# design 1

Figure 1. Signal wires on met1 (design 1).
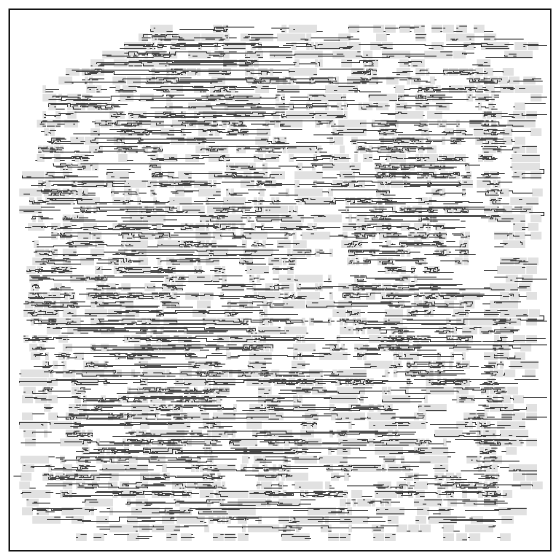
Figure 2. Signal wires on met2 (design 1).
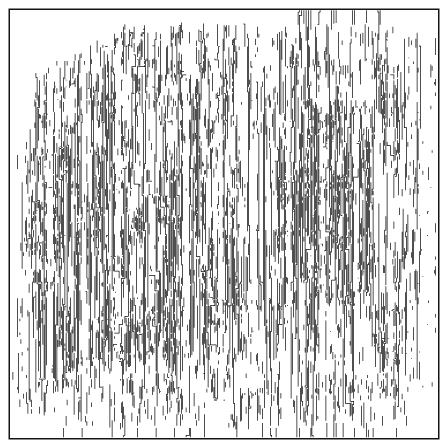
**config.mk**
```make
export PLATFORM = sky130hd
export DESIGN_NAME = draw_circle
export DESIGN_NICKNAME = d
export VERILOG_FILES = /design/src/rtl/draw_circle.sv
export SDC_FILE = /design/constraint.sdc
export NUM_CORES = 1
export LEC_CHECK = 0
export CAP_MARGIN = 40
export CORE_MARGIN = 2
export CORE_UTILIZATION = 46
export CTS_BUF_LIST = sky130_fd_sc_hd__clkbuf_8
export CTS_CLUSTER_DIAMETER = 120
export DETAILED_ROUTE_END_ITERATION = 8
export GPL_TIMING_DRIVEN = 0
export PLACE_DENSITY_LB_ADDON = 0.05
export SKIP_CTS_REPAIR_TIMING = 1
export SLEW_MARGIN = 20
export SYNTH_ARGS = -nofsm -noshare
export SYNTH_HDL_FRONTEND = slang
export SYNTH_SLANG_ARGS = --single-unit
```
**constraint.sdc**
```tcl
create_clock -name clk -period 8.8 [get_ports clk]
set_input_delay 2.2 -clock clk [delete_from_list [all_inputs] [get_ports clk]]
set_output_delay 2.2 -clock clk [all_outputs]
set_load 0.01 [all_outputs]
```
**src/rtl/draw_circle.sv**
```systemverilog
// Circle-outline drawing controller: sequences a circle distance generator and
// emits the four quadrant pixels of each generated step under oe flow control.

module circle #(
  parameter int CORDW = 16
) (
  input  logic                    clk,
  input  logic                    rst,
  input  logic                    start,
  input  logic                    oe,
  input  logic signed [CORDW-1:0] r0,
  output logic signed [CORDW-1:0] xa,
  output logic signed [CORDW-1:0] ya,
  output logic                    valid,
  output logic                    done
);

  localparam int EW = CORDW + 2;
  localparam logic signed [EW-1:0]    TWO   = 2;
  localparam logic signed [EW-1:0]    THREE = 3;
  localparam logic signed [CORDW-1:0] ONE   = 1;

  typedef enum logic [2:0] {C_IDLE, C_VALID, C_WAIT, C_CALC_Y, C_CALC_X} cState_t;

  cState_t                 r_state;
  logic signed [CORDW-1:0] r_xa, r_ya;
  logic signed [EW-1:0]    r_err, r_errTmp;
  logic                    r_done;
  logic signed [EW-1:0]    w_r0Ext, w_xaExt, w_yaExt;

  assign w_r0Ext = {{2{r0[CORDW-1]}}, r0};
  assign w_xaExt = {{2{r_xa[CORDW-1]}}, r_xa};
  assign w_yaExt = {{2{r_ya[CORDW-1]}}, r_ya};

  // Midpoint error walk from (-r, 0) towards the y axis; the y step is decided
  // on the old error and the x step on both the old and the updated error.
  always_ff @(posedge clk) begin
    if (rst) begin
      r_state  <= C_IDLE;
      r_xa     <= '0;
      r_ya     <= '0;
      r_err    <= '0;
      r_errTmp <= '0;
      r_done   <= 1'b0;
    end else begin
      r_done <= 1'b0;
      case (r_state)
        C_IDLE: begin
          if (start) begin
            r_xa    <= -r0;
            r_ya    <= '0;
            r_err   <= TWO - (w_r0Ext <<< 1);
            r_state <= C_VALID;
          end
        end
        C_VALID:  if (oe) r_state <= C_WAIT;
        C_WAIT:   r_state <= C_CALC_Y;
        C_CALC_Y: begin
          if (r_xa == '0) begin
            r_state <= C_IDLE;
            r_done  <= 1'b1;
          end else begin
            r_errTmp <= r_err;
            if (r_err <= w_yaExt) begin
              r_ya  <= r_ya + ONE;
              r_err <= r_err + (w_yaExt <<< 1) + THREE;
            end
            r_state <= C_CALC_X;
          end
        end
        C_CALC_X: begin
          if ((r_errTmp > w_xaExt) || (r_err > w_yaExt)) begin
            r_xa  <= r_xa + ONE;
            r_err <= r_err + (w_xaExt <<< 1) + THREE;
          end
          r_state <= C_VALID;
        end
        default: r_state <= C_IDLE;
      endcase
    end
  end

  assign xa    = r_xa;
  assign ya    = r_ya;
  assign valid = (r_state == C_VALID);
  assign done  = r_done;

endmodule

module draw_circle #(
  parameter int CORDW = 16
) (
  input  logic                    clk,
  input  logic                    rst,
  input  logic                    start,
  input  logic                    oe,
  input  logic signed [CORDW-1:0] x0,
  input  logic signed [CORDW-1:0] y0,
  input  logic signed [CORDW-1:0] r0,
  output logic signed [CORDW-1:0] x,
  output logic signed [CORDW-1:0] y,
  output logic                    drawing,
  output logic                    busy,
  output logic                    done
);

  typedef enum logic [2:0] {S_IDLE, S_WAIT_PT, S_DRAW, S_NEXT, S_DONE} state_t;

  state_t                  r_state, w_next;
  logic signed [CORDW-1:0] r_xc, r_yc, r_r0, r_xs, r_ys;
  logic [1:0]              r_q;
  logic                    r_busy, r_done, r_cStart, r_cOe;
  logic signed [CORDW-1:0] w_cXa, w_cYa;
  logic                    w_cValid, w_cDone;
  logic                    w_accept, w_finish, w_lastPix;

  circle #(.CORDW(CORDW)) u_circle (
    .clk   (clk),
    .rst   (rst),
    .start (r_cStart),
    .oe    (r_cOe),
    .r0    (r_r0),
    .xa    (w_cXa),
    .ya    (w_cYa),
    .valid (w_cValid),
    .done  (w_cDone)
  );

  assign w_accept  = (r_state == S_IDLE) && start;
  assign w_finish  = (r_state == S_WAIT_PT) && !w_cValid && w_cDone;
  assign w_lastPix = (r_state == S_DRAW) && oe && (r_q == 2'd3);

  always_ff @(posedge clk or posedge rst) begin
    if (rst) r_state <= S_IDLE;
    else     r_state <= w_next;
  end

  always_comb begin
    w_next = r_state;
    case (r_state)
      S_IDLE:    if (start) w_next = S_WAIT_PT;
      S_WAIT_PT: begin
        if (w_cValid)     w_next = S_DRAW;
        else if (w_cDone) w_next = S_DONE;
      end
      S_DRAW:    if (oe && (r_q == 2'd3)) w_next = S_NEXT;
      S_NEXT:    w_next = S_WAIT_PT;
      S_DONE:    w_next = S_IDLE;
      default:   w_next = S_IDLE;
    endcase
  end

  // The radius is held locally because the generator samples it one edge after start.
  always_ff @(posedge clk or posedge rst) begin
    if (rst) begin
      r_xc     <= '0;
      r_yc     <= '0;
      r_r0     <= '0;
      r_xs     <= '0;
      r_ys     <= '0;
      r_q      <= '0;
      r_busy   <= 1'b0;
      r_done   <= 1'b0;
      r_cStart <= 1'b0;
      r_cOe    <= 1'b0;
    end else begin
      r_cStart <= w_accept;
      r_cOe    <= w_lastPix;
      r_done   <= w_finish;
      if (w_accept) begin
        r_xc   <= x0;
        r_yc   <= y0;
        r_r0   <= r0;
        r_busy <= 1'b1;
      end else if (w_finish) begin
        r_busy <= 1'b0;
      end
      if ((r_state == S_WAIT_PT) && w_cValid) begin
        r_xs <= w_cXa;
        r_ys <= w_cYa;
        r_q  <= '0;
      end else if ((r_state == S_DRAW) && oe) begin
        r_q <= r_q + 2'd1;
      end
    end
  end

  always_comb begin
    drawing = (r_state == S_DRAW) && oe;
    busy    = r_busy;
    done    = r_done;
    x       = '0;
    y       = '0;
    case (r_q)
      2'd0: begin x = r_xc - r_xs; y = r_yc + r_ys; end
      2'd1: begin x = r_xc - r_ys; y = r_yc - r_xs; end
      2'd2: begin x = r_xc + r_xs; y = r_yc - r_ys; end
      default: begin x = r_xc + r_ys; y = r_yc + r_xs; end
    endcase
  end

endmodule

```
==> impl_metrics.toml <==
# implementation run metrics
[cts]
clockBufferDepth = 2
cts_buffers = 17
cts.htree.levels = 4

[run_status]
outcome = "finished clean"

[place]
post_dp_cell_area_mm2 = 0.01410
gp_congestion = 0.9398
dp_worst_setup_slack_ns = 1.530

[final_timing]
fin_crit_ns = 7.880
clock_skew_ns = 0.02754

[setup_path]
crit_path_cell_trace = "ha_1, clkbuf_1, clkbuf_1, buf_1, a21oi_1, o311ai_0, o21ai_0, ha_1, o21a_1, o31a_1, nor3_1, o31a_1, a21oi_1, a41o_1, o41ai_1, xnor2_1, clkdlybuf4s50_1"
path_buffers = 4
endpoint_kind = "output port"

[final_layout]
mostFrequentLayoutCell = "nand2_1"
largestClassByArea = "combinational gates"
largestRegisters = "u_circle.r_errTmp: 18 flops, u_circle.r_err: 18 flops"
fin_cells = 2020
drive_gt1_frac = 0.07706
n_fill_cell = 2613

[run]
cap_violations = 0
warning_count = 35

[power_and_ir_drop]
ir_drop_mv = 0.2171
pwr-share-clk = 0.091
maxPowerGroup = "combinational cells"
power_density_mw_per_mm2 = 458.2
powerComb_uw = 4860
power_frac_comb = 0.730

[synth]
synthTopCellsByArea = "dfrtp_1 17%, ha_1 14%, dfxtp_1 11%"
ff_type = "dfrtp_1"
muxShareOfSynthArea = 0.04386
topCombFamilyByArea = "AND-OR/OR-AND gates"
yosys.stat.seqShare = 0.2877

[die]
tapcell.inserted = 372
rows = 60

[min_path]
min_from = "u_circle.r_errTmp[0]"
## Picture notes: Figure 1
longest straight run = 66.2 µm
nets with wire on the layer = 1697
main direction = horizontal
share of all routed wire = 43%
wire length on this layer = 16900 µm

## Picture notes: Figure 2
main direction = vertical
wire length on this layer = 19300 µm
nets with wire on the layer = 1496


# design 2

Figure 3. Signal wires on met1 (design 2).
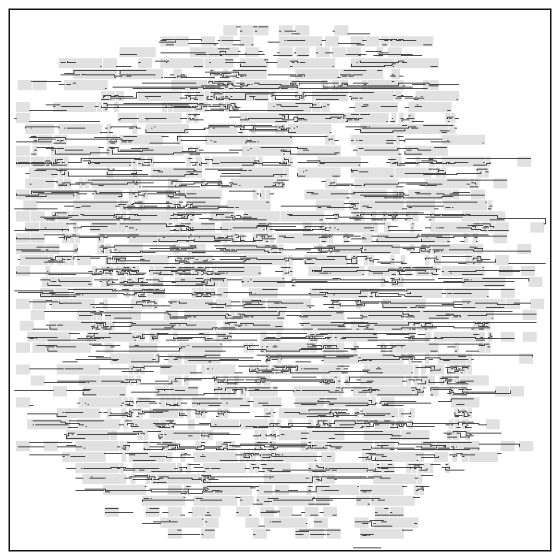
===== src/rtl/wb_arbiter.sv =====
// Writeback arbiter: two 2-entry result FIFOs (ALU, MEM) merged round-robin into
// one registered register-file write port, at most one writeback per cycle.
module wb_arbiter #(
    parameter int W_OPR = 32,
    parameter int W_RA  = 5
) (
    input  logic             clk,
    input  logic             reset,
    input  logic             alu_valid_i,
    input  logic [W_RA-1:0]  alu_addr_i,
    input  logic [W_OPR-1:0] alu_data_i,
    output logic             alu_ready_o,
    input  logic             mem_valid_i,
    input  logic [W_RA-1:0]  mem_addr_i,
    input  logic [W_OPR-1:0] mem_data_i,
    output logic             mem_ready_o,
    output logic             wb_en_o,
    output logic [W_RA-1:0]  wb_addr_o,
    output logic [W_OPR-1:0] wb_data_o
);

    logic [W_RA-1:0]  alu_addr_q [2];
    logic [W_OPR-1:0] alu_data_q [2];
    logic [1:0]       alu_cnt;
    logic             alu_wp;
    logic             alu_rp;

    logic [W_RA-1:0]  mem_addr_q [2];
    logic [W_OPR-1:0] mem_data_q [2];
    logic [1:0]       mem_cnt;
    logic             mem_wp;
    logic             mem_rp;

    logic             pref;
    logic             alu_push;
    logic             mem_push;
    logic             alu_nempty;
    logic             mem_nempty;
    logic             grant_alu;
    logic             grant_mem;

    assign alu_ready_o = (alu_cnt != 2'd2);
    assign mem_ready_o = (mem_cnt != 2'd2);
    assign alu_push    = alu_valid_i && alu_ready_o;
    assign mem_push    = mem_valid_i && mem_ready_o;
    assign alu_nempty  = (alu_cnt != 2'd0);
    assign mem_nempty  = (mem_cnt != 2'd0);

    // Grants look only at registered counts, so a same-edge push is never bypassed.
    always_comb begin
        grant_alu = 1'b0;
        grant_mem = 1'b0;
        if (alu_nempty && (!mem_nempty || !pref)) begin
            grant_alu = 1'b1;
        end else if (mem_nempty) begin
            grant_mem = 1'b1;
        end
    end

    always_ff @(posedge clk) begin
        if (reset && alu_push) begin
            alu_addr_q[alu_wp] <= alu_addr_i;
            alu_data_q[alu_wp] <= alu_data_i;
        end
        if (reset && mem_push) begin
            mem_addr_q[mem_wp] <= mem_addr_i;
            mem_data_q[mem_wp] <= mem_data_i;
        end
    end

    always_ff @(posedge clk) begin
        if (!reset) begin
            alu_cnt   <= 2'd0;
            alu_wp    <= 1'b0;
            alu_rp    <= 1'b0;
            mem_cnt   <= 2'd0;
            mem_wp    <= 1'b0;
            mem_rp    <= 1'b0;
            pref      <= 1'b0;
            wb_en_o   <= 1'b0;
            wb_addr_o <= '0;
            wb_data_o <= '0;
        end else begin
            if (alu_push)  alu_wp <= ~alu_wp;
            if (grant_alu) alu_rp <= ~alu_rp;
            if (mem_push)  mem_wp <= ~mem_wp;
            if (grant_mem) mem_rp <= ~mem_rp;

            case ({alu_push, grant_alu})
                2'b10:   alu_cnt <= alu_cnt + 2'd1;
                2'b01:   alu_cnt <= alu_cnt - 2'd1;
                default: alu_cnt <= alu_cnt;
            endcase
            case ({mem_push, grant_mem})
                2'b10:   mem_cnt <= mem_cnt + 2'd1;
                2'b01:   mem_cnt <= mem_cnt - 2'd1;
                default: mem_cnt <= mem_cnt;
            endcase

            wb_en_o <= grant_alu || grant_mem;
            // Address/data hold their last value on idle cycles.
            if (grant_alu) begin
                wb_addr_o <= alu_addr_q[alu_rp];
                wb_data_o <= alu_data_q[alu_rp];
                pref      <= 1'b1;
            end else if (grant_mem) begin
                wb_addr_o <= mem_addr_q[mem_rp];
                wb_data_o <= mem_data_q[mem_rp];
                pref      <= 1'b0;
            end
        end
    end

endmodule


===== config.mk =====
export PLATFORM = sky130hd
export DESIGN_NAME = wb_arbiter
export DESIGN_NICKNAME = d
export VERILOG_FILES = /design/src/rtl/wb_arbiter.sv
export SDC_FILE = /design/constraint.sdc
export NUM_CORES = 1
export LEC_CHECK = 0
export ABC_AREA = 1
export ABC_CLOCK_PERIOD_IN_PS = 7700
export CORE_UTILIZATION = 45
export CTS_CLUSTER_SIZE = 28
export DETAILED_ROUTE_END_ITERATION = 8
export PLACE_DENSITY_LB_ADDON = 0.25
export SYNTH_ARGS = -nofsm -noshare
export SYNTH_HDL_FRONTEND = slang
export SYNTH_SLANG_ARGS = --single-unit
export TNS_END_PERCENT = 20

===== constraint.sdc =====
create_clock -name clk -period 7.7 [get_ports clk]
set_input_delay 1.155 -clock clk [delete_from_list [all_inputs] [get_ports clk]]
set_output_delay 1.155 -clock clk [all_outputs]
set_load 0.02 [all_outputs]

==> impl_metrics.toml <==
# implementation run metrics
[route]
drc_errors = 0
wl_met2_mm = 8.695

[min_path]
min_path_cells = 2
min_path_type = "reg -> reg"

[place]
gp_congestion = 0.8203
place_inst = 1040

[final_layout]
nMultiInputCombCells = 447
lay_top_cells = "220 x nand2_1, 148 x edfxtp_1, 117 x clkdlybuf4s50_1"
clockBufferCount = 26
comb_area_share = 0.2091
n_fill_cell = 1412
nFlopsAndLatches = 197
drive_gt1_frac = 0.08333
stdcell_area_mm2 = 0.009737

[die]
dieArea_mm2 = 0.01803
rows = 47
tapcell.inserted = 220

[synth]
synth.top_cells.by_count = "220 x nand2_1, 148 x edfxtp_1, 84 x nor2_1"
ys_warn_count = 0
muxShareOfSynthArea = 0
syn_area_mm2 = 0.007874
topCombFamilyByArea = "simple AND/OR/NAND/NOR gates"
simple_gate_area_frac = 0.2172
yosysTopAreaCell = "edfxtp_1"
most_common_cell = "nand2_1"

[cts]
post_cts_resized = 0
cts.htree.levels = 4
clock_latency_ns = 0.44
cts.sinks = 197

[setup_path]
rr_worst_depth = 11
endpoint_kind = "register"
cpPeakStageDelay_ns = 0.88
crit_path_max_fanout = 24

[global_route]
gr-total-overflow = 0
grt_pass1_wl_mm = 28.69
grtUsageTotal = 0.2142
grt_busiest_layer = "met2"

[run_status]
outcome = "finished clean"

[final_timing]
hold_viol = 0
relSlewSlack = 0.2515

[power_and_ir_drop]
p_clk_uw = 870
power_uw = 3680
maxPowerGroup = "sequential cells"
power_frac_comb = 0.381
Notes on Figure 3 above:
wire length on this layer = 8120 µm
longest straight run = 37.3 µm


# design 3

**src/rtl/pulse_writeback_sequencer_if.sv**
```systemverilog
// Write-address handshake: the sequencer drives valid/addr, the writeback path returns ready.
interface pulse_writeback_sequencer_if #(
    parameter int ADDR_W = 16
);
    logic              wr_valid;
    logic              wr_ready;
    logic [ADDR_W-1:0] wr_addr;

    modport master (output wr_valid, output wr_addr, input wr_ready);
    modport slave  (input wr_valid, input wr_addr, output wr_ready);
endinterface

```
**src/rtl/pulse_writeback_sequencer.sv**
```systemverilog
// Counts slow_pulse events and issues one raster-ordered write address each; PWS_DROP_COUNT_EN adds drop_cnt.
// Latency: a pulse sampled at an edge raises wr_valid right after that edge (registered-state decode).
// Backpressure: address held while wr_ready is low; excess pulses saturate the pending counter and set overflow.
module pulse_writeback_sequencer #(
    parameter int CNT_W  = 8,
    parameter int ROWS   = 16,
    parameter int COLS   = 16,
    parameter int ADDR_W = 16
) (
    input  logic                slow_clk,
    input  logic                rst,
    input  logic                start,
    input  logic [ADDR_W-1:0]   cfg_base,
    input  logic                slow_pulse,
    pulse_writeback_sequencer_if.master wr,
    output logic                busy,
    output logic                frame_done,
    output logic                overflow
`ifdef PWS_DROP_COUNT_EN
    ,
    output logic [15:0]         drop_cnt
`endif
);
    localparam int RW = (ROWS > 1) ? $clog2(ROWS) : 1;
    localparam int CW = (COLS > 1) ? $clog2(COLS) : 1;
    localparam logic [RW-1:0]    ROW_LAST = RW'(ROWS - 1);
    localparam logic [CW-1:0]    COL_LAST = CW'(COLS - 1);
    localparam logic [CNT_W-1:0] PEND_MAX = '1;

    typedef enum logic [1:0] {IDLE, RUN, DONE} state_t;

    state_t            state, state_nxt;
    logic [CNT_W-1:0]  pending, pending_nxt;
    logic [RW-1:0]     row, row_nxt;
    logic [CW-1:0]     col, col_nxt;
    logic [ADDR_W-1:0] addr, addr_nxt;
    logic              overflow_nxt;
    logic              hs;
    logic              last;
    logic              pulse_lost;

    assign wr.wr_valid = (state == RUN) && (pending != '0);
    assign wr.wr_addr  = addr;
    assign busy        = (state != IDLE);
    assign frame_done  = (state == DONE);
    assign hs          = wr.wr_valid && wr.wr_ready;
    assign last        = (row == ROW_LAST) && (col == COL_LAST);

    always_ff @(posedge slow_clk or posedge rst) begin
        if (rst) begin
            state    <= IDLE;
            pending  <= '0;
            row      <= '0;
            col      <= '0;
            addr     <= '0;
            overflow <= 1'b0;
        end else begin
            state    <= state_nxt;
            pending  <= pending_nxt;
            row      <= row_nxt;
            col      <= col_nxt;
            addr     <= addr_nxt;
            overflow <= overflow_nxt;
        end
    end

    always_comb begin
        state_nxt    = state;
        pending_nxt  = pending;
        row_nxt      = row;
        col_nxt      = col;
        addr_nxt     = addr;
        overflow_nxt = overflow;
        pulse_lost   = 1'b0;
        case (state)
            IDLE: begin
                if (start) begin
                    state_nxt    = RUN;
                    addr_nxt     = cfg_base;
                    row_nxt      = '0;
                    col_nxt      = '0;
                    pending_nxt  = '0;
                    overflow_nxt = 1'b0;
                end
            end
            RUN: begin
                if (hs) begin
                    addr_nxt = addr + 1'b1;
                    if (col == COL_LAST) begin
                        col_nxt = '0;
                        row_nxt = row + 1'b1;
                    end else begin
                        col_nxt = col + 1'b1;
                    end
                end
                if (hs && last) begin
                    // Frame complete: anything still pending belongs to no element.
                    state_nxt   = DONE;
                    pending_nxt = '0;
                    row_nxt     = '0;
                    col_nxt     = '0;
                end else if (slow_pulse && !hs) begin
                    if (pending == PEND_MAX) begin
                        overflow_nxt = 1'b1;
                        pulse_lost   = 1'b1;
                    end else begin
                        pending_nxt = pending + 1'b1;
                    end
                end else if (!slow_pulse && hs) begin
                    pending_nxt = pending - 1'b1;
                end
            end
            DONE: state_nxt = IDLE;
            default: state_nxt = IDLE;
        endcase
    end

`ifdef PWS_DROP_COUNT_EN
    logic [CNT_W:0] residual;
    logic [16:0]    drop_inc;
    logic [16:0]    drop_sum;

    always_comb begin
        residual = {1'b0, pending} + {{CNT_W{1'b0}}, slow_pulse} - {{CNT_W{1'b0}}, 1'b1};
        drop_inc = '0;
        if (((state == IDLE) && !start) || (state == DONE)) begin
            drop_inc = {16'd0, slow_pulse};
        end else if (state == RUN) begin
            if (hs && last)
                drop_inc = 17'(residual);
            else if (pulse_lost)
                drop_inc = 17'd1;
        end
        drop_sum = {1'b0, drop_cnt} + drop_inc;
    end

    always_ff @(posedge slow_clk or posedge rst) begin
        if (rst)
            drop_cnt <= '0;
        else if ((state == IDLE) && start)
            drop_cnt <= '0;
        else if (drop_sum[16])
            drop_cnt <= 16'hFFFF;
        else
            drop_cnt <= drop_sum[15:0];
    end
`endif
endmodule
```
**src/flat_wrapper.sv**
```systemverilog
// flat-port wrapper written by rule: the top's interface ports become plain ports
module pulse_writeback_sequencer_flat 
#(
    parameter int CNT_W  = 8,
    parameter int ROWS   = 16,
    parameter int COLS   = 16,
    parameter int ADDR_W = 16
)
  (slow_clk, rst, start, cfg_base, slow_pulse, busy, frame_done, overflow, wr_wr_valid, wr_wr_addr, wr_wr_ready);
  pulse_writeback_sequencer_if #(.ADDR_W(ADDR_W)) wr_i ();
  input  logic slow_clk;
  input  logic rst;
  input  logic start;
  input  logic [ADDR_W-1:0] cfg_base;
  input  logic slow_pulse;
  output logic busy;
  output logic frame_done;
  output logic overflow;
  output wire logic [$bits(wr_i.wr_valid)-1:0] wr_wr_valid;
  output wire logic [$bits(wr_i.wr_addr)-1:0] wr_wr_addr;
  input wire logic [$bits(wr_i.wr_ready)-1:0] wr_wr_ready;
  assign wr_wr_valid = wr_i.wr_valid;
  assign wr_wr_addr = wr_i.wr_addr;
  assign wr_i.wr_ready = wr_wr_ready;
  pulse_writeback_sequencer #(.CNT_W(CNT_W), .ROWS(ROWS), .COLS(COLS), .ADDR_W(ADDR_W)) u_core (.slow_clk(slow_clk), .rst(rst), .start(start), .cfg_base(cfg_base), .slow_pulse(slow_pulse), .wr(wr_i), .busy(busy), .frame_done(frame_done), .overflow(overflow));
endmodule
```
**config.mk**
```make
export PLATFORM = sky130hd
export DESIGN_NAME = pulse_writeback_sequencer_flat
export DESIGN_NICKNAME = d
export VERILOG_FILES = /design/src/rtl/pulse_writeback_sequencer_if.sv /design/src/rtl/pulse_writeback_sequencer.sv /design/src/flat_wrapper.sv
export SDC_FILE = /design/constraint.sdc
export NUM_CORES = 1
export LEC_CHECK = 0
export ABC_AREA = 1
export CAP_MARGIN = 20
export CORE_UTILIZATION = 50
export DETAILED_ROUTE_END_ITERATION = 10
export PLACE_DENSITY = 0.84
export RECOVER_POWER = 50
export SYNTH_ARGS = -nofsm -noshare
export SYNTH_HDL_FRONTEND = slang
export SYNTH_SLANG_ARGS = --single-unit
```
**constraint.sdc**
```tcl
create_clock -name slow_clk -period 2.7 [get_ports slow_clk]
set_clock_uncertainty 0.05 [all_clocks]
set_input_delay 0.27 -clock slow_clk [delete_from_list [all_inputs] [get_ports slow_clk]]
set_output_delay 0.27 -clock slow_clk [all_outputs]
set_load 0.01 [all_outputs]
```
==> impl_metrics.toml <==
# implementation run metrics
[place]
port_buffers = 40
place_inst = 485
dp_hpwl_mm = 4.492
gp_congestion = 0.9068

[final_layout]
layout.nets = 457
inverters = 47
drive_gt1_frac = 0.1033
stdcell_area_mm2 = 0.003178
seq_share = 0.2756
mostFrequentLayoutCell = "nand2_1"
logic_area_mm2 = 0.001483
buffer_area_frac = 0.1390
clock_area_frac = 0.03701
lay_top_cells = "137 x nand2_1, 41 x inv_1, 35 x dfrtp_1"

[setup_path]
rrSetupSlack_ns = 0.22
cp-endpoint = "u_core.pending[7]"
regToRegStartpoint = "u_core.pending[4]"
path_depth = 16
crit_family = "simple AND/OR/NAND/NOR gates"
crit_top_cell = "nand2_1"
crit_start = "u_core.pending[4]"
rr_worst_depth = 16
slowest_stage = "dfrtp_1"

[global_route]
antenna_found_initial = 0
gr-total-overflow = 0
grt_busiest_layer = "met2"
grt_use_met1 = 0.3135

[synth]
syn_area_mm2 = 0.002601
muxShareOfSynthArea = 0
simple_gate_area_frac = 0.4319
synth.top_cells.by_count = "137 x nand2_1, 41 x inv_1, 35 x dfrtp_1"
syn_inst = 380
ff_type = "dfrtp_1"
topCombFamilyByArea = "simple AND/OR/NAND/NOR gates"
synthTopCellsByArea = "dfrtp_1 34%, nand2_1 20%, nand3_1 6.2%"
synth_nets = 412

[cts]
cts_tree = "yes"
cts.htree.levels = 2
cts.sinks = 35
cts_setup_buffers = 0
holdBufCountCts = 0
clock_latency_ns = 0.29
cts_buffers = 5

[final_timing]
worstMarginPinSlew_ns = 1.944
rsz0062_at_grt = "no"
report.final.slew_viol_count = 36
finalClockPeriodUsage = 0.9200
max_freq_mhz = 402.6

[power_and_ir_drop]
power_frac_comb = 0.487
ir_drop_mv = 0.4901
power_density_mw_per_mm2 = 900.6
power_uw = 2862
netSwitchingFraction = 0.4267
p_leak_uw = 0.001645
seq_power_share = 0.338
p_switching_uw = 1221

[route]
avgViaCountPerCell = 5.191
wl_met2_mm = 2.890
postRouteAntennaNets = 0

[die]
fp-utilization = 0.5365
dieHeight_um = 74.13

[run_status]
outcome = "complete, but fails checks"
violations = "capacitance limit, slew limit"

[run]
cap_violations = 1
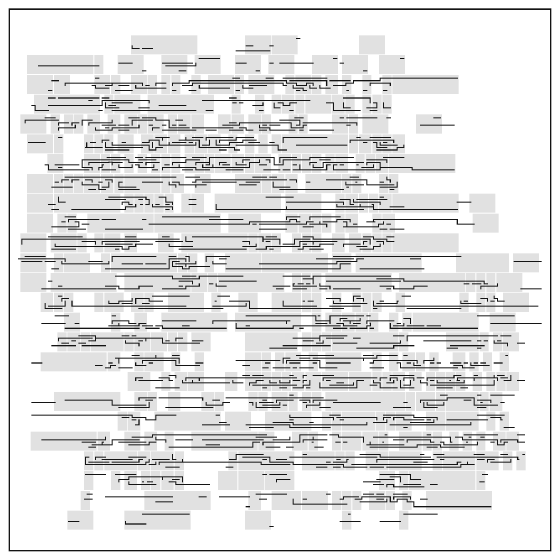
Figure 4: design 3, signal wires on met1.
share of all routed wire = 45%
longest straight run = 22.5 µm

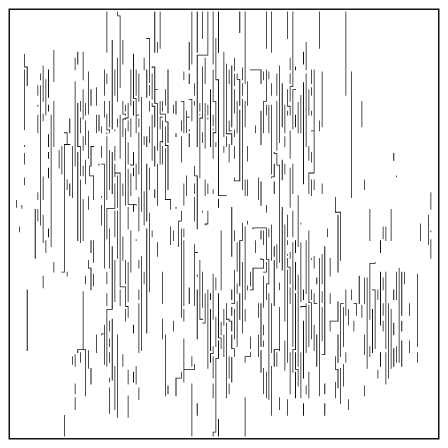
Figure 5: design 3, signal wires on met2.
nets with wire on the layer = 349
main direction = vertical
longest straight run = 24.1 µm
share of all routed wire = 48%


# design 4

Figure 6. Signal wires on met2 (design 4).
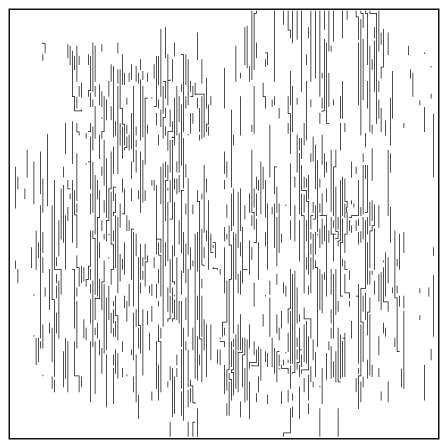
Figure 7. Cell area per tile (design 4).
Scale bar: 20 µm. 9 x 9 tiles, from dark blue (low) to red (high), 0 to 100% covered.
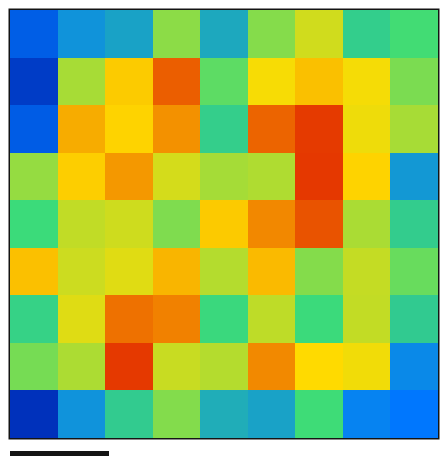
Figure 8. Metal 4 (design 4).
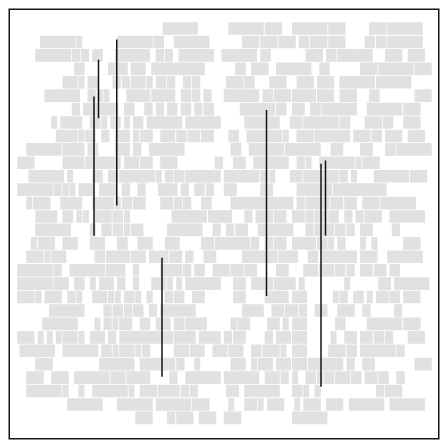
### src/rtl/vga_scan_gen.sv
// VGA raster scan generator: counters, framebuffer addressing, sync/de/sof and pixel output.
// Latency: 3 pclk from counter state to prgb/de/hs/vs/sof; paddr leads the outputs by 2 pclk.
// Backpressure: none; free-running raster, the framebuffer must answer one cycle after paddr.
// Optional build macro VGA_TEST_PATTERN_EN adds pattern_sel and an 8-bar colour test pattern.
module vga_scan_gen #(
    parameter int H_ACTIVE    = 800,
    parameter int H_FP        = 56,
    parameter int H_SYNC      = 120,
    parameter int H_BP        = 64,
    parameter int V_ACTIVE    = 600,
    parameter int V_FP        = 37,
    parameter int V_SYNC      = 6,
    parameter int V_BP        = 23,
    parameter int SYNC_POL    = 1,
    parameter int SCALE_SHIFT = 0,
    parameter int AW          = 19
) (
    input  logic          pclk,
    input  logic          rstn,
`ifdef VGA_TEST_PATTERN_EN
    input  logic          pattern_sel,
`endif
    input  logic [11:0]   pdata,
    output logic [AW-1:0] paddr,
    output logic [11:0]   prgb,
    output logic          hs,
    output logic          vs,
    output logic          de,
    output logic          sof
);

    localparam int H_TOTAL = H_ACTIVE + H_FP + H_SYNC + H_BP;
    localparam int V_TOTAL = V_ACTIVE + V_FP + V_SYNC + V_BP;

    localparam logic [11:0] H_LAST   = 12'(H_TOTAL - 1);
    localparam logic [11:0] V_LAST   = 12'(V_TOTAL - 1);
    localparam logic [11:0] H_ACT    = 12'(H_ACTIVE);
    localparam logic [11:0] V_ACT    = 12'(V_ACTIVE);
    localparam logic [11:0] H_ACT_M1 = 12'(H_ACTIVE - 1);
    localparam logic [11:0] HS_FIRST = 12'(H_ACTIVE + H_FP);
    localparam logic [11:0] HS_LAST  = 12'(H_ACTIVE + H_FP + H_SYNC - 1);
    localparam logic [11:0] VS_FIRST = 12'(V_ACTIVE + V_FP);
    localparam logic [11:0] VS_LAST  = 12'(V_ACTIVE + V_FP + V_SYNC - 1);
    localparam logic [11:0] V_MASK   = 12'((1 << SCALE_SHIFT) - 1);
    localparam logic [AW-1:0] LINE_STEP = AW'(H_ACTIVE >> SCALE_SHIFT);
    localparam logic        SP       = (SYNC_POL != 0);

    // Framebuffer footprint after scaling; must fit in the address space.
    localparam longint PIX = (longint'(H_ACTIVE) * longint'(V_ACTIVE)) >> (2 * SCALE_SHIFT);

    if (((H_ACTIVE % (1 << SCALE_SHIFT)) != 0) ||
        ((V_ACTIVE % (1 << SCALE_SHIFT)) != 0) ||
        (PIX > (longint'(1) << AW))) begin : g_bad_cfg
        $error("vga_scan_gen: active area not a multiple of the scale or framebuffer exceeds 2^AW");
    end

    // Stage 0: raster counters
    logic [11:0]   hcnt;
    logic [11:0]   vcnt;
    logic [AW-1:0] line_base;

    logic act0, hs0, vs0, sof0, line_end, frame_end;

    assign act0      = (hcnt < H_ACT) && (vcnt < V_ACT);
    assign hs0       = (hcnt >= HS_FIRST) && (hcnt <= HS_LAST);
    assign vs0       = (vcnt >= VS_FIRST) && (vcnt <= VS_LAST);
    assign sof0      = (hcnt == 12'd0) && (vcnt == 12'd0);
    assign line_end  = (hcnt == H_ACT_M1) && (vcnt < V_ACT);
    assign frame_end = (hcnt == H_LAST) && (vcnt == V_LAST);

    // Horizontal/vertical counters; vertical steps only on horizontal wrap
    always_ff @(posedge pclk) begin
        if (!rstn) begin
            hcnt <= '0;
            vcnt <= '0;
        end else if (hcnt == H_LAST) begin
            hcnt <= '0;
            vcnt <= (vcnt == V_LAST) ? 12'd0 : vcnt + 12'd1;
        end else begin
            hcnt <= hcnt + 12'd1;
        end
    end

    // Line base address: steps once per 2^SCALE_SHIFT active lines, cleared at frame end
    always_ff @(posedge pclk) begin
        if (!rstn) begin
            line_base <= '0;
        end else if (frame_end) begin
            line_base <= '0;
        end else if (line_end && ((vcnt & V_MASK) == V_MASK)) begin
            line_base <= line_base + LINE_STEP;
        end
    end

    // Stage 1: framebuffer address (held through blanking) and control flags
    logic de1, hs1, vs1, sof1;

    always_ff @(posedge pclk) begin
        if (!rstn) begin
            paddr <= '0;
            de1   <= 1'b0;
            hs1   <= 1'b0;
            vs1   <= 1'b0;
            sof1  <= 1'b0;
        end else begin
            if (act0) begin
                paddr <= line_base + AW'(hcnt >> SCALE_SHIFT);
            end
            de1  <= act0;
            hs1  <= hs0;
            vs1  <= vs0;
            sof1 <= sof0;
        end
    end

    // Stage 2: flags wait for the framebuffer read to return
    logic de2, hs2, vs2, sof2;

    always_ff @(posedge pclk) begin
        if (!rstn) begin
            de2  <= 1'b0;
            hs2  <= 1'b0;
            vs2  <= 1'b0;
            sof2 <= 1'b0;
        end else begin
            de2  <= de1;
            hs2  <= hs1;
            vs2  <= vs1;
            sof2 <= sof1;
        end
    end

    // Pixel source for stage 3: framebuffer data or the optional test pattern
    logic [11:0] pix2;

`ifdef VGA_TEST_PATTERN_EN
    localparam logic [11:0] BAR_W = 12'(H_ACTIVE / 8);

    logic [11:0] bar0;
    logic [11:0] bar_rgb0;
    logic [11:0] pat1, pat2;
    logic        sel1, sel2;

    assign bar0 = hcnt / BAR_W;

    // Bar colour lookup, left to right
    always_comb begin
        bar_rgb0 = 12'h000;
        case (bar0)
            12'd0:   bar_rgb0 = 12'hFFF;
            12'd1:   bar_rgb0 = 12'hFF0;
            12'd2:   bar_rgb0 = 12'h0FF;
            12'd3:   bar_rgb0 = 12'h0F0;
            12'd4:   bar_rgb0 = 12'hF0F;
            12'd5:   bar_rgb0 = 12'hF00;
            12'd6:   bar_rgb0 = 12'h00F;
            default: bar_rgb0 = 12'h000;
        endcase
    end

    // Pattern colour and select travel alongside the address pipeline
    always_ff @(posedge pclk) begin
        if (!rstn) begin
            pat1 <= '0;
            pat2 <= '0;
            sel1 <= 1'b0;
            sel2 <= 1'b0;
        end else begin
            pat1 <= bar_rgb0;
            pat2 <= pat1;
            sel1 <= pattern_sel;
            sel2 <= sel1;
        end
    end

    assign pix2 = sel2 ? pat2 : pdata;
`else
    assign pix2 = pdata;
`endif

    // Stage 3: registered outputs, colour blanked outside the visible area
    always_ff @(posedge pclk) begin
        if (!rstn) begin
            prgb <= '0;
            de   <= 1'b0;
            hs   <= ~SP;
            vs   <= ~SP;
            sof  <= 1'b0;
        end else begin
            prgb <= de2 ? pix2 : 12'h000;
            de   <= de2;
            hs   <= hs2 ? SP : ~SP;
            vs   <= vs2 ? SP : ~SP;
            sof  <= sof2;
        end
    end

endmodule

### config.mk
export PLATFORM = sky130hd
export DESIGN_NAME = vga_scan_gen
export DESIGN_NICKNAME = d
export VERILOG_FILES = /design/src/rtl/vga_scan_gen.sv
export SDC_FILE = /design/constraint.sdc
export NUM_CORES = 1
export LEC_CHECK = 0
export CORE_UTILIZATION = 55
export DETAILED_ROUTE_END_ITERATION = 6
export PLACE_DENSITY_LB_ADDON = 0.12
export SETUP_SLACK_MARGIN = 0.2
export SYNTH_ARGS = -nofsm -noshare
export SYNTH_HDL_FRONTEND = slang
export SYNTH_SLANG_ARGS = --single-unit
export TNS_END_PERCENT = 50
### constraint.sdc
create_clock -name pclk -period 3.1 [get_ports pclk]
set_clock_uncertainty 0.2 [all_clocks]
set_input_delay 0.62 -clock pclk [delete_from_list [all_inputs] [get_ports pclk]]
set_output_delay 0.62 -clock pclk [all_outputs]
set_load 0.005 [all_outputs]
==> impl_metrics.toml <==
# implementation run metrics
[synth]
topCombFamilyByArea = "simple AND/OR/NAND/NOR gates"
muxShareOfSynthArea = 0.03550
synth.top_cells.by_count = "81 x dfxtp_1, 39 x nor2_1, 28 x o21ai_0"
syn_avg_cell_area_um2 = 8.792
ff_type = "dfxtp_1"

[cts]
root_buffer = "clkbuf_8"
clkTransAtPathRegs_ns = 0.09

[die]
fp-utilization = 0.5747
io_pins = 49

[setup_path]
crit_family = "simple AND/OR/NAND/NOR gates"

[run_status]
outcome = "finished clean"

[final_layout]
largest_register_ffs = 19

[final_timing]
report.final.slew_viol_count = 0
setup_viol = 0

[global_route]
grt_pass1_vias = 3264

[power_and_ir_drop]
powerSeq_uw = 1060
## Picture notes: Figure 6
longest straight run = 33.0 µm
wire length on this layer = 4320 µm

## Picture notes: Figure 7
tiles over 75% full = 28%
fullest tile = 94%
mean over tiles = 61%

## Picture notes: Figure 8
wire length on this layer = 194 µm
nets with wire on the layer = 6


# design 5

<file path="src/rtl/qsys_block_nios2e_oci_trace_monitor_if.sv">
// Trace drain handshake between the OCI trace monitor and whatever consumes its buffer.
// The master presents {tag, word} entries and the slave accepts them with trace_ready.
interface qsys_block_nios2e_oci_trace_monitor_if #(
    parameter int DCT_WIDTH   = 30,
    parameter int COUNT_WIDTH = 4
);
    logic [DCT_WIDTH+COUNT_WIDTH-1:0] trace_data;
    logic                             trace_valid;
    logic                             trace_ready;

    modport master (
        output trace_data,
        output trace_valid,
        input  trace_ready
    );

    modport slave (
        input  trace_data,
        input  trace_valid,
        output trace_ready
    );
endinterface

</file>
<file path="src/rtl/qsys_block_nios2e_oci_trace_monitor.sv">
// Captures tagged debug trace words into a circular buffer, then drains them in order
// over a valid/ready handshake once the test signals it is ending.
module qsys_block_nios2e_oci_trace_monitor #(
    parameter int DCT_WIDTH   = 30,
    parameter int COUNT_WIDTH = 4,
    parameter int DEPTH       = 16,
    parameter int OVERWRITE   = 0
) (
    input  logic                          clk,
    input  logic                          reset,
    input  logic [DCT_WIDTH-1:0]          dct_buffer,
    input  logic [COUNT_WIDTH-1:0]        dct_count,
    input  logic                          test_ending,
    input  logic                          test_has_ended,
    qsys_block_nios2e_oci_trace_monitor_if.master trace,
    output logic [$clog2(DEPTH):0]        fill,
    output logic                          overflow,
    output logic [7:0]                    drop_count,
    output logic                          done
);
    localparam int AW = $clog2(DEPTH);
    localparam int EW = DCT_WIDTH + COUNT_WIDTH;
    localparam logic [AW:0] FULL = (AW+1)'(DEPTH);

    typedef enum logic [1:0] {CAPTURE, DRAIN, DONE} state_t;

    state_t                 state, state_n;
    logic [EW-1:0]          mem [DEPTH];
    logic [AW-1:0]          wr_ptr, wr_ptr_n, rd_ptr, rd_ptr_n;
    logic [AW:0]            fill_n;
    logic [COUNT_WIDTH-1:0] dct_count_q;
    logic                   overflow_n;
    logic [7:0]             drop_n;
    logic                   valid_q, valid_n;
    logic                   done_q;
    logic                   cap_event, pop, wr_en;

    always_comb begin
        cap_event  = (dct_count != dct_count_q) && (dct_count != '0);
        pop        = valid_q && trace.trace_ready;
        state_n    = state;
        fill_n     = fill;
        wr_ptr_n   = wr_ptr;
        rd_ptr_n   = rd_ptr;
        wr_en      = 1'b0;
        overflow_n = overflow;
        drop_n     = drop_count;

        case (state)
            CAPTURE: begin
                if (cap_event) begin
                    if (fill != FULL) begin
                        wr_en    = 1'b1;
                        wr_ptr_n = wr_ptr + 1'b1;
                        fill_n   = fill + 1'b1;
                    end else begin
                        overflow_n = 1'b1;
                        if (drop_count != 8'hFF) begin
                            drop_n = drop_count + 8'd1;
                        end
                        // Overwrite mode sacrifices the oldest entry; fill stays pinned at DEPTH.
                        if (OVERWRITE != 0) begin
                            wr_en    = 1'b1;
                            wr_ptr_n = wr_ptr + 1'b1;
                            rd_ptr_n = rd_ptr + 1'b1;
                        end
                    end
                end
                if (test_ending) begin
                    state_n = DRAIN;
                end
            end
            DRAIN: begin
                if (pop) begin
                    rd_ptr_n = rd_ptr + 1'b1;
                    fill_n   = fill - 1'b1;
                end else if (fill == '0) begin
                    state_n = DONE;
                end
            end
            default: ;
        endcase

        // Abort wins over everything: contents are discarded, loss statistics are kept.
        if (test_has_ended) begin
            state_n    = DONE;
            fill_n     = '0;
            wr_ptr_n   = '0;
            rd_ptr_n   = '0;
            wr_en      = 1'b0;
            overflow_n = overflow;
            drop_n     = drop_count;
        end

        valid_n = (state_n == DRAIN) && (fill_n != '0);
    end

    always_ff @(posedge clk) begin
        if (reset) begin
            state       <= CAPTURE;
            fill        <= '0;
            wr_ptr      <= '0;
            rd_ptr      <= '0;
            overflow    <= 1'b0;
            drop_count  <= 8'd0;
            dct_count_q <= '0;
            valid_q     <= 1'b0;
            done_q      <= 1'b0;
        end else begin
            state       <= state_n;
            fill        <= fill_n;
            wr_ptr      <= wr_ptr_n;
            rd_ptr      <= rd_ptr_n;
            overflow    <= overflow_n;
            drop_count  <= drop_n;
            dct_count_q <= dct_count;
            valid_q     <= valid_n;
            done_q      <= (state_n == DONE);
        end
    end

    always_ff @(posedge clk) begin
        if (wr_en) begin
            mem[wr_ptr] <= {dct_count, dct_buffer};
        end
    end

    assign trace.trace_data  = mem[rd_ptr];
    assign trace.trace_valid = valid_q;
    assign done              = done_q;
endmodule

</file>
<file path="src/flat_wrapper.sv">
// flat-port wrapper written by rule: the top's interface ports become plain ports
module qsys_block_nios2e_oci_trace_monitor_flat 
#(
    parameter int DCT_WIDTH   = 30,
    parameter int COUNT_WIDTH = 4,
    parameter int DEPTH       = 16,
    parameter int OVERWRITE   = 0
)
  (clk, reset, dct_buffer, dct_count, test_ending, test_has_ended, fill, overflow, drop_count, done, trace_trace_data, trace_trace_valid, trace_trace_ready);
  qsys_block_nios2e_oci_trace_monitor_if #(.DCT_WIDTH(DCT_WIDTH), .COUNT_WIDTH(COUNT_WIDTH)) trace_i ();
  input  logic clk;
  input  logic reset;
  input  logic [DCT_WIDTH-1:0] dct_buffer;
  input  logic [COUNT_WIDTH-1:0] dct_count;
  input  logic test_ending;
  input  logic test_has_ended;
  output logic [$clog2(DEPTH):0] fill;
  output logic overflow;
  output logic [7:0] drop_count;
  output logic done;
  output wire logic [$bits(trace_i.trace_data)-1:0] trace_trace_data;
  output wire logic [$bits(trace_i.trace_valid)-1:0] trace_trace_valid;
  input wire logic [$bits(trace_i.trace_ready)-1:0] trace_trace_ready;
  assign trace_trace_data = trace_i.trace_data;
  assign trace_trace_valid = trace_i.trace_valid;
  assign trace_i.trace_ready = trace_trace_ready;
  qsys_block_nios2e_oci_trace_monitor #(.DCT_WIDTH(DCT_WIDTH), .COUNT_WIDTH(COUNT_WIDTH), .DEPTH(DEPTH), .OVERWRITE(OVERWRITE)) u_core (.clk(clk), .reset(reset), .dct_buffer(dct_buffer), .dct_count(dct_count), .test_ending(test_ending), .test_has_ended(test_has_ended), .trace(trace_i), .fill(fill), .overflow(overflow), .drop_count(drop_count), .done(done));
endmodule
</file>
<file path="config.mk">
export PLATFORM = sky130hd
export DESIGN_NAME = qsys_block_nios2e_oci_trace_monitor_flat
export DESIGN_NICKNAME = d
export VERILOG_FILES = /design/src/rtl/qsys_block_nios2e_oci_trace_monitor_if.sv /design/src/rtl/qsys_block_nios2e_oci_trace_monitor.sv /design/src/flat_wrapper.sv
export SDC_FILE = /design/constraint.sdc
export NUM_CORES = 1
export LEC_CHECK = 0
export CORE_MARGIN = 3
export CORE_UTILIZATION = 30
export CTS_BUF_LIST = sky130_fd_sc_hd__clkbuf_4 sky130_fd_sc_hd__clkbuf_8 sky130_fd_sc_hd__clkbuf_16
export DETAILED_ROUTE_END_ITERATION = 10
export GPL_ROUTABILITY_DRIVEN = 0
export GPL_TIMING_DRIVEN = 0
export PLACE_DENSITY = 0.51
export SYNTH_ARGS = -nofsm -noshare
export SYNTH_HDL_FRONTEND = slang
export SYNTH_SLANG_ARGS = --single-unit
</file>
<file path="constraint.sdc">
create_clock -name clk -period 4.2 [get_ports clk]
set_input_delay 0.63 -clock clk [delete_from_list [all_inputs] [get_ports clk]]
set_output_delay 0.63 -clock clk [all_outputs]
set_load 0.005 [all_outputs]
</file>
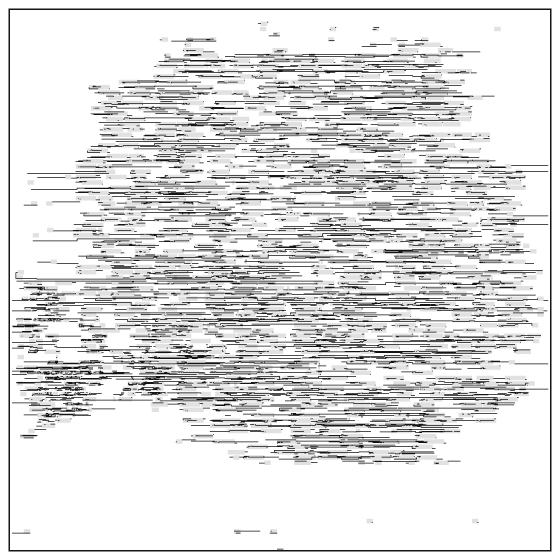
Figure 9: design 5, signal wires on met1.
longest straight run = 75.9 µm
share of all routed wire = 43%
main direction = horizontal

==> impl_metrics.toml <==
# implementation run metrics
[global_route]
grtUsageTotal = 0.1355
met2_usage = 0.2297

[power_and_ir_drop]
internal_power_uw = 9628
seq_power_share = 0.529

[synth]
ys_ff = 578
synth_compound_gate_area_share = 0.008702
yosysTopAreaCell = "edfxtp_1"

[route]
wl_per_cell_um = 24.37
vias = 10380

[final_layout]
buffer_area_frac = 0.06536
antenna_cells = 0
buffers = 162
fin_cells = 2132

[run_status]
outcome = "finished clean"

[final_timing]
setup_tns_ns = 0

# design 6

Figure 10. Signal wires on met1 (design 6).
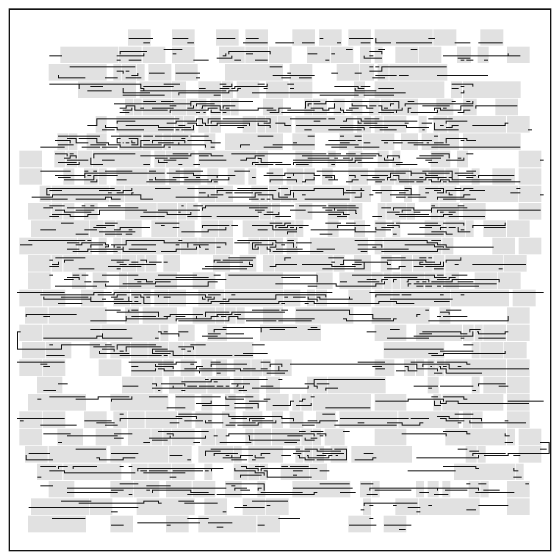
Figure 11. Signal wires on met2 (design 6).
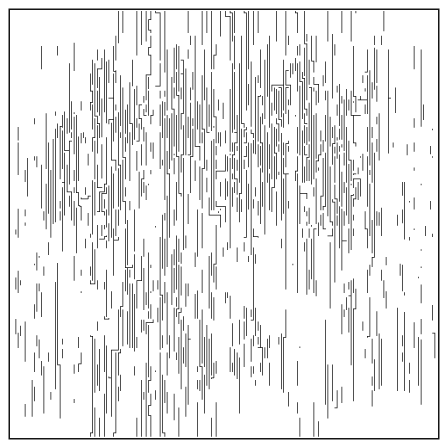
`config.mk`:
```
export PLATFORM = sky130hd
export DESIGN_NAME = spi_dma_flat
export DESIGN_NICKNAME = d
export VERILOG_FILES = /design/src/rtl/spi_dma_if.sv /design/src/rtl/spi_dma.sv /design/src/flat_wrapper.sv
export SDC_FILE = /design/constraint.sdc
export NUM_CORES = 1
export LEC_CHECK = 0
export CAP_MARGIN = 20
export CORE_UTILIZATION = 48
export DETAILED_ROUTE_END_ITERATION = 6
export PLACE_DENSITY = 0.81
export SLEW_MARGIN = 10
export SYNTH_ARGS = -nofsm -noshare
export SYNTH_HDL_FRONTEND = slang
export SYNTH_SLANG_ARGS = --single-unit
```
`constraint.sdc`:
```
create_clock -name clk -period 2.43 [get_ports clk]
set_clock_uncertainty 0.1 [all_clocks]
set_input_delay 0.243 -clock clk [delete_from_list [all_inputs] [get_ports clk]]
set_output_delay 0.243 -clock clk [all_outputs]
set_load 0.01 [all_outputs]
```
`src/rtl/spi_dma_if.sv`:
```
// spi_dma_if: control, memory-port and SPI DMA-port signals of the SPI burst DMA sequencer.
interface spi_dma_if #(
  parameter int ADDR_W = 21,
  parameter int LEN_W  = 9
);
  logic              go;
  logic              dir;
  logic [ADDR_W-1:0] addr;
  logic [LEN_W-1:0]  len;
  logic              abort;
  logic              busy;
  logic              done;
  logic              aborted;
  logic              mem_req;
  logic              mem_we;
  logic [ADDR_W-1:0] mem_addr;
  logic [7:0]        mem_wdata;
  logic [7:0]        mem_rdata;
  logic              mem_ack;
  logic              spi_req;
  logic [7:0]        spi_dout;
  logic              spi_start;
  logic [7:0]        spi_din;
  modport master (
    input  go, dir, addr, len, abort, mem_rdata, mem_ack, spi_start, spi_din,
    output busy, done, aborted, mem_req, mem_we, mem_addr, mem_wdata, spi_req, spi_dout
  );
  modport slave (
    output go, dir, addr, len, abort, mem_rdata, mem_ack, spi_start, spi_din,
    input  busy, done, aborted, mem_req, mem_we, mem_addr, mem_wdata, spi_req, spi_dout
  );
endinterface

```
`src/rtl/spi_dma.sv`:
```
// spi_dma: burst DMA sequencer moving len+1 bytes between a byte-wide memory port and the SPI
// master's DMA port; dir=1 reads memory and transmits, dir=0 transmits 0xFF and stores received bytes.
module spi_dma #(
  parameter int ADDR_W    = 21,
  parameter int LEN_W     = 9,
  parameter int BYTE_CLKS = 17
) (
  input logic        clk,
  input logic        rst_n,
  spi_dma_if.master  bus
);
  localparam int TW = $clog2(BYTE_CLKS + 1);
  typedef enum logic [2:0] {IDLE, FETCH, ISSUE, SHIFT, STORE, NEXT} state_t;
  state_t            state_q, state_d;
  logic              dir_q, dir_d, abt_q, abt_d, aborted_q, aborted_d, done_q, done_d;
  logic [ADDR_W-1:0] addr_q, addr_d;
  logic [LEN_W-1:0]  rem_q, rem_d;
  logic [TW-1:0]     timer_q, timer_d;
  logic [7:0]        wdata_q, wdata_d, dout_q, dout_d;
  always_ff @(posedge clk or negedge rst_n)
    if (!rst_n) begin
      state_q   <= IDLE;
      dir_q     <= 1'b0;
      abt_q     <= 1'b0;
      aborted_q <= 1'b0;
      done_q    <= 1'b0;
      addr_q    <= '0;
      rem_q     <= '0;
      timer_q   <= '0;
      wdata_q   <= '0;
      dout_q    <= 8'hFF;
    end else begin
      state_q   <= state_d;
      dir_q     <= dir_d;
      abt_q     <= abt_d;
      aborted_q <= aborted_d;
      done_q    <= done_d;
      addr_q    <= addr_d;
      rem_q     <= rem_d;
      timer_q   <= timer_d;
      wdata_q   <= wdata_d;
      dout_q    <= dout_d;
    end
  always_comb begin
    state_d   = state_q;
    dir_d     = dir_q;
    addr_d    = addr_q;
    rem_d     = rem_q;
    timer_d   = timer_q;
    wdata_d   = wdata_q;
    dout_d    = dout_q;
    aborted_d = aborted_q;
    done_d    = 1'b0;
    abt_d     = abt_q | (state_q != IDLE && bus.abort);
    case (state_q)
      IDLE: if (bus.go) begin
        dir_d     = bus.dir;
        addr_d    = bus.addr;
        rem_d     = bus.len;
        aborted_d = 1'b0;
        abt_d     = 1'b0;
        dout_d    = 8'hFF;
        state_d   = bus.dir ? FETCH : ISSUE;
      end
      FETCH: if (bus.mem_ack) begin
        dout_d  = bus.mem_rdata;
        state_d = ISSUE;
      end
      ISSUE: if (bus.spi_start) begin
        timer_d = TW'(BYTE_CLKS - 1);
        state_d = SHIFT;
      end
      SHIFT: if (timer_q == '0) begin
        wdata_d = bus.spi_din;
        state_d = dir_q ? NEXT : STORE;
      end else timer_d = timer_q - 1'b1;
      STORE: state_d = bus.mem_ack ? NEXT : STORE;
      NEXT: begin
        addr_d = addr_q + 1'b1;
        // abort wins over completion so a last-byte abort still reports aborted, not done
        if (abt_d) begin
          state_d   = IDLE;
          aborted_d = 1'b1;
          abt_d     = 1'b0;
        end else if (rem_q == '0) begin
          state_d = IDLE;
          done_d  = 1'b1;
        end else begin
          rem_d   = rem_q - 1'b1;
          state_d = dir_q ? FETCH : ISSUE;
          dout_d  = dir_q ? dout_q : 8'hFF;
        end
      end
      default: state_d = IDLE;
    endcase
  end
  assign bus.busy      = state_q != IDLE;
  assign bus.done      = done_q;
  assign bus.aborted   = aborted_q;
  assign bus.mem_req   = state_q == FETCH || state_q == STORE;
  assign bus.mem_we    = state_q == STORE;
  assign bus.mem_addr  = addr_q;
  assign bus.mem_wdata = wdata_q;
  assign bus.spi_req   = state_q == ISSUE;
  assign bus.spi_dout  = dout_q;
endmodule

```
`src/flat_wrapper.sv`:
```
// flat-port wrapper written by rule: the top's interface ports become plain ports
module spi_dma_flat 
#(
  parameter int ADDR_W    = 21,
  parameter int LEN_W     = 9,
  parameter int BYTE_CLKS = 17
)
  (clk, rst_n, bus_go, bus_dir, bus_addr, bus_len, bus_abort, bus_mem_rdata, bus_mem_ack, bus_spi_start, bus_spi_din, bus_busy, bus_done, bus_aborted, bus_mem_req, bus_mem_we, bus_mem_addr, bus_mem_wdata, bus_spi_req, bus_spi_dout);
  spi_dma_if #(.ADDR_W(ADDR_W), .LEN_W(LEN_W)) bus_i ();
  input logic clk;
  input logic rst_n;
  input wire logic [$bits(bus_i.go)-1:0] bus_go;
  input wire logic [$bits(bus_i.dir)-1:0] bus_dir;
  input wire logic [$bits(bus_i.addr)-1:0] bus_addr;
  input wire logic [$bits(bus_i.len)-1:0] bus_len;
  input wire logic [$bits(bus_i.abort)-1:0] bus_abort;
  input wire logic [$bits(bus_i.mem_rdata)-1:0] bus_mem_rdata;
  input wire logic [$bits(bus_i.mem_ack)-1:0] bus_mem_ack;
  input wire logic [$bits(bus_i.spi_start)-1:0] bus_spi_start;
  input wire logic [$bits(bus_i.spi_din)-1:0] bus_spi_din;
  output wire logic [$bits(bus_i.busy)-1:0] bus_busy;
  output wire logic [$bits(bus_i.done)-1:0] bus_done;
  output wire logic [$bits(bus_i.aborted)-1:0] bus_aborted;
  output wire logic [$bits(bus_i.mem_req)-1:0] bus_mem_req;
  output wire logic [$bits(bus_i.mem_we)-1:0] bus_mem_we;
  output wire logic [$bits(bus_i.mem_addr)-1:0] bus_mem_addr;
  output wire logic [$bits(bus_i.mem_wdata)-1:0] bus_mem_wdata;
  output wire logic [$bits(bus_i.spi_req)-1:0] bus_spi_req;
  output wire logic [$bits(bus_i.spi_dout)-1:0] bus_spi_dout;
  assign bus_i.go = bus_go;
  assign bus_i.dir = bus_dir;
  assign bus_i.addr = bus_addr;
  assign bus_i.len = bus_len;
  assign bus_i.abort = bus_abort;
  assign bus_i.mem_rdata = bus_mem_rdata;
  assign bus_i.mem_ack = bus_mem_ack;
  assign bus_i.spi_start = bus_spi_start;
  assign bus_i.spi_din = bus_spi_din;
  assign bus_busy = bus_i.busy;
  assign bus_done = bus_i.done;
  assign bus_aborted = bus_i.aborted;
  assign bus_mem_req = bus_i.mem_req;
  assign bus_mem_we = bus_i.mem_we;
  assign bus_mem_addr = bus_i.mem_addr;
  assign bus_mem_wdata = bus_i.mem_wdata;
  assign bus_spi_req = bus_i.spi_req;
  assign bus_spi_dout = bus_i.spi_dout;
  spi_dma #(.ADDR_W(ADDR_W), .LEN_W(LEN_W), .BYTE_CLKS(BYTE_CLKS)) u_core (.clk(clk), .rst_n(rst_n), .bus(bus_i));
endmodule
```
==> impl_metrics.toml <==
# implementation run metrics
[route]
first_pass_iters = 7
drc_errors = 8

[synth]
yosys.stat.seqShare = 0.4468
yosysCellCount = 349

[cts]
root_buffer = "clkbuf_8"
clock_latency_ns = 0.34

[global_route]
grt_max_degree = 36

[final_layout]
layout.nets = 511
nFlopsAndLatches = 58

[setup_path]
crit_family = "buffers and inverters"
crit_start = "u_core.state_q[0]"
cp.arrival_ns = 1.90
regToRegStartpoint = "u_core.rem_q[0]"
endpoint_kind = "output port"

[power_and_ir_drop]
power_frac_comb = 0.447
p_leak_uw = 0.001888
ir_drop_mv = 0.5517

[final_timing]
finalHoldWorstSlack_ns = 0.3440

[run]
warning_count = 27

[run_status]
outcome = "complete, but fails checks"
violations = "DRC"

[die]
die_x_um = 84.55
About Figure 10:
nets with wire on the layer = 445
longest straight run = 34.0 µm
share of all routed wire = 43%
wire length on this layer = 3880 µm

About Figure 11:
main direction = vertical
nets with wire on the layer = 447
share of all routed wire = 48%
longest straight run = 24.6 µm


# design 7

### src/rtl/dwell_locker.sv
// rtl/dwell_locker.sv - Locks a smoothed sample once it persists for DWELL cycles, drops lock after TIMEOUT mismatches.
module dwell_locker #(
    parameter int BUS     = 6,
    parameter int DWELL   = 4,
    parameter int TIMEOUT = 16,
    parameter int CW      = 5
) (
    input  logic           clock,
    input  logic           reset,
    input  logic [BUS-1:0] datain,
    output logic [BUS-1:0] dataout,
    output logic           locked,
    output logic           update
);

    typedef enum logic [1:0] {
        ACQUIRE  = 2'd0,
        LOCKED   = 2'd1,
        CHANGING = 2'd2
    } state_t;

    localparam logic [CW-1:0] RUN_MAX  = CW'(DWELL);
    localparam logic [CW-1:0] RUN_PRE  = CW'(DWELL - 1);
    localparam logic [CW-1:0] LOST_MAX = CW'(TIMEOUT - 1);

    state_t         state_q, state_d;
    logic [BUS-1:0] cand_q, cand_d;
    logic [CW-1:0]  run_q, run_d;
    logic [CW-1:0]  lost_q, lost_d;
    logic [BUS-1:0] dataout_q, dataout_d;
    logic           locked_q, locked_d;
    logic           update_q, update_d;

    logic same;
    logic qualify;
    logic hit;

    always_ff @(posedge clock) begin
        if (reset) begin
            state_q   <= ACQUIRE;
            cand_q    <= '0;
            run_q     <= '0;
            lost_q    <= '0;
            dataout_q <= '0;
            locked_q  <= 1'b0;
            update_q  <= 1'b0;
        end else begin
            state_q   <= state_d;
            cand_q    <= cand_d;
            run_q     <= run_d;
            lost_q    <= lost_d;
            dataout_q <= dataout_d;
            locked_q  <= locked_d;
            update_q  <= update_d;
        end
    end

    always_comb begin
        state_d   = state_q;
        cand_d    = cand_q;
        run_d     = run_q;
        lost_d    = lost_q;
        dataout_d = dataout_q;
        locked_d  = locked_q;
        update_d  = 1'b0;

        same    = (datain == cand_q);
        qualify = same && (run_q == RUN_PRE);
        hit     = (datain == dataout_q);

        // Run tracking is independent of the lock state.
        if (same) begin
            if (run_q != RUN_MAX) begin
                run_d = run_q + CW'(1);
            end
        end else begin
            cand_d = datain;
            run_d  = CW'(1);
        end

        case (state_q)
            ACQUIRE: begin
                if (qualify) begin
                    dataout_d = datain;
                    locked_d  = 1'b1;
                    update_d  = 1'b1;
                    state_d   = LOCKED;
                end
            end
            LOCKED: begin
                if (hit) begin
                    lost_d = '0;
                end else begin
                    lost_d  = CW'(1);
                    state_d = CHANGING;
                end
            end
            CHANGING: begin
                // Relock is checked before timeout so a coinciding qualify wins.
                if (hit) begin
                    lost_d  = '0;
                    state_d = LOCKED;
                end else if (qualify) begin
                    dataout_d = datain;
                    update_d  = 1'b1;
                    lost_d    = '0;
                    state_d   = LOCKED;
                end else if (lost_q == LOST_MAX) begin
                    locked_d = 1'b0;
                    lost_d   = '0;
                    state_d  = ACQUIRE;
                end else begin
                    lost_d = lost_q + CW'(1);
                end
            end
            default: begin
                state_d  = ACQUIRE;
                locked_d = 1'b0;
                lost_d   = '0;
            end
        endcase
    end

    assign dataout = dataout_q;
    assign locked  = locked_q;
    assign update  = update_q;

endmodule

### config.mk
export PLATFORM = sky130hd
export DESIGN_NAME = dwell_locker
export DESIGN_NICKNAME = d
export VERILOG_FILES = /design/src/rtl/dwell_locker.sv
export SDC_FILE = /design/constraint.sdc
export NUM_CORES = 1
export LEC_CHECK = 0
export ABC_CLOCK_PERIOD_IN_PS = 2050
export CORE_UTILIZATION = 51
export CTS_BUF_LIST = sky130_fd_sc_hd__clkbuf_2
export DETAILED_ROUTE_END_ITERATION = 10
export GPL_ROUTABILITY_DRIVEN = 0
export PLACE_DENSITY = 0.77
export SETUP_SLACK_MARGIN = 0.15
export SYNTH_ARGS = -nofsm -noshare
export SYNTH_HDL_FRONTEND = slang
export SYNTH_SLANG_ARGS = --single-unit
export TNS_END_PERCENT = 20
### constraint.sdc
create_clock -name clock -period 2.05 [get_ports clock]
set_input_delay 0.41 -clock clock [delete_from_list [all_inputs] [get_ports clock]]
set_output_delay 0.41 -clock clock [all_outputs]
set_load 0.02 [all_outputs]
==> impl_metrics.toml <==
# implementation run metrics
[run_status]
outcome = "complete, but fails checks"
violations = "setup timing"

[final_timing]
finalClockPeriodUsage = 1.063
setup_viol = 11
report.final.slew_viol_count = 0
setup_ws_ns = -0.1292
rsz0062_at_grt = "yes"
hold_viol = 0

[min_path]
min_to = "cand_q[3]"
min_path_type = "in -> reg"

[die]
dieArea_mm2 = 0.002709
rows = 17
tapcell.inserted = 28

[setup_path]
cp.arrival_ns = 2.46
r2r-end = "dataout[5]"
crit_start = "run_q[0]"
crit_path_cell_trace = "ha_4, or4b_4, or4_4, a211oi_4, buf_12, mux2i_2, nor2_1"
crit_family = "simple AND/OR/NAND/NOR gates"

[place]
post_dp_cell_area_mm2 = 0.001605
port_buffers = 15

[route]
postRouteAntennaNets = 0
drtIter0Drc = 10
routed_wirelength_mm = 2.647
highest_layer = "met4"
vias = 1071

[final_layout]
n_fill_cell = 179
buffer_area_frac = 0.1789
largestClassByArea = "combinational gates"
lay_top_cells = "24 x dfxtp_1, 17 x nor2_1, 17 x buf_4"
mostFrequentLayoutCell = "dfxtp_1"
fin_util = 0.7284
drive_gt1_frac = 0.1953
fin_cells = 197

[synth]
yosysCellCount = 138
synthTopCellsByArea = "dfxtp_1 41%, xor2_1 7.5%, ha_1 6.9%"
synth_cell_types = 32
syn_avg_cell_area_um2 = 9.257
synth-edff-count = 0
simple_gate_area_frac = 0.2380
topCombFamilyByArea = "simple AND/OR/NAND/NOR gates"
ys_area_mm2 = 0.001277
async_flop_share = 0

[global_route]
grt_use_met1 = 0.2423
grt_pass1_vias = 1029

[cts]
cts.sinks = 26
post_cts_resized = 7
cts_setup_buffers = 0
holdBufCountCts = 0
clock_latency_ns = 0.35

[power_and_ir_drop]
power_frac_comb = 0.127
internal_power_uw = 608.2
p_switching_uw = 205.4
powerSeq_uw = 523
powerComb_uw = 103

[run]
warning_count = 33
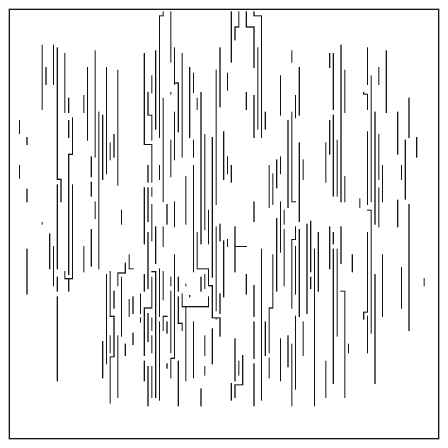
Figure 12: design 7, signal wires on met2.
longest straight run = 19.0 µm
nets with wire on the layer = 165
share of all routed wire = 50%

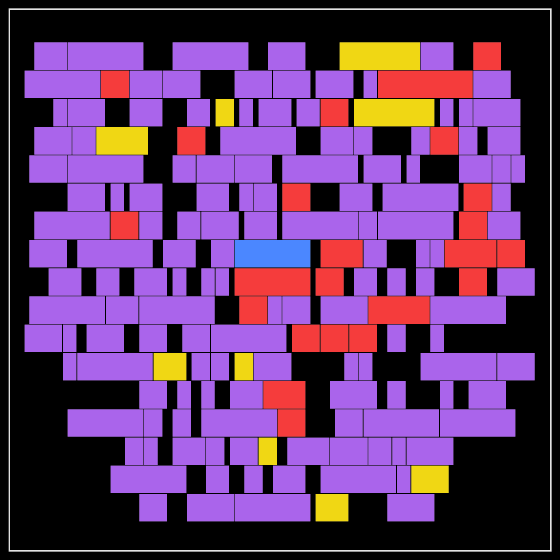
Figure 13: design 7, cell sizes after repair.
_2 cells -> yellow  # cells 9, most used clkbuf_2
_6 and larger -> blue  # cells 1, most used buf_12
_3 and _4 cells -> red  # cells 23, most used buf_4
_0 and _1 cells -> purple  # cells 136, most used dfxtp_1


# design 8

Figure 14. Signal wires on met2 (design 8).
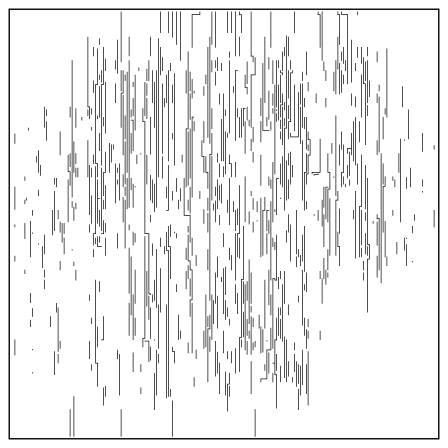
Figure 15. Cell area per tile (design 8).
Scale bar: 20 µm. 10 x 10 tiles, from dark blue (low) to red (high), 0 to 100% covered.
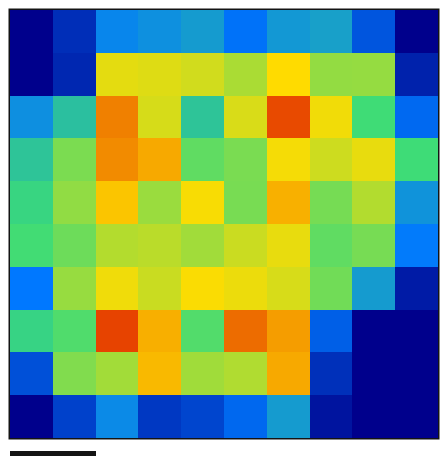
**config.mk**
```make
export PLATFORM = sky130hd
export DESIGN_NAME = mm_io_ctrl
export DESIGN_NICKNAME = d
export VERILOG_FILES = /design/src/rtl/mm_io_pkg.sv /design/src/rtl/sw_debounce.sv /design/src/rtl/mm_io_ctrl.sv
export SDC_FILE = /design/constraint.sdc
export NUM_CORES = 1
export LEC_CHECK = 0
export CAP_MARGIN = 0
export CORE_MARGIN = 3
export CORE_UTILIZATION = 45
export DETAILED_ROUTE_END_ITERATION = 6
export PLACE_DENSITY = 0.7
export SLEW_MARGIN = 20
export SYNTH_ARGS = -nofsm -noshare
export SYNTH_HDL_FRONTEND = slang
export SYNTH_SLANG_ARGS = --single-unit
export TNS_END_PERCENT = 50
```
**constraint.sdc**
```tcl
create_clock -name clk -period 5.6 [get_ports clk]
set_clock_uncertainty 0.15 [all_clocks]
set_input_delay 0.56 -clock clk [delete_from_list [all_inputs] [get_ports clk]]
set_output_delay 0.56 -clock clk [all_outputs]
set_load 0.03 [all_outputs]
```
**src/rtl/mm_io_pkg.sv**
```systemverilog
`default_nettype none
// ============================================================================
//  Module      : mm_io_pkg
//  Description : Shared definitions for the memory-mapped I/O controller:
//                region tag, register select encoding, STATUS bit positions
//                and register reset values.
//  Revision    : 1.0 - initial release
// ============================================================================
package mm_io_pkg;

    // Upper three address bits that identify the MM window (0xC000-0xDFFF)
    localparam logic [2:0]  C_MM_REGION   = 3'b110;

    // Register select encoding taken from addr[2:0]
    typedef enum logic [2:0] {
        SEL_LED    = 3'd0,
        SEL_SW     = 3'd1,
        SEL_TIMER  = 3'd2,
        SEL_CMP    = 3'd3,
        SEL_STATUS = 3'd4,
        SEL_RSVD5  = 3'd5,
        SEL_RSVD6  = 3'd6,
        SEL_RSVD7  = 3'd7
    } reg_sel_e;

    // STATUS register bit positions
    localparam int          C_ST_TMR_MATCH = 0;
    localparam int          C_ST_SW_CHG    = 1;
    localparam int          C_ST_W         = 2;

    // Register reset values
    localparam logic [15:0] C_CMP_RST     = 16'hFFFF;
    localparam logic [15:0] C_TIMER_RST   = 16'h0000;

    // True when the address falls inside the MM window
    function automatic logic is_mm(input logic [15:0] a);
        return (a[15:13] == C_MM_REGION);
    endfunction

endpackage : mm_io_pkg
`default_nettype wire

```
**src/rtl/sw_debounce.sv**
```systemverilog
`default_nettype none
// ============================================================================
//  Module      : sw_debounce
//  Description : Two-flop synchronizer followed by a stability counter. A new
//                switch value is accepted only after it has been seen
//                unchanged for DB_CYCLES consecutive cycles; any bounce
//                restarts the count. chg_pulse is high for the single cycle
//                in which the accepted value is loaded.
//  Revision    : 1.0 - initial release
// ============================================================================
module sw_debounce #(
    parameter int SW_W      = 10,
    parameter int DB_CYCLES = 16
) (
    input  logic            clk,
    input  logic            rst,
    input  logic [SW_W-1:0] sw,
    output logic [SW_W-1:0] sw_deb,
    output logic            chg_pulse
);

    localparam int                 C_CNT_W    = (DB_CYCLES > 2) ? $clog2(DB_CYCLES) : 1;
    localparam logic [C_CNT_W-1:0] C_CNT_LAST = C_CNT_W'(DB_CYCLES - 1);
    localparam logic [C_CNT_W-1:0] C_CNT_ONE  = C_CNT_W'(1);

    // Elaboration guard: a single-cycle debounce window is meaningless
    generate
        if (DB_CYCLES < 2) begin : g_bad_db_cycles
            $error("sw_debounce: DB_CYCLES must be at least 2");
        end
    endgenerate

    logic [SW_W-1:0]    r_sync1;
    logic [SW_W-1:0]    r_sync2;
    logic [SW_W-1:0]    r_prev;
    logic [SW_W-1:0]    r_deb;
    logic [C_CNT_W-1:0] r_cnt;

    logic               w_unstable;
    logic               w_settled;
    logic               w_accept;

    // Bounce detection and acceptance. Acceptance is additionally gated on
    // the synchronized value still matching last cycle, so a change landing
    // exactly on the terminal count is never taken as stable.
    always_comb begin
        w_unstable = (r_sync2 != r_prev);
        w_settled  = (r_sync2 == r_deb);
        w_accept   = !w_unstable && !w_settled && (r_cnt == C_CNT_LAST);
    end

    // Synchronizer, previous-value register, stability counter, debounced value
    always_ff @(posedge clk) begin
        if (rst) begin
            r_sync1 <= '0;
            r_sync2 <= '0;
            r_prev  <= '0;
            r_cnt   <= '0;
            r_deb   <= '0;
        end else begin
            r_sync1 <= sw;
            r_sync2 <= r_sync1;
            r_prev  <= r_sync2;
            if (w_unstable || w_settled || w_accept) begin
                r_cnt <= '0;
            end else begin
                r_cnt <= r_cnt + C_CNT_ONE;
            end
            if (w_accept) begin
                r_deb <= r_sync2;
            end
        end
    end

    assign sw_deb    = r_deb;
    assign chg_pulse = w_accept;

endmodule : sw_debounce
`default_nettype wire

```
**src/rtl/mm_io_ctrl.sv**
```systemverilog
`default_nettype none
// ============================================================================
//  Module      : mm_io_ctrl
//  Description : Memory-mapped I/O controller behind the CPU's MM port.
//                Decodes EX_DM address/read/write, holds LED, debounced
//                switch, free-running timer with compare and a read-to-clear
//                STATUS register. Read data and mm_re are combinational so
//                the CPU can steer its DM/MM read mux in the same cycle.
//  Revision    : 1.0 - initial release
// ============================================================================
module mm_io_ctrl
    import mm_io_pkg::*;
#(
    parameter int LED_W     = 10,
    parameter int SW_W      = 10,
    parameter int DB_CYCLES = 16
) (
    input  logic             clk,
    input  logic             rst,
    input  logic [15:0]      addr,
    input  logic             re,
    input  logic             we,
    input  logic [15:0]      wdata,
    input  logic [SW_W-1:0]  sw,
    output logic [15:0]      rdata,
    output logic             mm_re,
    output logic [LED_W-1:0] led,
    output logic             irq
);

    // Registers
    logic [LED_W-1:0]  r_led;
    logic [15:0]       r_timer;
    logic [15:0]       r_cmp;
    logic [C_ST_W-1:0] r_status;

    // Decode and event wires
    logic              w_in_mm;
    reg_sel_e          w_sel;
    logic              w_wr;
    logic              w_rd_clr;
    logic              w_match;
    logic [SW_W-1:0]   w_sw_deb;
    logic              w_sw_chg;
    logic [15:0]       w_rdata;

    // Address bits inside the window are aliased; only addr[2:0] selects
    logic              w_unused_addr;
    assign w_unused_addr = ^addr[12:3];

    // Switch synchronizer and debouncer
    sw_debounce #(
        .SW_W      (SW_W),
        .DB_CYCLES (DB_CYCLES)
    ) u_sw_debounce (
        .clk       (clk),
        .rst       (rst),
        .sw        (sw),
        .sw_deb    (w_sw_deb),
        .chg_pulse (w_sw_chg)
    );

    // Address decode and access qualifiers
    always_comb begin
        w_in_mm  = is_mm(addr);
        w_sel    = reg_sel_e'(addr[2:0]);
        w_wr     = we & w_in_mm;
        w_rd_clr = re & w_in_mm & (w_sel == SEL_STATUS);
        w_match  = (r_timer == r_cmp);
    end

    // Read mux: zero unless this is an MM-space read; unmapped returns zero
    always_comb begin
        w_rdata = '0;
        if (re && w_in_mm) begin
            case (w_sel)
                SEL_LED:    w_rdata = 16'(r_led);
                SEL_SW:     w_rdata = 16'(w_sw_deb);
                SEL_TIMER:  w_rdata = r_timer;
                SEL_CMP:    w_rdata = r_cmp;
                SEL_STATUS: w_rdata = 16'(r_status);
                default:    w_rdata = '0;
            endcase
        end
    end

    // LED and compare registers, loaded by CPU writes
    always_ff @(posedge clk) begin
        if (rst) begin
            r_led <= '0;
            r_cmp <= C_CMP_RST;
        end else begin
            if (w_wr && (w_sel == SEL_LED)) begin
                r_led <= wdata[LED_W-1:0];
            end
            if (w_wr && (w_sel == SEL_CMP)) begin
                r_cmp <= wdata;
            end
        end
    end

    // Free-running timer; a CPU write takes priority over the increment
    always_ff @(posedge clk) begin
        if (rst) begin
            r_timer <= C_TIMER_RST;
        end else if (w_wr && (w_sel == SEL_TIMER)) begin
            r_timer <= wdata;
        end else begin
            r_timer <= r_timer + 16'd1;
        end
    end

    // STATUS: sticky event bits, cleared by a STATUS read unless the event
    // fires again in the same cycle
    always_ff @(posedge clk) begin
        if (rst) begin
            r_status <= '0;
        end else begin
            r_status[C_ST_TMR_MATCH] <= w_match  | (r_status[C_ST_TMR_MATCH] & ~w_rd_clr);
            r_status[C_ST_SW_CHG]    <= w_sw_chg | (r_status[C_ST_SW_CHG]    & ~w_rd_clr);
        end
    end

    assign rdata = w_rdata;
    assign mm_re = re & w_in_mm;
    assign led   = r_led;
    assign irq   = r_status[C_ST_TMR_MATCH];

endmodule : mm_io_ctrl
`default_nettype wire

```
==> impl_metrics.toml <==
# implementation run metrics
[run_status]
outcome = "finished clean"

[final_layout]
inverters = 1
register_area_mm2 = 0.001762
seq_share = 0.3615
largestClassByArea = "combinational gates"

[route]
drc_errors = 0
vias = 3008
wl_met1_mm = 4.167

[setup_path]
cp.arrival_ns = 3.15
path_depth = 5
rrSetupSlack_ns = 3.21
crit_start = "addr[0]"
cpPeakStageDelay_ns = 1.02
path_class = "in -> out"
r2r-end = "u_sw_debounce.sw_deb[2]"

[synth]
ff_type = "dfxtp_1"
simple_gate_area_frac = 0.2507
ys_ff = 88
synth-xor-area-share = 0.1145
ys_warn_count = 0
yosys.stat.seqShare = 0.4429
most_common_cell = "dfxtp_1"
yosysTopAreaCell = "dfxtp_1"

[die]
io_pins = 74
tapcell.inserted = 105
rows = 33
fp-utilization = 0.4745
die_x_um = 100.0

[min_path]
min_path_type = "reg -> reg"
min_from = "u_sw_debounce.r_sync1[7]"

[power_and_ir_drop]
pwr-share-clk = 0.365
power_uw = 1175
p_clk_uw = 429

[final_timing]
max_freq_mhz = 259.2
hold_viol = 0
setup_tns_ns = 0
relSlewSlack = 0.4342

[global_route]
antenna_found_initial = 0
grt_use_met3 = 0.03892
grt_pass1_vias = 2962

[cts]
cts_tree = "yes"

[place]
dp_worst_setup_slack_ns = 1.708
## Picture notes: Figure 14
nets with wire on the layer = 408
longest straight run = 34.3 µm

## Picture notes: Figure 15
nearly empty tiles = 10%
fullest tile = 92%
emptiest ninth of the die = bottom right


# design 9

Figure 16. Signal wires on met2 (design 9).
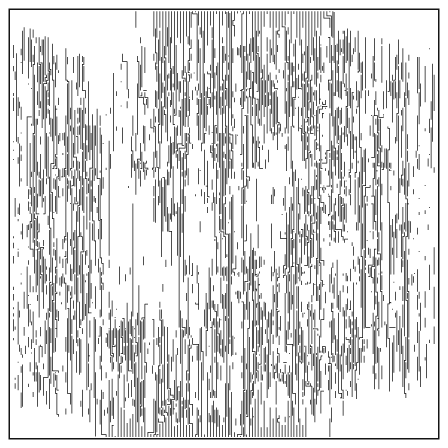
--- src/rtl/lsu_pkg.sv ---
// rtl/lsu_pkg.sv - LSU uop encoding, FSM states and lane helper functions
package lsu_pkg;

  localparam logic [2:0] CLS_LOAD  = 3'b000;
  localparam logic [2:0] CLS_STORE = 3'b001;

  localparam logic [2:0] FN_B   = 3'b000;
  localparam logic [2:0] FN_H   = 3'b001;
  localparam logic [2:0] FN_W   = 3'b010;
  localparam logic [2:0] FN_LUI = 3'b011;
  localparam logic [2:0] FN_BU  = 3'b100;
  localparam logic [2:0] FN_HU  = 3'b101;

  localparam logic [5:0] NONE_UOP = 6'b111111;

  typedef enum logic [1:0] {
    ST_IDLE = 2'd0,
    ST_MEM  = 2'd1,
    ST_WB   = 2'd2
  } lsu_state_t;

  // fn[1:0]: 00 byte, 01 half, 10 word for both signed and unsigned variants
  function automatic logic [3:0] f_be(input logic [2:0] fn, input logic [1:0] a);
    case (fn[1:0])
      2'b00:   f_be = 4'b0001 << a;
      2'b01:   f_be = a[1] ? 4'b1100 : 4'b0011;
      default: f_be = 4'b1111;
    endcase
  endfunction

  function automatic logic [31:0] f_lane(input logic [2:0] fn, input logic [31:0] d);
    case (fn[1:0])
      2'b00:   f_lane = {4{d[7:0]}};
      2'b01:   f_lane = {2{d[15:0]}};
      default: f_lane = d;
    endcase
  endfunction

  function automatic logic [31:0] f_ext(input logic [2:0] fn, input logic [1:0] a,
                                        input logic [31:0] w);
    logic [7:0]  b;
    logic [15:0] h;
    b = 8'(w >> {a, 3'b000});
    h = 16'(w >> {a[1], 4'b0000});
    case (fn)
      FN_B:    f_ext = {{24{b[7]}}, b};
      FN_BU:   f_ext = {24'b0, b};
      FN_H:    f_ext = {{16{h[15]}}, h};
      FN_HU:   f_ext = {16'b0, h};
      default: f_ext = w;
    endcase
  endfunction

  function automatic logic f_misalign(input logic [2:0] fn, input logic [1:0] a);
    case (fn[1:0])
      2'b01:   f_misalign = a[0];
      2'b10:   f_misalign = |a;
      default: f_misalign = 1'b0;
    endcase
  endfunction

endpackage

--- src/rtl/lsu_lane_align.sv ---
// rtl/lsu_lane_align.sv - byte enables, store lane replication and load extension
module lsu_lane_align
  import lsu_pkg::*;
(
  input  logic [1:0]  addr_lo,
  input  logic [2:0]  func,
  input  logic [31:0] wdata,
  input  logic [31:0] rdata,
  output logic [3:0]  be,
  output logic [31:0] wdata_lane,
  output logic [31:0] ldata
);

  // pure lane steering, no state
  always_comb begin
    be         = f_be(func, addr_lo);
    wdata_lane = f_lane(func, wdata);
    ldata      = f_ext(func, addr_lo, rdata);
  end

endmodule

--- src/rtl/lsu_issue_wb.sv ---
// rtl/lsu_issue_wb.sv - LSU issue consumer, memory sequencer and load writeback (option LSU_MISALIGN_TRAP_EN)
module lsu_issue_wb
  import lsu_pkg::*;
#(
  parameter int W_PA_REG   = 5,
  parameter int W_PD_UOPS  = 6,
  parameter int W_PD_DATA  = 32,
  parameter int W_AA_INSTR = 32,
  parameter int W_PC_SEL   = 2
) (
  input  logic                  clk,
  input  logic                  CFI_PC_rst,
  input  logic                  CFI_PC_clear,
  input  logic [W_PD_UOPS-1:0]  CDI_PD_uops1,
  input  logic [W_PD_UOPS-1:0]  CDI_PD_uops2,
  input  logic [W_PA_REG-1:0]   CDI_PA_r1,
  input  logic [W_PA_REG-1:0]   CDI_PA_r2,
  input  logic [W_PC_SEL-1:0]   CDI_PD_odr,
  input  logic [W_PD_UOPS-1:0]  DFI_PD_uops,
  input  logic [W_PD_DATA-1:0]  DFI_PD_rs,
  input  logic [W_PD_DATA-1:0]  DFI_PD_rt,
  input  logic [W_PD_DATA-1:0]  DFI_PD_imm,
  input  logic [W_AA_INSTR-1:0] DFI_AA_pc,
  output logic [W_PC_SEL-1:0]   CDO_PC_s1,
  output logic [W_PD_DATA-1:0]  CDO_PD_upt1,
  output logic [W_PA_REG-1:0]   CDO_PA_upt1,
  output logic                  MEM_req,
  output logic                  MEM_we,
  output logic [W_PD_DATA-1:0]  MEM_addr,
  output logic [W_PD_DATA-1:0]  MEM_wdata,
  output logic [3:0]            MEM_be,
  input  logic                  MEM_ack,
  input  logic [W_PD_DATA-1:0]  MEM_rdata,
`ifdef LSU_MISALIGN_TRAP_EN
  output logic                  CFO_PC_exc,
  output logic [W_AA_INSTR-1:0] CFO_AA_excpc,
`endif
  output logic                  CFO_PC_busy
);

  lsu_state_t state, state_n;

  logic                 v0, v1, issue, is_ld, is_st, is_lui, mis, wb_exc;
  logic                 in_mem, in_wb, upd;
  logic [2:0]           d_cls, d_fn;
  logic [W_PD_DATA-1:0] ea;

  logic [2:0]           func_q;
  logic                 we_q;
  logic [W_PA_REG-1:0]  rd_q;
  logic [W_PD_DATA-1:0] rt_q, addr_q, data_q;

  logic [3:0]           be_l;
  logic [31:0]          wdata_l, ldata_l;

  logic                 unused_odr;

  assign v0     = (CDI_PD_uops1 != NONE_UOP);
  assign v1     = (CDI_PD_uops2 != NONE_UOP);
  assign d_cls  = DFI_PD_uops[5:3];
  assign d_fn   = DFI_PD_uops[2:0];
  assign ea     = DFI_PD_rs + DFI_PD_imm;
  assign is_lui = (d_cls == CLS_LOAD) && (d_fn == FN_LUI);
  assign is_ld  = (d_cls == CLS_LOAD) && (d_fn == FN_B || d_fn == FN_H || d_fn == FN_W ||
                                          d_fn == FN_BU || d_fn == FN_HU);
  assign is_st  = (d_cls == CLS_STORE) && (d_fn == FN_B || d_fn == FN_H || d_fn == FN_W);
  assign in_mem = (state == ST_MEM);
  assign in_wb  = (state == ST_WB);
  assign issue  = |CDO_PC_s1;
  assign unused_odr = ^CDI_PD_odr[W_PC_SEL-1:1];

`ifdef LSU_MISALIGN_TRAP_EN
  logic                  exc_q;
  logic [W_AA_INSTR-1:0] pc_q;

  assign mis          = (is_ld | is_st) & f_misalign(d_fn, ea[1:0]);
  assign wb_exc       = exc_q;
  assign CFO_PC_exc   = in_wb & exc_q & ~CFI_PC_clear;
  assign CFO_AA_excpc = CFO_PC_exc ? pc_q : '0;

  // misaligned accesses ride through WB as an exception pulse instead of an update
  always_ff @(posedge clk or posedge CFI_PC_rst) begin
    if (CFI_PC_rst) begin
      exc_q <= 1'b0;
      pc_q  <= '0;
    end else if (issue) begin
      exc_q <= mis;
      pc_q  <= DFI_AA_pc;
    end
  end
`else
  logic unused_pc;
  assign unused_pc = ^DFI_AA_pc;
  assign mis       = 1'b0;
  assign wb_exc    = 1'b0;
`endif

  // state register
  always_ff @(posedge clk or posedge CFI_PC_rst) begin
    if (CFI_PC_rst) state <= ST_IDLE;
    else            state <= state_n;
  end

  // grant selection and next-state; grant is only offered while idle
  always_comb begin
    state_n   = state;
    CDO_PC_s1 = '0;
    case (state)
      ST_IDLE: begin
        if (!CFI_PC_clear && !CFI_PC_rst) begin
          if (v0 && (!v1 || CDI_PD_odr[0])) CDO_PC_s1[0] = 1'b1;
          else if (v1)                      CDO_PC_s1[1] = 1'b1;
          if (v0 || v1) begin
            if (is_lui || mis)       state_n = ST_WB;
            else if (is_ld || is_st) state_n = ST_MEM;
          end
        end
      end
      ST_MEM: begin
        // stores are committed once requested, so a flush only cancels loads
        if (we_q) begin
          if (MEM_ack) state_n = ST_IDLE;
        end else if (CFI_PC_clear) begin
          state_n = ST_IDLE;
        end else if (MEM_ack) begin
          state_n = ST_WB;
        end
      end
      ST_WB:   state_n = ST_IDLE;
      default: state_n = ST_IDLE;
    endcase
  end

  // capture the granted operation; load data lands in data_q on ack
  always_ff @(posedge clk or posedge CFI_PC_rst) begin
    if (CFI_PC_rst) begin
      func_q <= '0;
      we_q   <= 1'b0;
      rd_q   <= '0;
      rt_q   <= '0;
      addr_q <= '0;
      data_q <= '0;
    end else if (issue) begin
      func_q <= d_fn;
      we_q   <= is_st;
      rd_q   <= CDO_PC_s1[0] ? CDI_PA_r1 : CDI_PA_r2;
      rt_q   <= DFI_PD_rt;
      addr_q <= ea;
      data_q <= DFI_PD_imm;
    end else if (in_mem && !we_q && !CFI_PC_clear && MEM_ack) begin
      data_q <= ldata_l;
    end
  end

  lsu_lane_align u_align (
    .addr_lo    (addr_q[1:0]),
    .func       (func_q),
    .wdata      (rt_q),
    .rdata      (MEM_rdata),
    .be         (be_l),
    .wdata_lane (wdata_l),
    .ldata      (ldata_l)
  );

  assign MEM_req     = in_mem;
  assign MEM_we      = in_mem & we_q;
  assign MEM_addr    = in_mem ? {addr_q[W_PD_DATA-1:2], 2'b00} : '0;
  assign MEM_be      = in_mem ? be_l : 4'b0000;
  assign MEM_wdata   = in_mem ? wdata_l : '0;

  assign upd         = in_wb & ~CFI_PC_clear & ~wb_exc;
  assign CDO_PA_upt1 = upd ? rd_q : '0;
  assign CDO_PD_upt1 = upd ? data_q : '0;
  assign CFO_PC_busy = (state != ST_IDLE);

endmodule

--- config.mk ---
export PLATFORM = sky130hd
export DESIGN_NAME = lsu_issue_wb
export DESIGN_NICKNAME = d
export VERILOG_FILES = /design/src/rtl/lsu_pkg.sv /design/src/rtl/lsu_lane_align.sv /design/src/rtl/lsu_issue_wb.sv
export SDC_FILE = /design/constraint.sdc
export NUM_CORES = 1
export LEC_CHECK = 0
export CORE_MARGIN = 2
export CORE_UTILIZATION = 49
export CTS_CLUSTER_DIAMETER = 30
export DETAILED_ROUTE_END_ITERATION = 8
export MAX_ROUTING_LAYER = met4
export PLACE_DENSITY = 0.95
export SYNTH_ARGS = -nofsm -noshare
export SYNTH_HDL_FRONTEND = slang
export SYNTH_HIERARCHICAL = 1
export SYNTH_SLANG_ARGS = --single-unit
--- constraint.sdc ---
create_clock -name clk -period 6.3 [get_ports clk]
set_input_delay 1.26 -clock clk [delete_from_list [all_inputs] [get_ports clk]]
set_output_delay 1.26 -clock clk [all_outputs]
set_load 0.02 [all_outputs]
==> impl_metrics.toml <==
# implementation run metrics
[run_status]
outcome = "finished clean"

[final_layout]
comb_area_share = 0.4503
nMultiInputCombCells = 810
largestRegisters = "addr_q: 32 flops, data_q: 32 flops, rt_q: 32 flops"
largestClassByArea = "combinational gates"

[die]
fp-utilization = 0.5041
tapcell.inserted = 216

[synth]
syn_inst = 1006
most_common_cell = "nand2_1"
synth.top_cells.by_count = "250 x nand2_1, 109 x and2_1, 107 x dfrtp_1"

[cts]
cts.htree.levels = 3
cts.sinks = 107
cts_tree = "yes"

[place]
dp_worst_setup_slack_ns = 1.748
dp_hpwl_mm = 20.35
post_dp_cell_area_mm2 = 0.01072

[final_timing]
setup_ws_ns = 1.736

[power_and_ir_drop]
ir_drop_mv = 0.2318

[setup_path]
r2r-end = "data_q[0]"
crit_path_start_kind = "input port"

[min_path]
min_from = "rt_q[22]"

[route]
wl_met1_mm = 10.57
About Figure 16:
main direction = vertical
nets with wire on the layer = 1205


# design 10

Figure 17. Cell area per tile (design 10).
Scale bar: 10 µm. 9 x 8 tiles, from dark blue (low) to red (high), 0 to 100% covered.
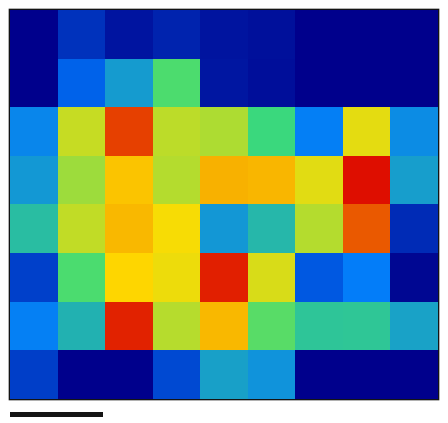
Figure 18. Cell sizes after repair (design 10).
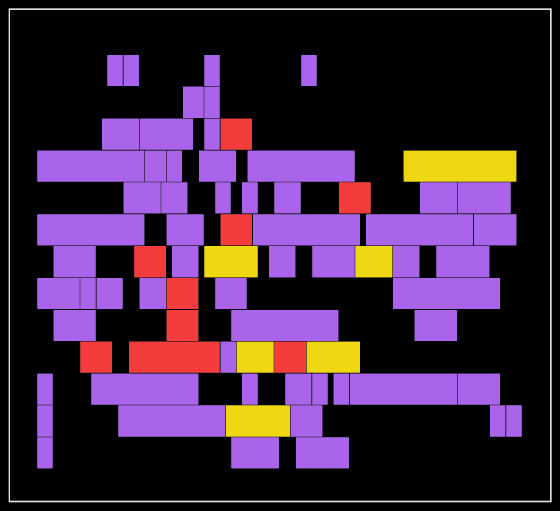
Figure 19. Signal wires on met2 (design 10).
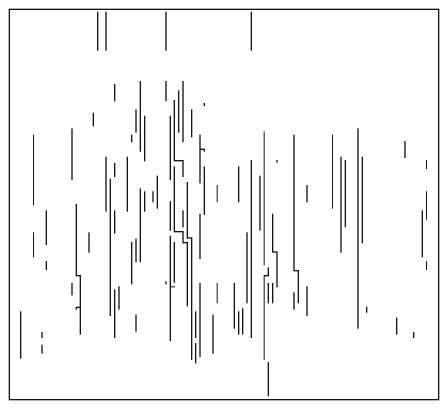
--- src/rtl/iiitb_cg_ctrl.sv ---
// -----------------------------------------------------------------------------
// iiitb_cg_ctrl
// Upstream enable controller for an integrated clock-gating (ICG) cell.
// An idle-detect FSM runs on the free-running clock and watches the data bits
// of the gated register bank plus an explicit request line. After IDLE_CYCLES
// consecutive idle cycles it closes the gate. On activity it reopens the gate
// and keeps it open for a wake window of WAKE_CYCLES cycles.
//
// Parameters
//   IDLE_CYCLES : consecutive idle cycles before gating (>= 2)
//   WAKE_CYCLES : minimum cycles the gate stays open after a wake (>= 1)
//   CNT_W       : width of the saturating gate-entry counter
//
// Ports
//   clk      in   free-running clock (the clock the ICG gates)
//   rst      in   asynchronous active-high reset
//   d0, d1   in   watched data bits; a change counts as activity
//   req      in   level-sensitive activity request
//   force_on in   inhibits gating while high
//   en       out  ICG enable, driven straight from a flop (1 = clock runs)
//   gated    out  high while the FSM is in GATED (registered)
//   state    out  RUN=0, COUNT=1, GATED=2, WAKE=3
//   gate_cnt out  number of gate entries, saturating at all-ones
//
// Build option
//   CG_STATS_EN : when defined, gate_cnt counts gate entries; when undefined
//                 the counter is not built and gate_cnt is tied to 0.
// -----------------------------------------------------------------------------
module iiitb_cg_ctrl #(
  parameter int IDLE_CYCLES = 4,
  parameter int WAKE_CYCLES = 2,
  parameter int CNT_W       = 8
) (
  input  logic             clk,
  input  logic             rst,
  input  logic             d0,
  input  logic             d1,
  input  logic             req,
  input  logic             force_on,
  output logic             en,
  output logic             gated,
  output logic [1:0]       state,
  output logic [CNT_W-1:0] gate_cnt
);

  localparam int IDLE_W = $clog2(IDLE_CYCLES) + 1;
  localparam int WAKE_W = $clog2(WAKE_CYCLES) + 1;
  localparam logic [IDLE_W-1:0] IDLE_LAST = IDLE_W'(IDLE_CYCLES - 1);
  localparam logic [WAKE_W-1:0] WAKE_LAST = WAKE_W'(WAKE_CYCLES - 1);

  typedef enum logic [1:0] {
    RUN   = 2'd0,
    COUNT = 2'd1,
    GATED = 2'd2,
    WAKE  = 2'd3
  } state_t;

  state_t            state_q, state_d;
  logic [IDLE_W-1:0] idle_cnt_q, idle_cnt_d;
  logic [WAKE_W-1:0] wake_cnt_q, wake_cnt_d;
  logic              d0_q, d1_q;
  logic              en_q, gated_q;
  logic              act;

  // Any data edge on the watched bits, a request, or force_on is activity.
  assign act = req | force_on | (d0 ^ d0_q) | (d1 ^ d1_q);

  // Next-state and counter decode.
  always_comb begin
    // NOTE: every output of this block gets a default first so no path leaves
    // a signal unassigned, which would otherwise infer a latch.
    state_d    = state_q;
    idle_cnt_d = idle_cnt_q;
    wake_cnt_d = wake_cnt_q;
    unique case (state_q)
      RUN: begin
        if (act) begin
          idle_cnt_d = '0;
        end else begin
          state_d    = COUNT;
          idle_cnt_d = IDLE_W'(1);
        end
      end
      COUNT: begin
        // Activity on the terminal-count cycle wins: back to RUN, no entry.
        if (act) begin
          state_d    = RUN;
          idle_cnt_d = '0;
        end else if (idle_cnt_q == IDLE_LAST) begin
          state_d    = GATED;
          idle_cnt_d = '0;
        end else begin
          idle_cnt_d = idle_cnt_q + IDLE_W'(1);
        end
      end
      GATED: begin
        if (act) begin
          state_d    = WAKE;
          wake_cnt_d = '0;
        end
      end
      WAKE: begin
        // The wake window is fixed length; activity here is ignored.
        if (wake_cnt_q == WAKE_LAST) begin
          state_d = RUN;
        end else begin
          wake_cnt_d = wake_cnt_q + WAKE_W'(1);
        end
      end
      default: state_d = RUN;
    endcase
  end

  // en and gated are loaded from the next state so the ICG enable comes
  // straight off a flop and can never glitch.
  always_ff @(posedge clk or posedge rst) begin
    if (rst) begin
      state_q    <= RUN;
      idle_cnt_q <= '0;
      wake_cnt_q <= '0;
      d0_q       <= 1'b0;
      d1_q       <= 1'b0;
      en_q       <= 1'b1;
      gated_q    <= 1'b0;
    end else begin
      // NOTE: non-blocking assignments so every flop samples pre-edge values.
      state_q    <= state_d;
      idle_cnt_q <= idle_cnt_d;
      wake_cnt_q <= wake_cnt_d;
      d0_q       <= d0;
      d1_q       <= d1;
      en_q       <= (state_d != GATED);
      gated_q    <= (state_d == GATED);
    end
  end

`ifdef CG_STATS_EN
  logic [CNT_W-1:0] gate_cnt_q;
  logic             gate_entry;

  assign gate_entry = (state_q == COUNT) && (state_d == GATED);

  always_ff @(posedge clk or posedge rst) begin
    if (rst) begin
      gate_cnt_q <= '0;
    end else if (gate_entry && (gate_cnt_q != {CNT_W{1'b1}})) begin
      gate_cnt_q <= gate_cnt_q + CNT_W'(1);
    end
  end

  assign gate_cnt = gate_cnt_q;
`else
  assign gate_cnt = '0;
`endif

  assign en    = en_q;
  assign gated = gated_q;
  assign state = state_q;

endmodule

--- config.mk ---
export PLATFORM = sky130hd
export DESIGN_NAME = iiitb_cg_ctrl
export DESIGN_NICKNAME = d
export VERILOG_FILES = /design/src/rtl/iiitb_cg_ctrl.sv
export SDC_FILE = /design/constraint.sdc
export NUM_CORES = 1
export LEC_CHECK = 0
export ABC_CLOCK_PERIOD_IN_PS = 1700
export CORE_ASPECT_RATIO = 0.9
export CORE_MARGIN = 2
export CORE_UTILIZATION = 39
export DETAILED_ROUTE_END_ITERATION = 8
export GPL_ROUTABILITY_DRIVEN = 0
export PLACE_DENSITY = 0.68
export SKIP_CTS_REPAIR_TIMING = 1
export SYNTH_ARGS = -nofsm -noshare
export SYNTH_HDL_FRONTEND = slang
export SYNTH_SLANG_ARGS = --single-unit
--- constraint.sdc ---
create_clock -name clk -period 1.7 [get_ports clk]
set_clock_uncertainty 0.15 [all_clocks]
set_input_delay 0.255 -clock clk [delete_from_list [all_inputs] [get_ports clk]]
set_output_delay 0.255 -clock clk [all_outputs]
set_load 0.02 [all_outputs]
==> impl_metrics.toml <==
# implementation run metrics
[setup_path]
rrSetupSlack_ns = 0.09
endpoint_kind = "register"
slowest_stage = "o41ai_1"
cp.arrival_ns = 1.71

[synth]
synthTopCellsByArea = "dfrtp_1 40%, buf_4 9.7%, nand2_1 4.8%"
ff_type = "dfrtp_1"
synth_compound_gate_area_share = 0.1630
syn_inst = 59
synth_cell_types = 26
yosysCellCount = 59

[route]
routed-wl-met3_um = 72
drc_errors = 0

[run_status]
outcome = "finished clean"

[die]
dieArea_mm2 = 0.001930
fp-utilization = 0.4248

[final_layout]
fin_cells = 88
logic_area_um2 = 291.5
regMostFlops = "idle_cnt_q"
stdcell_area_um2 = 755.7

[cts]
clockBufferDepth = 2
cts_buffers = 3

[global_route]
gr-total-overflow = 0
grt_max_degree = 12
grt_use_met1 = 0.1653

[run]
warning_count = 26

[power_and_ir_drop]
power_uw = 651.9
Notes on Figure 17 above:
tiles over 75% full = 15%
densest ninth of the die = middle
mean over tiles = 38%

Notes on Figure 18 above:
_3 and _4 cells -> red  # cells 9, most used buf_4
_0 and _1 cells -> purple  # cells 58, most used dfrtp_1
_2 cells -> yellow  # cells 6, most used o31ai_2

Notes on Figure 19 above:
longest straight run = 21.4 µm
share of all routed wire = 43%
nets with wire on the layer = 69
wire length on this layer = 445 µm
main direction = vertical


# design 11

Figure 20. Routing congestion (design 11).
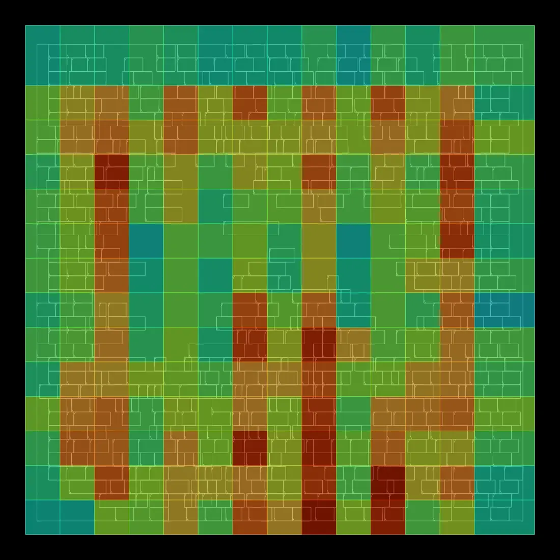
Figure 21. Signal wires on met2 (design 11).
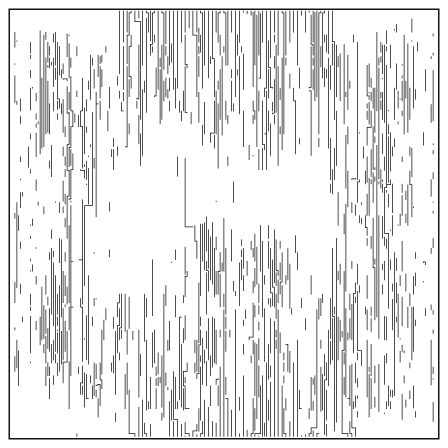
**src/rtl/iopmp_err_capture_ctrl.sv**
```systemverilog
// IOPMP error-record capture: round-robin arbitration of violation sources into a
// single held error record, with stall-or-drop handling and a saturating drop counter.
module iopmp_err_capture_ctrl #(
    parameter int NumReq    = 4,
    parameter int AddrWidth = 32,
    parameter int RidWidth  = 8,
    parameter int CntWidth  = 8
) (
    input  logic                          clk,
    input  logic                          rst,
    input  logic [NumReq-1:0]             viol_valid,
    output logic [NumReq-1:0]             viol_ready,
    input  logic [NumReq*AddrWidth-1:0]   viol_addr,
    input  logic [NumReq*RidWidth-1:0]    viol_rid,
    input  logic [NumReq*2-1:0]           viol_ttype,
    input  logic                          sw_err_clr,
    input  logic                          sw_cnt_clr,
    input  logic                          stall_en,
    input  logic                          irq_en,
    output logic                          err_valid,
    output logic [AddrWidth-1:0]          err_addr,
    output logic [RidWidth-1:0]           err_rid,
    output logic [1:0]                    err_ttype,
    output logic [$clog2(NumReq)-1:0]     err_src,
    output logic [CntWidth-1:0]           drop_cnt,
    output logic                          irq
);

    localparam int SrcW = $clog2(NumReq);
    localparam int PopW = $clog2(NumReq + 1);
    localparam int SumW = CntWidth + PopW;
    localparam logic [CntWidth-1:0] CntMax = '1;

    typedef enum logic {
        IDLE = 1'b0,
        HELD = 1'b1
    } state_t;

    state_t                state_reg, state_next;
    logic [SrcW-1:0]       rr_ptr_reg;
    logic                  err_valid_reg;
    logic [AddrWidth-1:0]  err_addr_reg;
    logic [RidWidth-1:0]   err_rid_reg;
    logic [1:0]            err_ttype_reg;
    logic [SrcW-1:0]       err_src_reg;
    logic [CntWidth-1:0]   drop_cnt_reg;

    logic [AddrWidth-1:0]  addr_arr  [NumReq];
    logic [RidWidth-1:0]   rid_arr   [NumReq];
    logic [1:0]            ttype_arr [NumReq];

    generate
        for (genvar gi = 0; gi < NumReq; gi++) begin : g_unpack
            assign addr_arr[gi]  = viol_addr[gi*AddrWidth +: AddrWidth];
            assign rid_arr[gi]   = viol_rid[gi*RidWidth +: RidWidth];
            assign ttype_arr[gi] = viol_ttype[gi*2 +: 2];
        end
    endgenerate

    // Round-robin search starting at rr_ptr, wrapping modulo NumReq
    logic            grant_found;
    logic [SrcW-1:0] grant_idx;
    logic [SrcW:0]   cand;
    logic [SrcW-1:0] cand_s;
    logic [SrcW-1:0] rr_ptr_next;

    always_comb begin
        grant_found = 1'b0;
        grant_idx   = '0;
        cand        = '0;
        cand_s      = '0;
        for (int k = 0; k < NumReq; k++) begin
            cand = {1'b0, rr_ptr_reg} + (SrcW+1)'(k);
            if (cand >= (SrcW+1)'(NumReq)) begin
                cand = cand - (SrcW+1)'(NumReq);
            end
            cand_s = cand[SrcW-1:0];
            if (!grant_found && viol_valid[cand_s]) begin
                grant_found = 1'b1;
                grant_idx   = cand_s;
            end
        end
        rr_ptr_next = (grant_idx == SrcW'(NumReq - 1)) ? '0 : grant_idx + SrcW'(1);
    end

    always_comb begin
        state_next = state_reg;
        viol_ready = '0;
        case (state_reg)
            IDLE: begin
                if (grant_found) begin
                    viol_ready[grant_idx] = 1'b1;
                    state_next            = HELD;
                end
            end
            HELD: begin
                if (!stall_en) begin
                    viol_ready = viol_valid;
                end
                if (sw_err_clr) begin
                    state_next = IDLE;
                end
            end
            default: state_next = IDLE;
        endcase
    end

    // Saturating drop-count update
    logic [PopW-1:0]     pop;
    logic [SumW-1:0]     cnt_sum;
    logic [CntWidth-1:0] cnt_sat;
    logic                drop_inc;

    always_comb begin
        pop = '0;
        for (int i = 0; i < NumReq; i++) begin
            pop = pop + PopW'(viol_valid[i]);
        end
        cnt_sum  = SumW'(drop_cnt_reg) + SumW'(pop);
        cnt_sat  = (cnt_sum > SumW'(CntMax)) ? CntMax : cnt_sum[CntWidth-1:0];
        drop_inc = (state_reg == HELD) && !stall_en && (|viol_valid);
    end

    always_ff @(posedge clk) begin
        if (rst) begin
            state_reg     <= IDLE;
            rr_ptr_reg    <= '0;
            err_valid_reg <= 1'b0;
            err_addr_reg  <= '0;
            err_rid_reg   <= '0;
            err_ttype_reg <= '0;
            err_src_reg   <= '0;
            drop_cnt_reg  <= '0;
        end else begin
            state_reg <= state_next;
            if (state_reg == IDLE && grant_found) begin
                err_valid_reg <= 1'b1;
                err_addr_reg  <= addr_arr[grant_idx];
                err_rid_reg   <= rid_arr[grant_idx];
                err_ttype_reg <= ttype_arr[grant_idx];
                err_src_reg   <= grant_idx;
                rr_ptr_reg    <= rr_ptr_next;
            end else if (state_reg == HELD && sw_err_clr) begin
                err_valid_reg <= 1'b0;
            end
            // Software clear takes precedence over a same-cycle drop
            if (sw_cnt_clr) begin
                drop_cnt_reg <= '0;
            end else if (drop_inc) begin
                drop_cnt_reg <= cnt_sat;
            end
        end
    end

    assign err_valid = err_valid_reg;
    assign err_addr  = err_addr_reg;
    assign err_rid   = err_rid_reg;
    assign err_ttype = err_ttype_reg;
    assign err_src   = err_src_reg;
    assign drop_cnt  = drop_cnt_reg;
    assign irq       = err_valid_reg & irq_en;

endmodule

```
**config.mk**
```make
export PLATFORM = sky130hd
export DESIGN_NAME = iopmp_err_capture_ctrl
export DESIGN_NICKNAME = d
export VERILOG_FILES = /design/src/rtl/iopmp_err_capture_ctrl.sv
export SDC_FILE = /design/constraint.sdc
export NUM_CORES = 1
export LEC_CHECK = 0
export CAP_MARGIN = 25
export CORE_MARGIN = 2
export CORE_UTILIZATION = 35
export DETAILED_ROUTE_END_ITERATION = 16
export PLACE_DENSITY = 0.81
export RECOVER_POWER = 25
export SLEW_MARGIN = 10
export SYNTH_ARGS = -nofsm -noshare
export SYNTH_HDL_FRONTEND = slang
export SYNTH_SLANG_ARGS = --single-unit
```
**constraint.sdc**
```tcl
create_clock -name clk -period 3.3 [get_ports clk]
set_clock_uncertainty 0.05 [all_clocks]
set_input_delay 0.66 -clock clk [delete_from_list [all_inputs] [get_ports clk]]
set_output_delay 0.66 -clock clk [all_outputs]
set_load 0.01 [all_outputs]
```
==> impl_metrics.toml <==
# implementation run metrics
[setup_path]
path_depth = 11
endpoint_kind = "register"
path_class = "in -> reg"
slowest_stage = "fa_1"

[final_timing]
fin_crit_ns = 3.112
hold_viol = 0
finalHoldWorstSlack_ns = 0.4129

[place]
dp_worst_setup_slack_ns = -0.1949
place_inst = 700
post_dp_cell_area_mm2 = 0.005797
dp_hpwl_mm = 8.925

[final_layout]
fin_cells = 708
comb_area_share = 0.3402
largestClassByArea = "buffers"
clock_area_frac = 0.02174
area_growth_pct = 77.52
n_fill_cell = 774
clockBufferCount = 5
seq_share = 0.1891
inverters = 8
mostFrequentLayoutCell = "clkdlybuf4s50_1"
largest_register_ffs = 32

[synth]
synth_nets = 533
muxShareOfSynthArea = 0.2548
synthTopCellsByArea = "dfxtp_1 34%, mux2i_1 25%, o221ai_1 11%"
most_common_cell = "mux2i_1"
topCombFamilyByArea = "multiplexers"
synth_compound_gate_area_share = 0.1664
ys_ff = 56

[cts]
clockBufferDepth = 2
cts.sinks = 56
cts_tree = "yes"

[power_and_ir_drop]
internal_power_uw = 1568
p_clk_uw = 520
netSwitchingFraction = 0.2837
powerComb_uw = 857
seq_power_share = 0.371
powerSeq_uw = 812
ir_drop_mv = 0.1915

[route]
vias = 3589
wl_met2_mm = 5.654
postRouteAntennaNets = 0
drc_errors = 0
wl_per_cell_um = 15.86

[global_route]
grt_use_met1 = 0.2268
grt_use_met3 = 0.04831

[run_status]
outcome = "finished clean"

[die]
core_area_mm2 = 0.009240

[min_path]
min_path_type = "reg -> reg"
min_path_cells = 2
About Figure 20:
GR Util met2: 0.3821
gr usage total: 0.2064
fin util: 0.6416

About Figure 21:
nets with wire on the layer = 664
wire length on this layer = 5650 µm
longest straight run = 43.7 µm


# design 12

File: src/rtl/alu.sv
// ---------------------------------------------------------------------------
// alu : registered add/subtract unit for the single-cycle RISC datapath.
//
// Computes ADD, ADC, SUB or SBB on A and B through one ripple-carry adder
// (S = A + Bop + cin) and registers the result with a latency of one cycle.
// A new operation is accepted every cycle.
//
// Ports
//   clk    : system clock, rising-edge active
//   rst    : asynchronous reset, active-high; clears Y, Cout and Cout_1
//   A      : operand A (minuend for SUB/SBB)
//   B      : operand B (subtrahend for SUB/SBB)
//   SBB    : subtract with borrow   (highest priority)
//   SUB    : subtract
//   ADC    : add with carry
//   C      : carry flag input, used by ADC/SBB only
//   Y      : registered result, wraps modulo 2^WIDTH
//   Cout   : registered carry out of bit WIDTH-1 (1 = no borrow on subtract)
//   Cout_1 : registered carry out of bit WIDTH-2 (carry into the MSB);
//            overflow downstream is Cout ^ Cout_1
// ---------------------------------------------------------------------------
module alu #(
  parameter int WIDTH = 16
) (
  input  logic             clk,
  input  logic             rst,
  input  logic [WIDTH-1:0] A,
  input  logic [WIDTH-1:0] B,
  input  logic             SBB,
  input  logic             SUB,
  input  logic             C,
  input  logic             ADC,
  output logic [WIDTH-1:0] Y,
  output logic             Cout,
  output logic             Cout_1
);

  logic [WIDTH-1:0] b_op;
  logic             cin;
  logic [WIDTH:0]   carry;
  logic [WIDTH-1:0] y_d,     y_q;
  logic             cout_d,  cout_q;
  logic             cout1_d, cout1_q;

  // Operand select, fixed priority SBB > SUB > ADC > ADD.
  // Subtraction is A + ~B + 1; the borrow variant drops the +1 when C is set,
  // so Cout keeps its natural "no borrow" meaning and is never inverted.
  always_comb begin
    b_op = B;
    cin  = 1'b0;
    if (SBB) begin
      b_op = ~B;
      cin  = ~C;
    end else if (SUB) begin
      b_op = ~B;
      cin  = 1'b1;
    end else if (ADC) begin
      b_op = B;
      cin  = C;
    end
  end

  // Explicit ripple chain so the carry out of bit WIDTH-2 is directly visible.
  always_comb begin
    carry    = '0;
    y_d      = '0;
    carry[0] = cin;
    for (int i = 0; i < WIDTH; i++) begin
      y_d[i]     = A[i] ^ b_op[i] ^ carry[i];
      carry[i+1] = (A[i] & b_op[i]) | (A[i] & carry[i]) | (b_op[i] & carry[i]);
    end
    cout_d  = carry[WIDTH];
    cout1_d = carry[WIDTH-1];
  end

  always_ff @(posedge clk or posedge rst) begin
    if (rst) begin
      y_q     <= '0;
      cout_q  <= 1'b0;
      cout1_q <= 1'b0;
    end else begin
      y_q     <= y_d;
      cout_q  <= cout_d;
      cout1_q <= cout1_d;
    end
  end

  assign Y      = y_q;
  assign Cout   = cout_q;
  assign Cout_1 = cout1_q;

endmodule

File: config.mk
export PLATFORM = sky130hd
export DESIGN_NAME = alu
export DESIGN_NICKNAME = d
export VERILOG_FILES = /design/src/rtl/alu.sv
export SDC_FILE = /design/constraint.sdc
export NUM_CORES = 1
export LEC_CHECK = 0
export ABC_AREA = 1
export CORE_ASPECT_RATIO = 1.25
export CORE_MARGIN = 2
export CORE_UTILIZATION = 41
export CTS_BUF_LIST = sky130_fd_sc_hd__clkbuf_8
export DETAILED_ROUTE_END_ITERATION = 7
export GPL_TIMING_DRIVEN = 0
export PLACE_DENSITY = 0.79
export SYNTH_ARGS = -nofsm -noshare
export SYNTH_HDL_FRONTEND = slang
export SYNTH_SLANG_ARGS = --single-unit
File: constraint.sdc
create_clock -name clk -period 0.8 [get_ports clk]
set_input_delay 0.08 -clock clk [delete_from_list [all_inputs] [get_ports clk]]
set_output_delay 0.08 -clock clk [all_outputs]
set_load 0.005 [all_outputs]
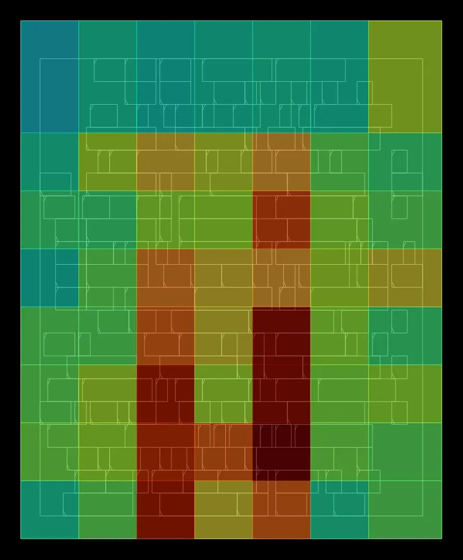
Figure 22: design 12, routing congestion.
GR peak layer: met2
fin util: 0.7141
GR Util met2: 0.3421

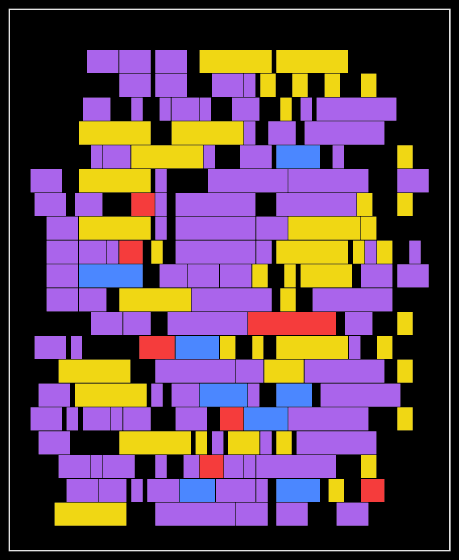
Figure 23: design 12, cell sizes after repair.
_0 and _1 cells -> purple  # cells 98, most used clkdlybuf4s50_1
_3 and _4 cells -> red  # cells 7, most used buf_4
_6 and larger -> blue  # cells 8, most used clkbuf_8
_2 cells -> yellow  # cells 43, most used buf_2

==> impl_metrics.toml <==
# implementation run metrics
[final_layout]
antenna_cells = 0
inverters = 32
lay_top_cells = "31 x clkdlybuf4s50_1, 25 x inv_1, 18 x dfrtp_1, 18 x buf_2, 15 x fa_2"
buffers = 61
fin_cells = 189

[synth]
most_common_cell = "inv_1"
synth-edff-count = 0
synth-xor-area-share = 0.1286
synthAdderAreaFrac = 0.2870
muxShareOfSynthArea = 0
synth.top_cells.by_count = "32 x inv_1, 18 x dfrtp_1, 15 x fa_1"
synth_nets = 146
topCombFamilyByArea = "adder cells"
syn_area_mm2 = 0.001090
syn_inst = 92

[setup_path]
endpoint_kind = "register"
worstPathRequired_ns = 1.00
crit_path_start_kind = "input port"
crit_top_cell = "fa_2"
cp-endpoint = "Cout"
crit_start = "SBB"

[run_status]
outcome = "complete, but fails checks"
violations = "setup timing"

[route]
first_pass_iters = 3
wl_met1_um = 789
routed-wl-met3_um = 118
postRouteAntennaNets = 0
avgViaCountPerCell = 4.339

[run]
cap_violations = 0

[min_path]
min_path_type = "in -> async"

[power_and_ir_drop]
p_switching_uw = 901.7
powerComb_uw = 1160
powerSeq_uw = 1230
power_uw = 3130
seq_power_share = 0.394

[global_route]
grt_use_met1 = 0.1805
grt_pass1_wl_mm = 3.891
grt_pass1_vias = 856

[final_timing]
setup_viol = 36
report.final.slew_viol_count = 0
relSlewSlack = 0.7462
fin_crit_ns = 5.784
setup_ws_ns = -4.984

[place]
dp_hpwl_mm = 1.925

[die]
rows = 20
dieArea_mm2 = 0.003089
fp-utilization = 0.4399
io_pins = 56
core_area_mm2 = 0.002477
die_x_um = 50.12

[cts]
cts_tree = "yes"

# design 13

Figure 24. Cell area per tile (design 13).
Scale bar: 10 µm. 8 x 9 tiles, from dark blue (low) to red (high), 0 to 100% covered.
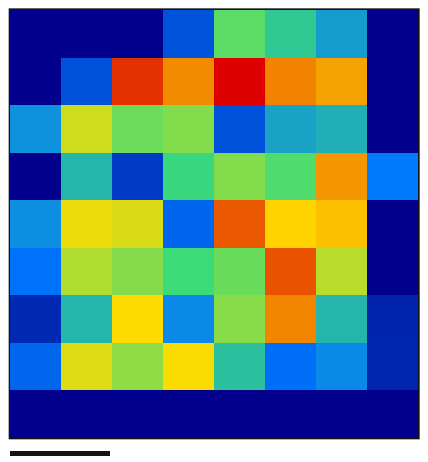
## config.mk

```make
export PLATFORM = sky130hd
export DESIGN_NAME = lfsr16_chk_win
export DESIGN_NICKNAME = d
export VERILOG_FILES = /design/src/rtl/lfsr16_chk_win.sv
export SDC_FILE = /design/constraint.sdc
export NUM_CORES = 1
export LEC_CHECK = 0
export ABC_AREA = 0
export CORE_AREA = 2 2 39 41
export DETAILED_ROUTE_END_ITERATION = 7
export DIE_AREA = 0 0 41 43
export GPL_TIMING_DRIVEN = 0
export REMOVE_ABC_BUFFERS = 1
export SYNTH_ARGS = -nofsm -noshare
export SYNTH_HDL_FRONTEND = slang
export SYNTH_SLANG_ARGS = --single-unit
export TNS_END_PERCENT = 100
```

## constraint.sdc

```tcl
create_clock -name clk -period 2.5 [get_ports clk]
set_input_delay 0.625 -clock clk [delete_from_list [all_inputs] [get_ports clk]]
set_output_delay 0.625 -clock clk [all_outputs]
set_load 0.05 [all_outputs]
```

## src/rtl/lfsr16_chk_win.sv

```systemverilog
// lfsr16_chk_win: loss-of-lock window, counts errors over WINDOW valid bits.
//   clk, rst : clock, synchronous active-high reset
//   tick     : a LOCKED valid bit is consumed this cycle
//   err      : that bit mismatched
//   clear    : hold window counters at zero (checker not LOCKED)
//   loss     : this bit brings the window error count to LOSS_THRESH
module lfsr16_chk_win #(
    parameter int WINDOW      = 64,
    parameter int LOSS_THRESH = 8
) (
    input  logic clk,
    input  logic rst,
    input  logic tick,
    input  logic err,
    input  logic clear,
    output logic loss
);
    localparam int CW = $clog2(WINDOW);
    localparam int EW = $clog2(LOSS_THRESH + 1) + 1;
    logic [CW-1:0] win_cnt;
    logic [EW-1:0] win_err;
    logic [EW-1:0] sum;
    logic          wrap;
    // The last bit of a window still counts toward that window before the wrap.
    assign sum  = win_err + EW'(err);
    assign wrap = win_cnt == CW'(WINDOW - 1);
    assign loss = tick && (sum >= EW'(LOSS_THRESH));
    always_ff @(posedge clk) begin
        if (rst || clear) begin
            win_cnt <= '0;
            win_err <= '0;
        end else if (tick) begin
            win_cnt <= wrap ? '0 : win_cnt + CW'(1);
            win_err <= wrap ? '0 : sum;
        end
    end
endmodule

```

==> impl_metrics.toml <==
# implementation run metrics
[route]
wl_per_cell_um = 12.77
highest_layer = "met4"
avgViaCountPerCell = 5.613
drc_errors = 0
postRouteAntennaNets = 0

[final_layout]
logic_area_um2 = 369.1
lay_top_cells = "11 x dfxtp_1, 7 x a21oi_1, 6 x nand2_1"
n_fill_cell = 132
comb_area_share = 0.5296
largestClassByArea = "combinational gates"
largestRegisters = "win_cnt: 6 flops, win_err: 5 flops"
buffers = 6
fin_util = 0.5036
mostFrequentLayoutCell = "dfxtp_1"
area_growth_pct = 20.04
antenna_cells = 0
nFlopsAndLatches = 11
stdcell_area_um2 = 696.9

[global_route]
grtUsageTotal = 0.1628
grt_pass1_wl_mm = 1.911
grt_max_degree = 20

[final_timing]
setup_tns_ns = 0
relSlewSlack = 0.6142
setup_viol = 0
worstMarginPinSlew_ns = 0.5786
hold_viol = 0

[setup_path]
rrSetupSlack_ns = 1.04
cp-endpoint = "loss"
crit_path_max_fanout = 2
crit_top_cell = "ha_4"
slowest_stage = "buf_4"
cp.arrival_ns = 1.79
path_buffers = 2
path_class = "in -> out"
cpPeakStageDelay_ns = 0.21

[cts]
post_cts_resized = 14
clockBufferDepth = 2
cts_tree = "yes"

[die]
tapcell.inserted = 16
dieHeight_um = 43
rows = 14

[synth]
yosysCellCount = 70
synth.top_cells.by_count = "11 x dfxtp_1, 7 x a21oi_1, 6 x nand2_1"
syn_avg_cell_area_um2 = 8.294
synthTopCellsByArea = "dfxtp_1 38%, ha_1 6.5%, o211ai_1 6.5%"
top_area_frac = 0.3793
muxShareOfSynthArea = 0
ys_area_um2 = 580.6
synth-xor-area-share = 0.07543
ys_warn_count = 0
ff_type = "dfxtp_1"
syn_area_um2 = 580.6
syn_inst = 70
yosysTopAreaCell = "dfxtp_1"

[power_and_ir_drop]
p_leak_uw = 0.0002103
ir_drop_mv = 0.2192
pwr-share-clk = 0.377
internal_power_uw = 249.4
powerSeq_uw = 179
netSwitchingFraction = 0.2262

[place]
dp_hpwl_um = 769.1

[min_path]
min_from = "win_cnt[5]"
min_path_type = "reg -> reg"

[run_status]
outcome = "finished clean"
## Picture notes: Figure 24
emptiest ninth of the die = bottom right
mean over tiles = 38%
tiles over 75% full = 15%
nearly empty tiles = 25%



## Gallery

Routing congestion.
shot_01.png
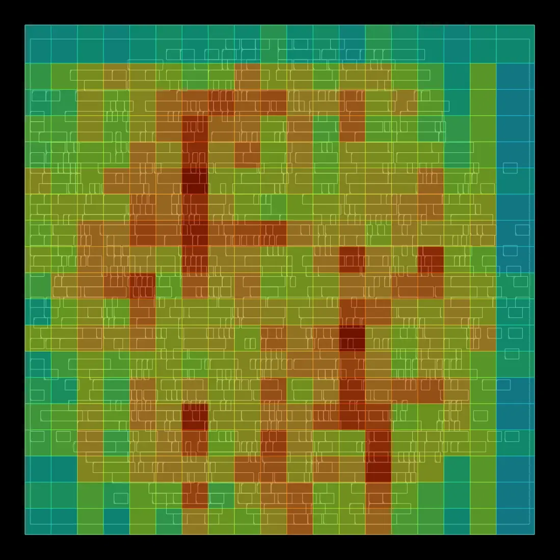
shot_02.png
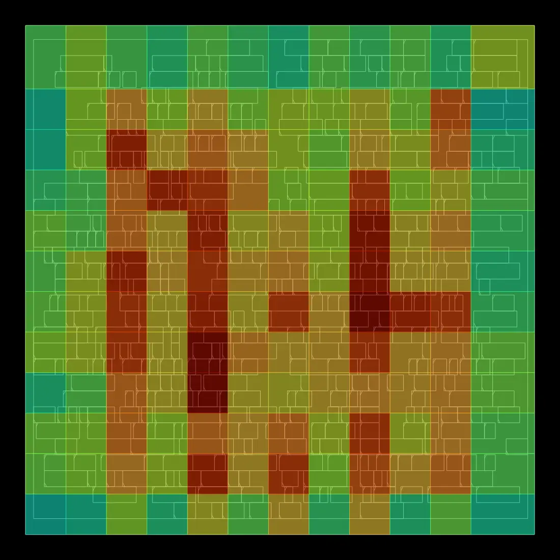
shot_03.png
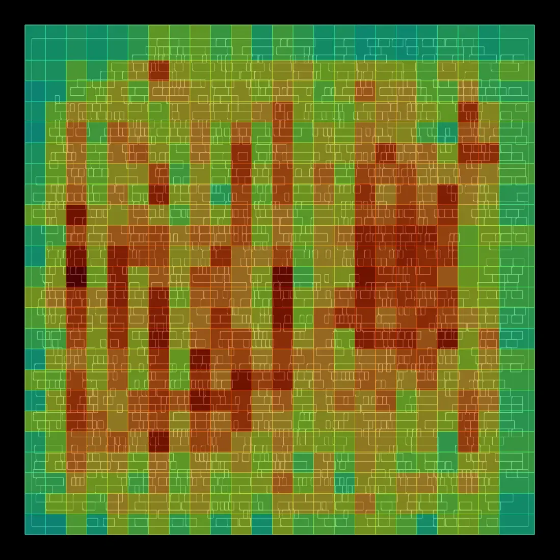
shot_04.png
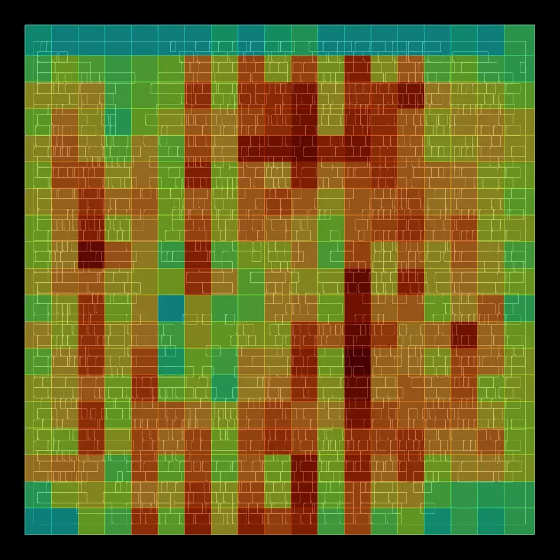
shot_05.png
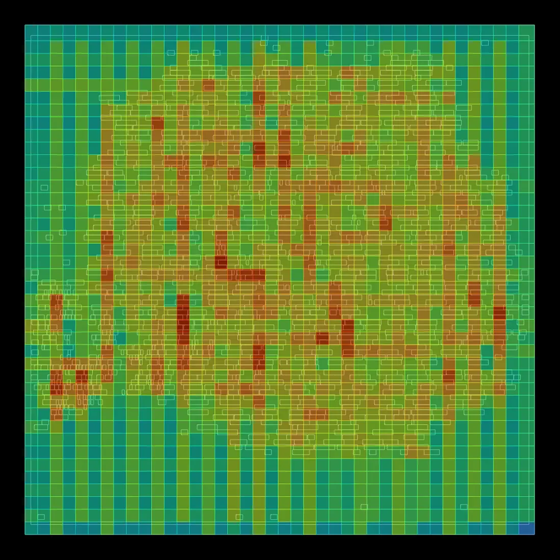
shot_06.png
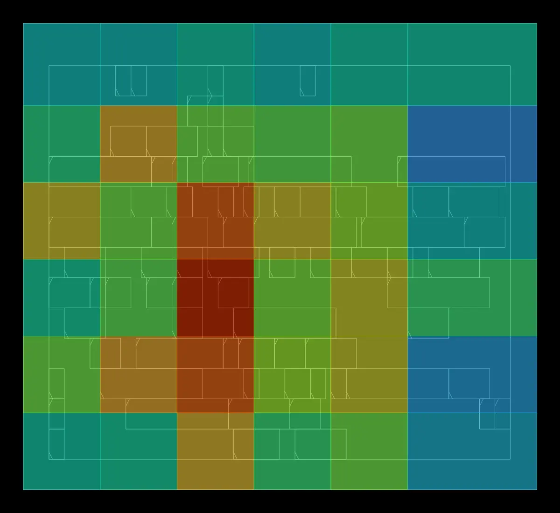
shot_06.png comes from design 10.
shot_01.png comes from design 2.
shot_03.png comes from design 1.
shot_04.png comes from design 9.
shot_05.png comes from design 5.
shot_02.png comes from design 4.
- least wire per cell: shot_06.png
- lowest utilization: shot_05.png


==> screenshots <==
Signal wires on met2.
(a)
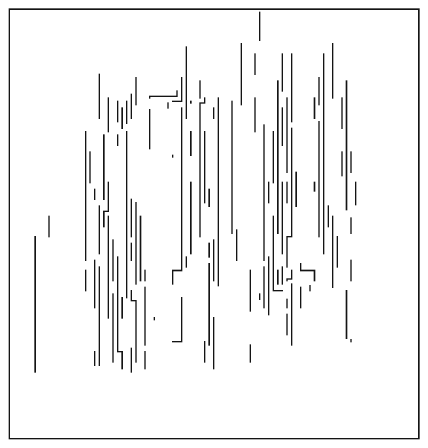
(b)
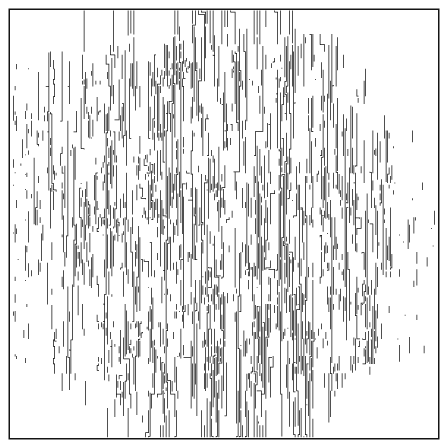
(c)
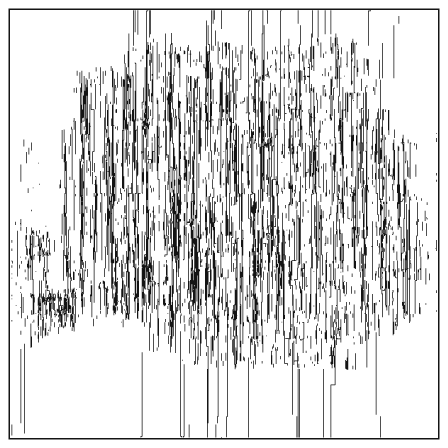
(d)
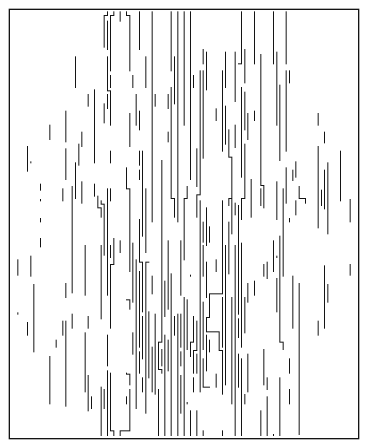
| picture | from |
|---|---|
| (d) | design 12 |
| (b) | design 2 |
| (a) | design 13 |
| (c) | design 5 |

Key to (a):
wire length on this layer = 541 µm
share of all routed wire = 46%
longest straight run = 20.1 µm

Power is estimated from default activity; no workload was simulated.
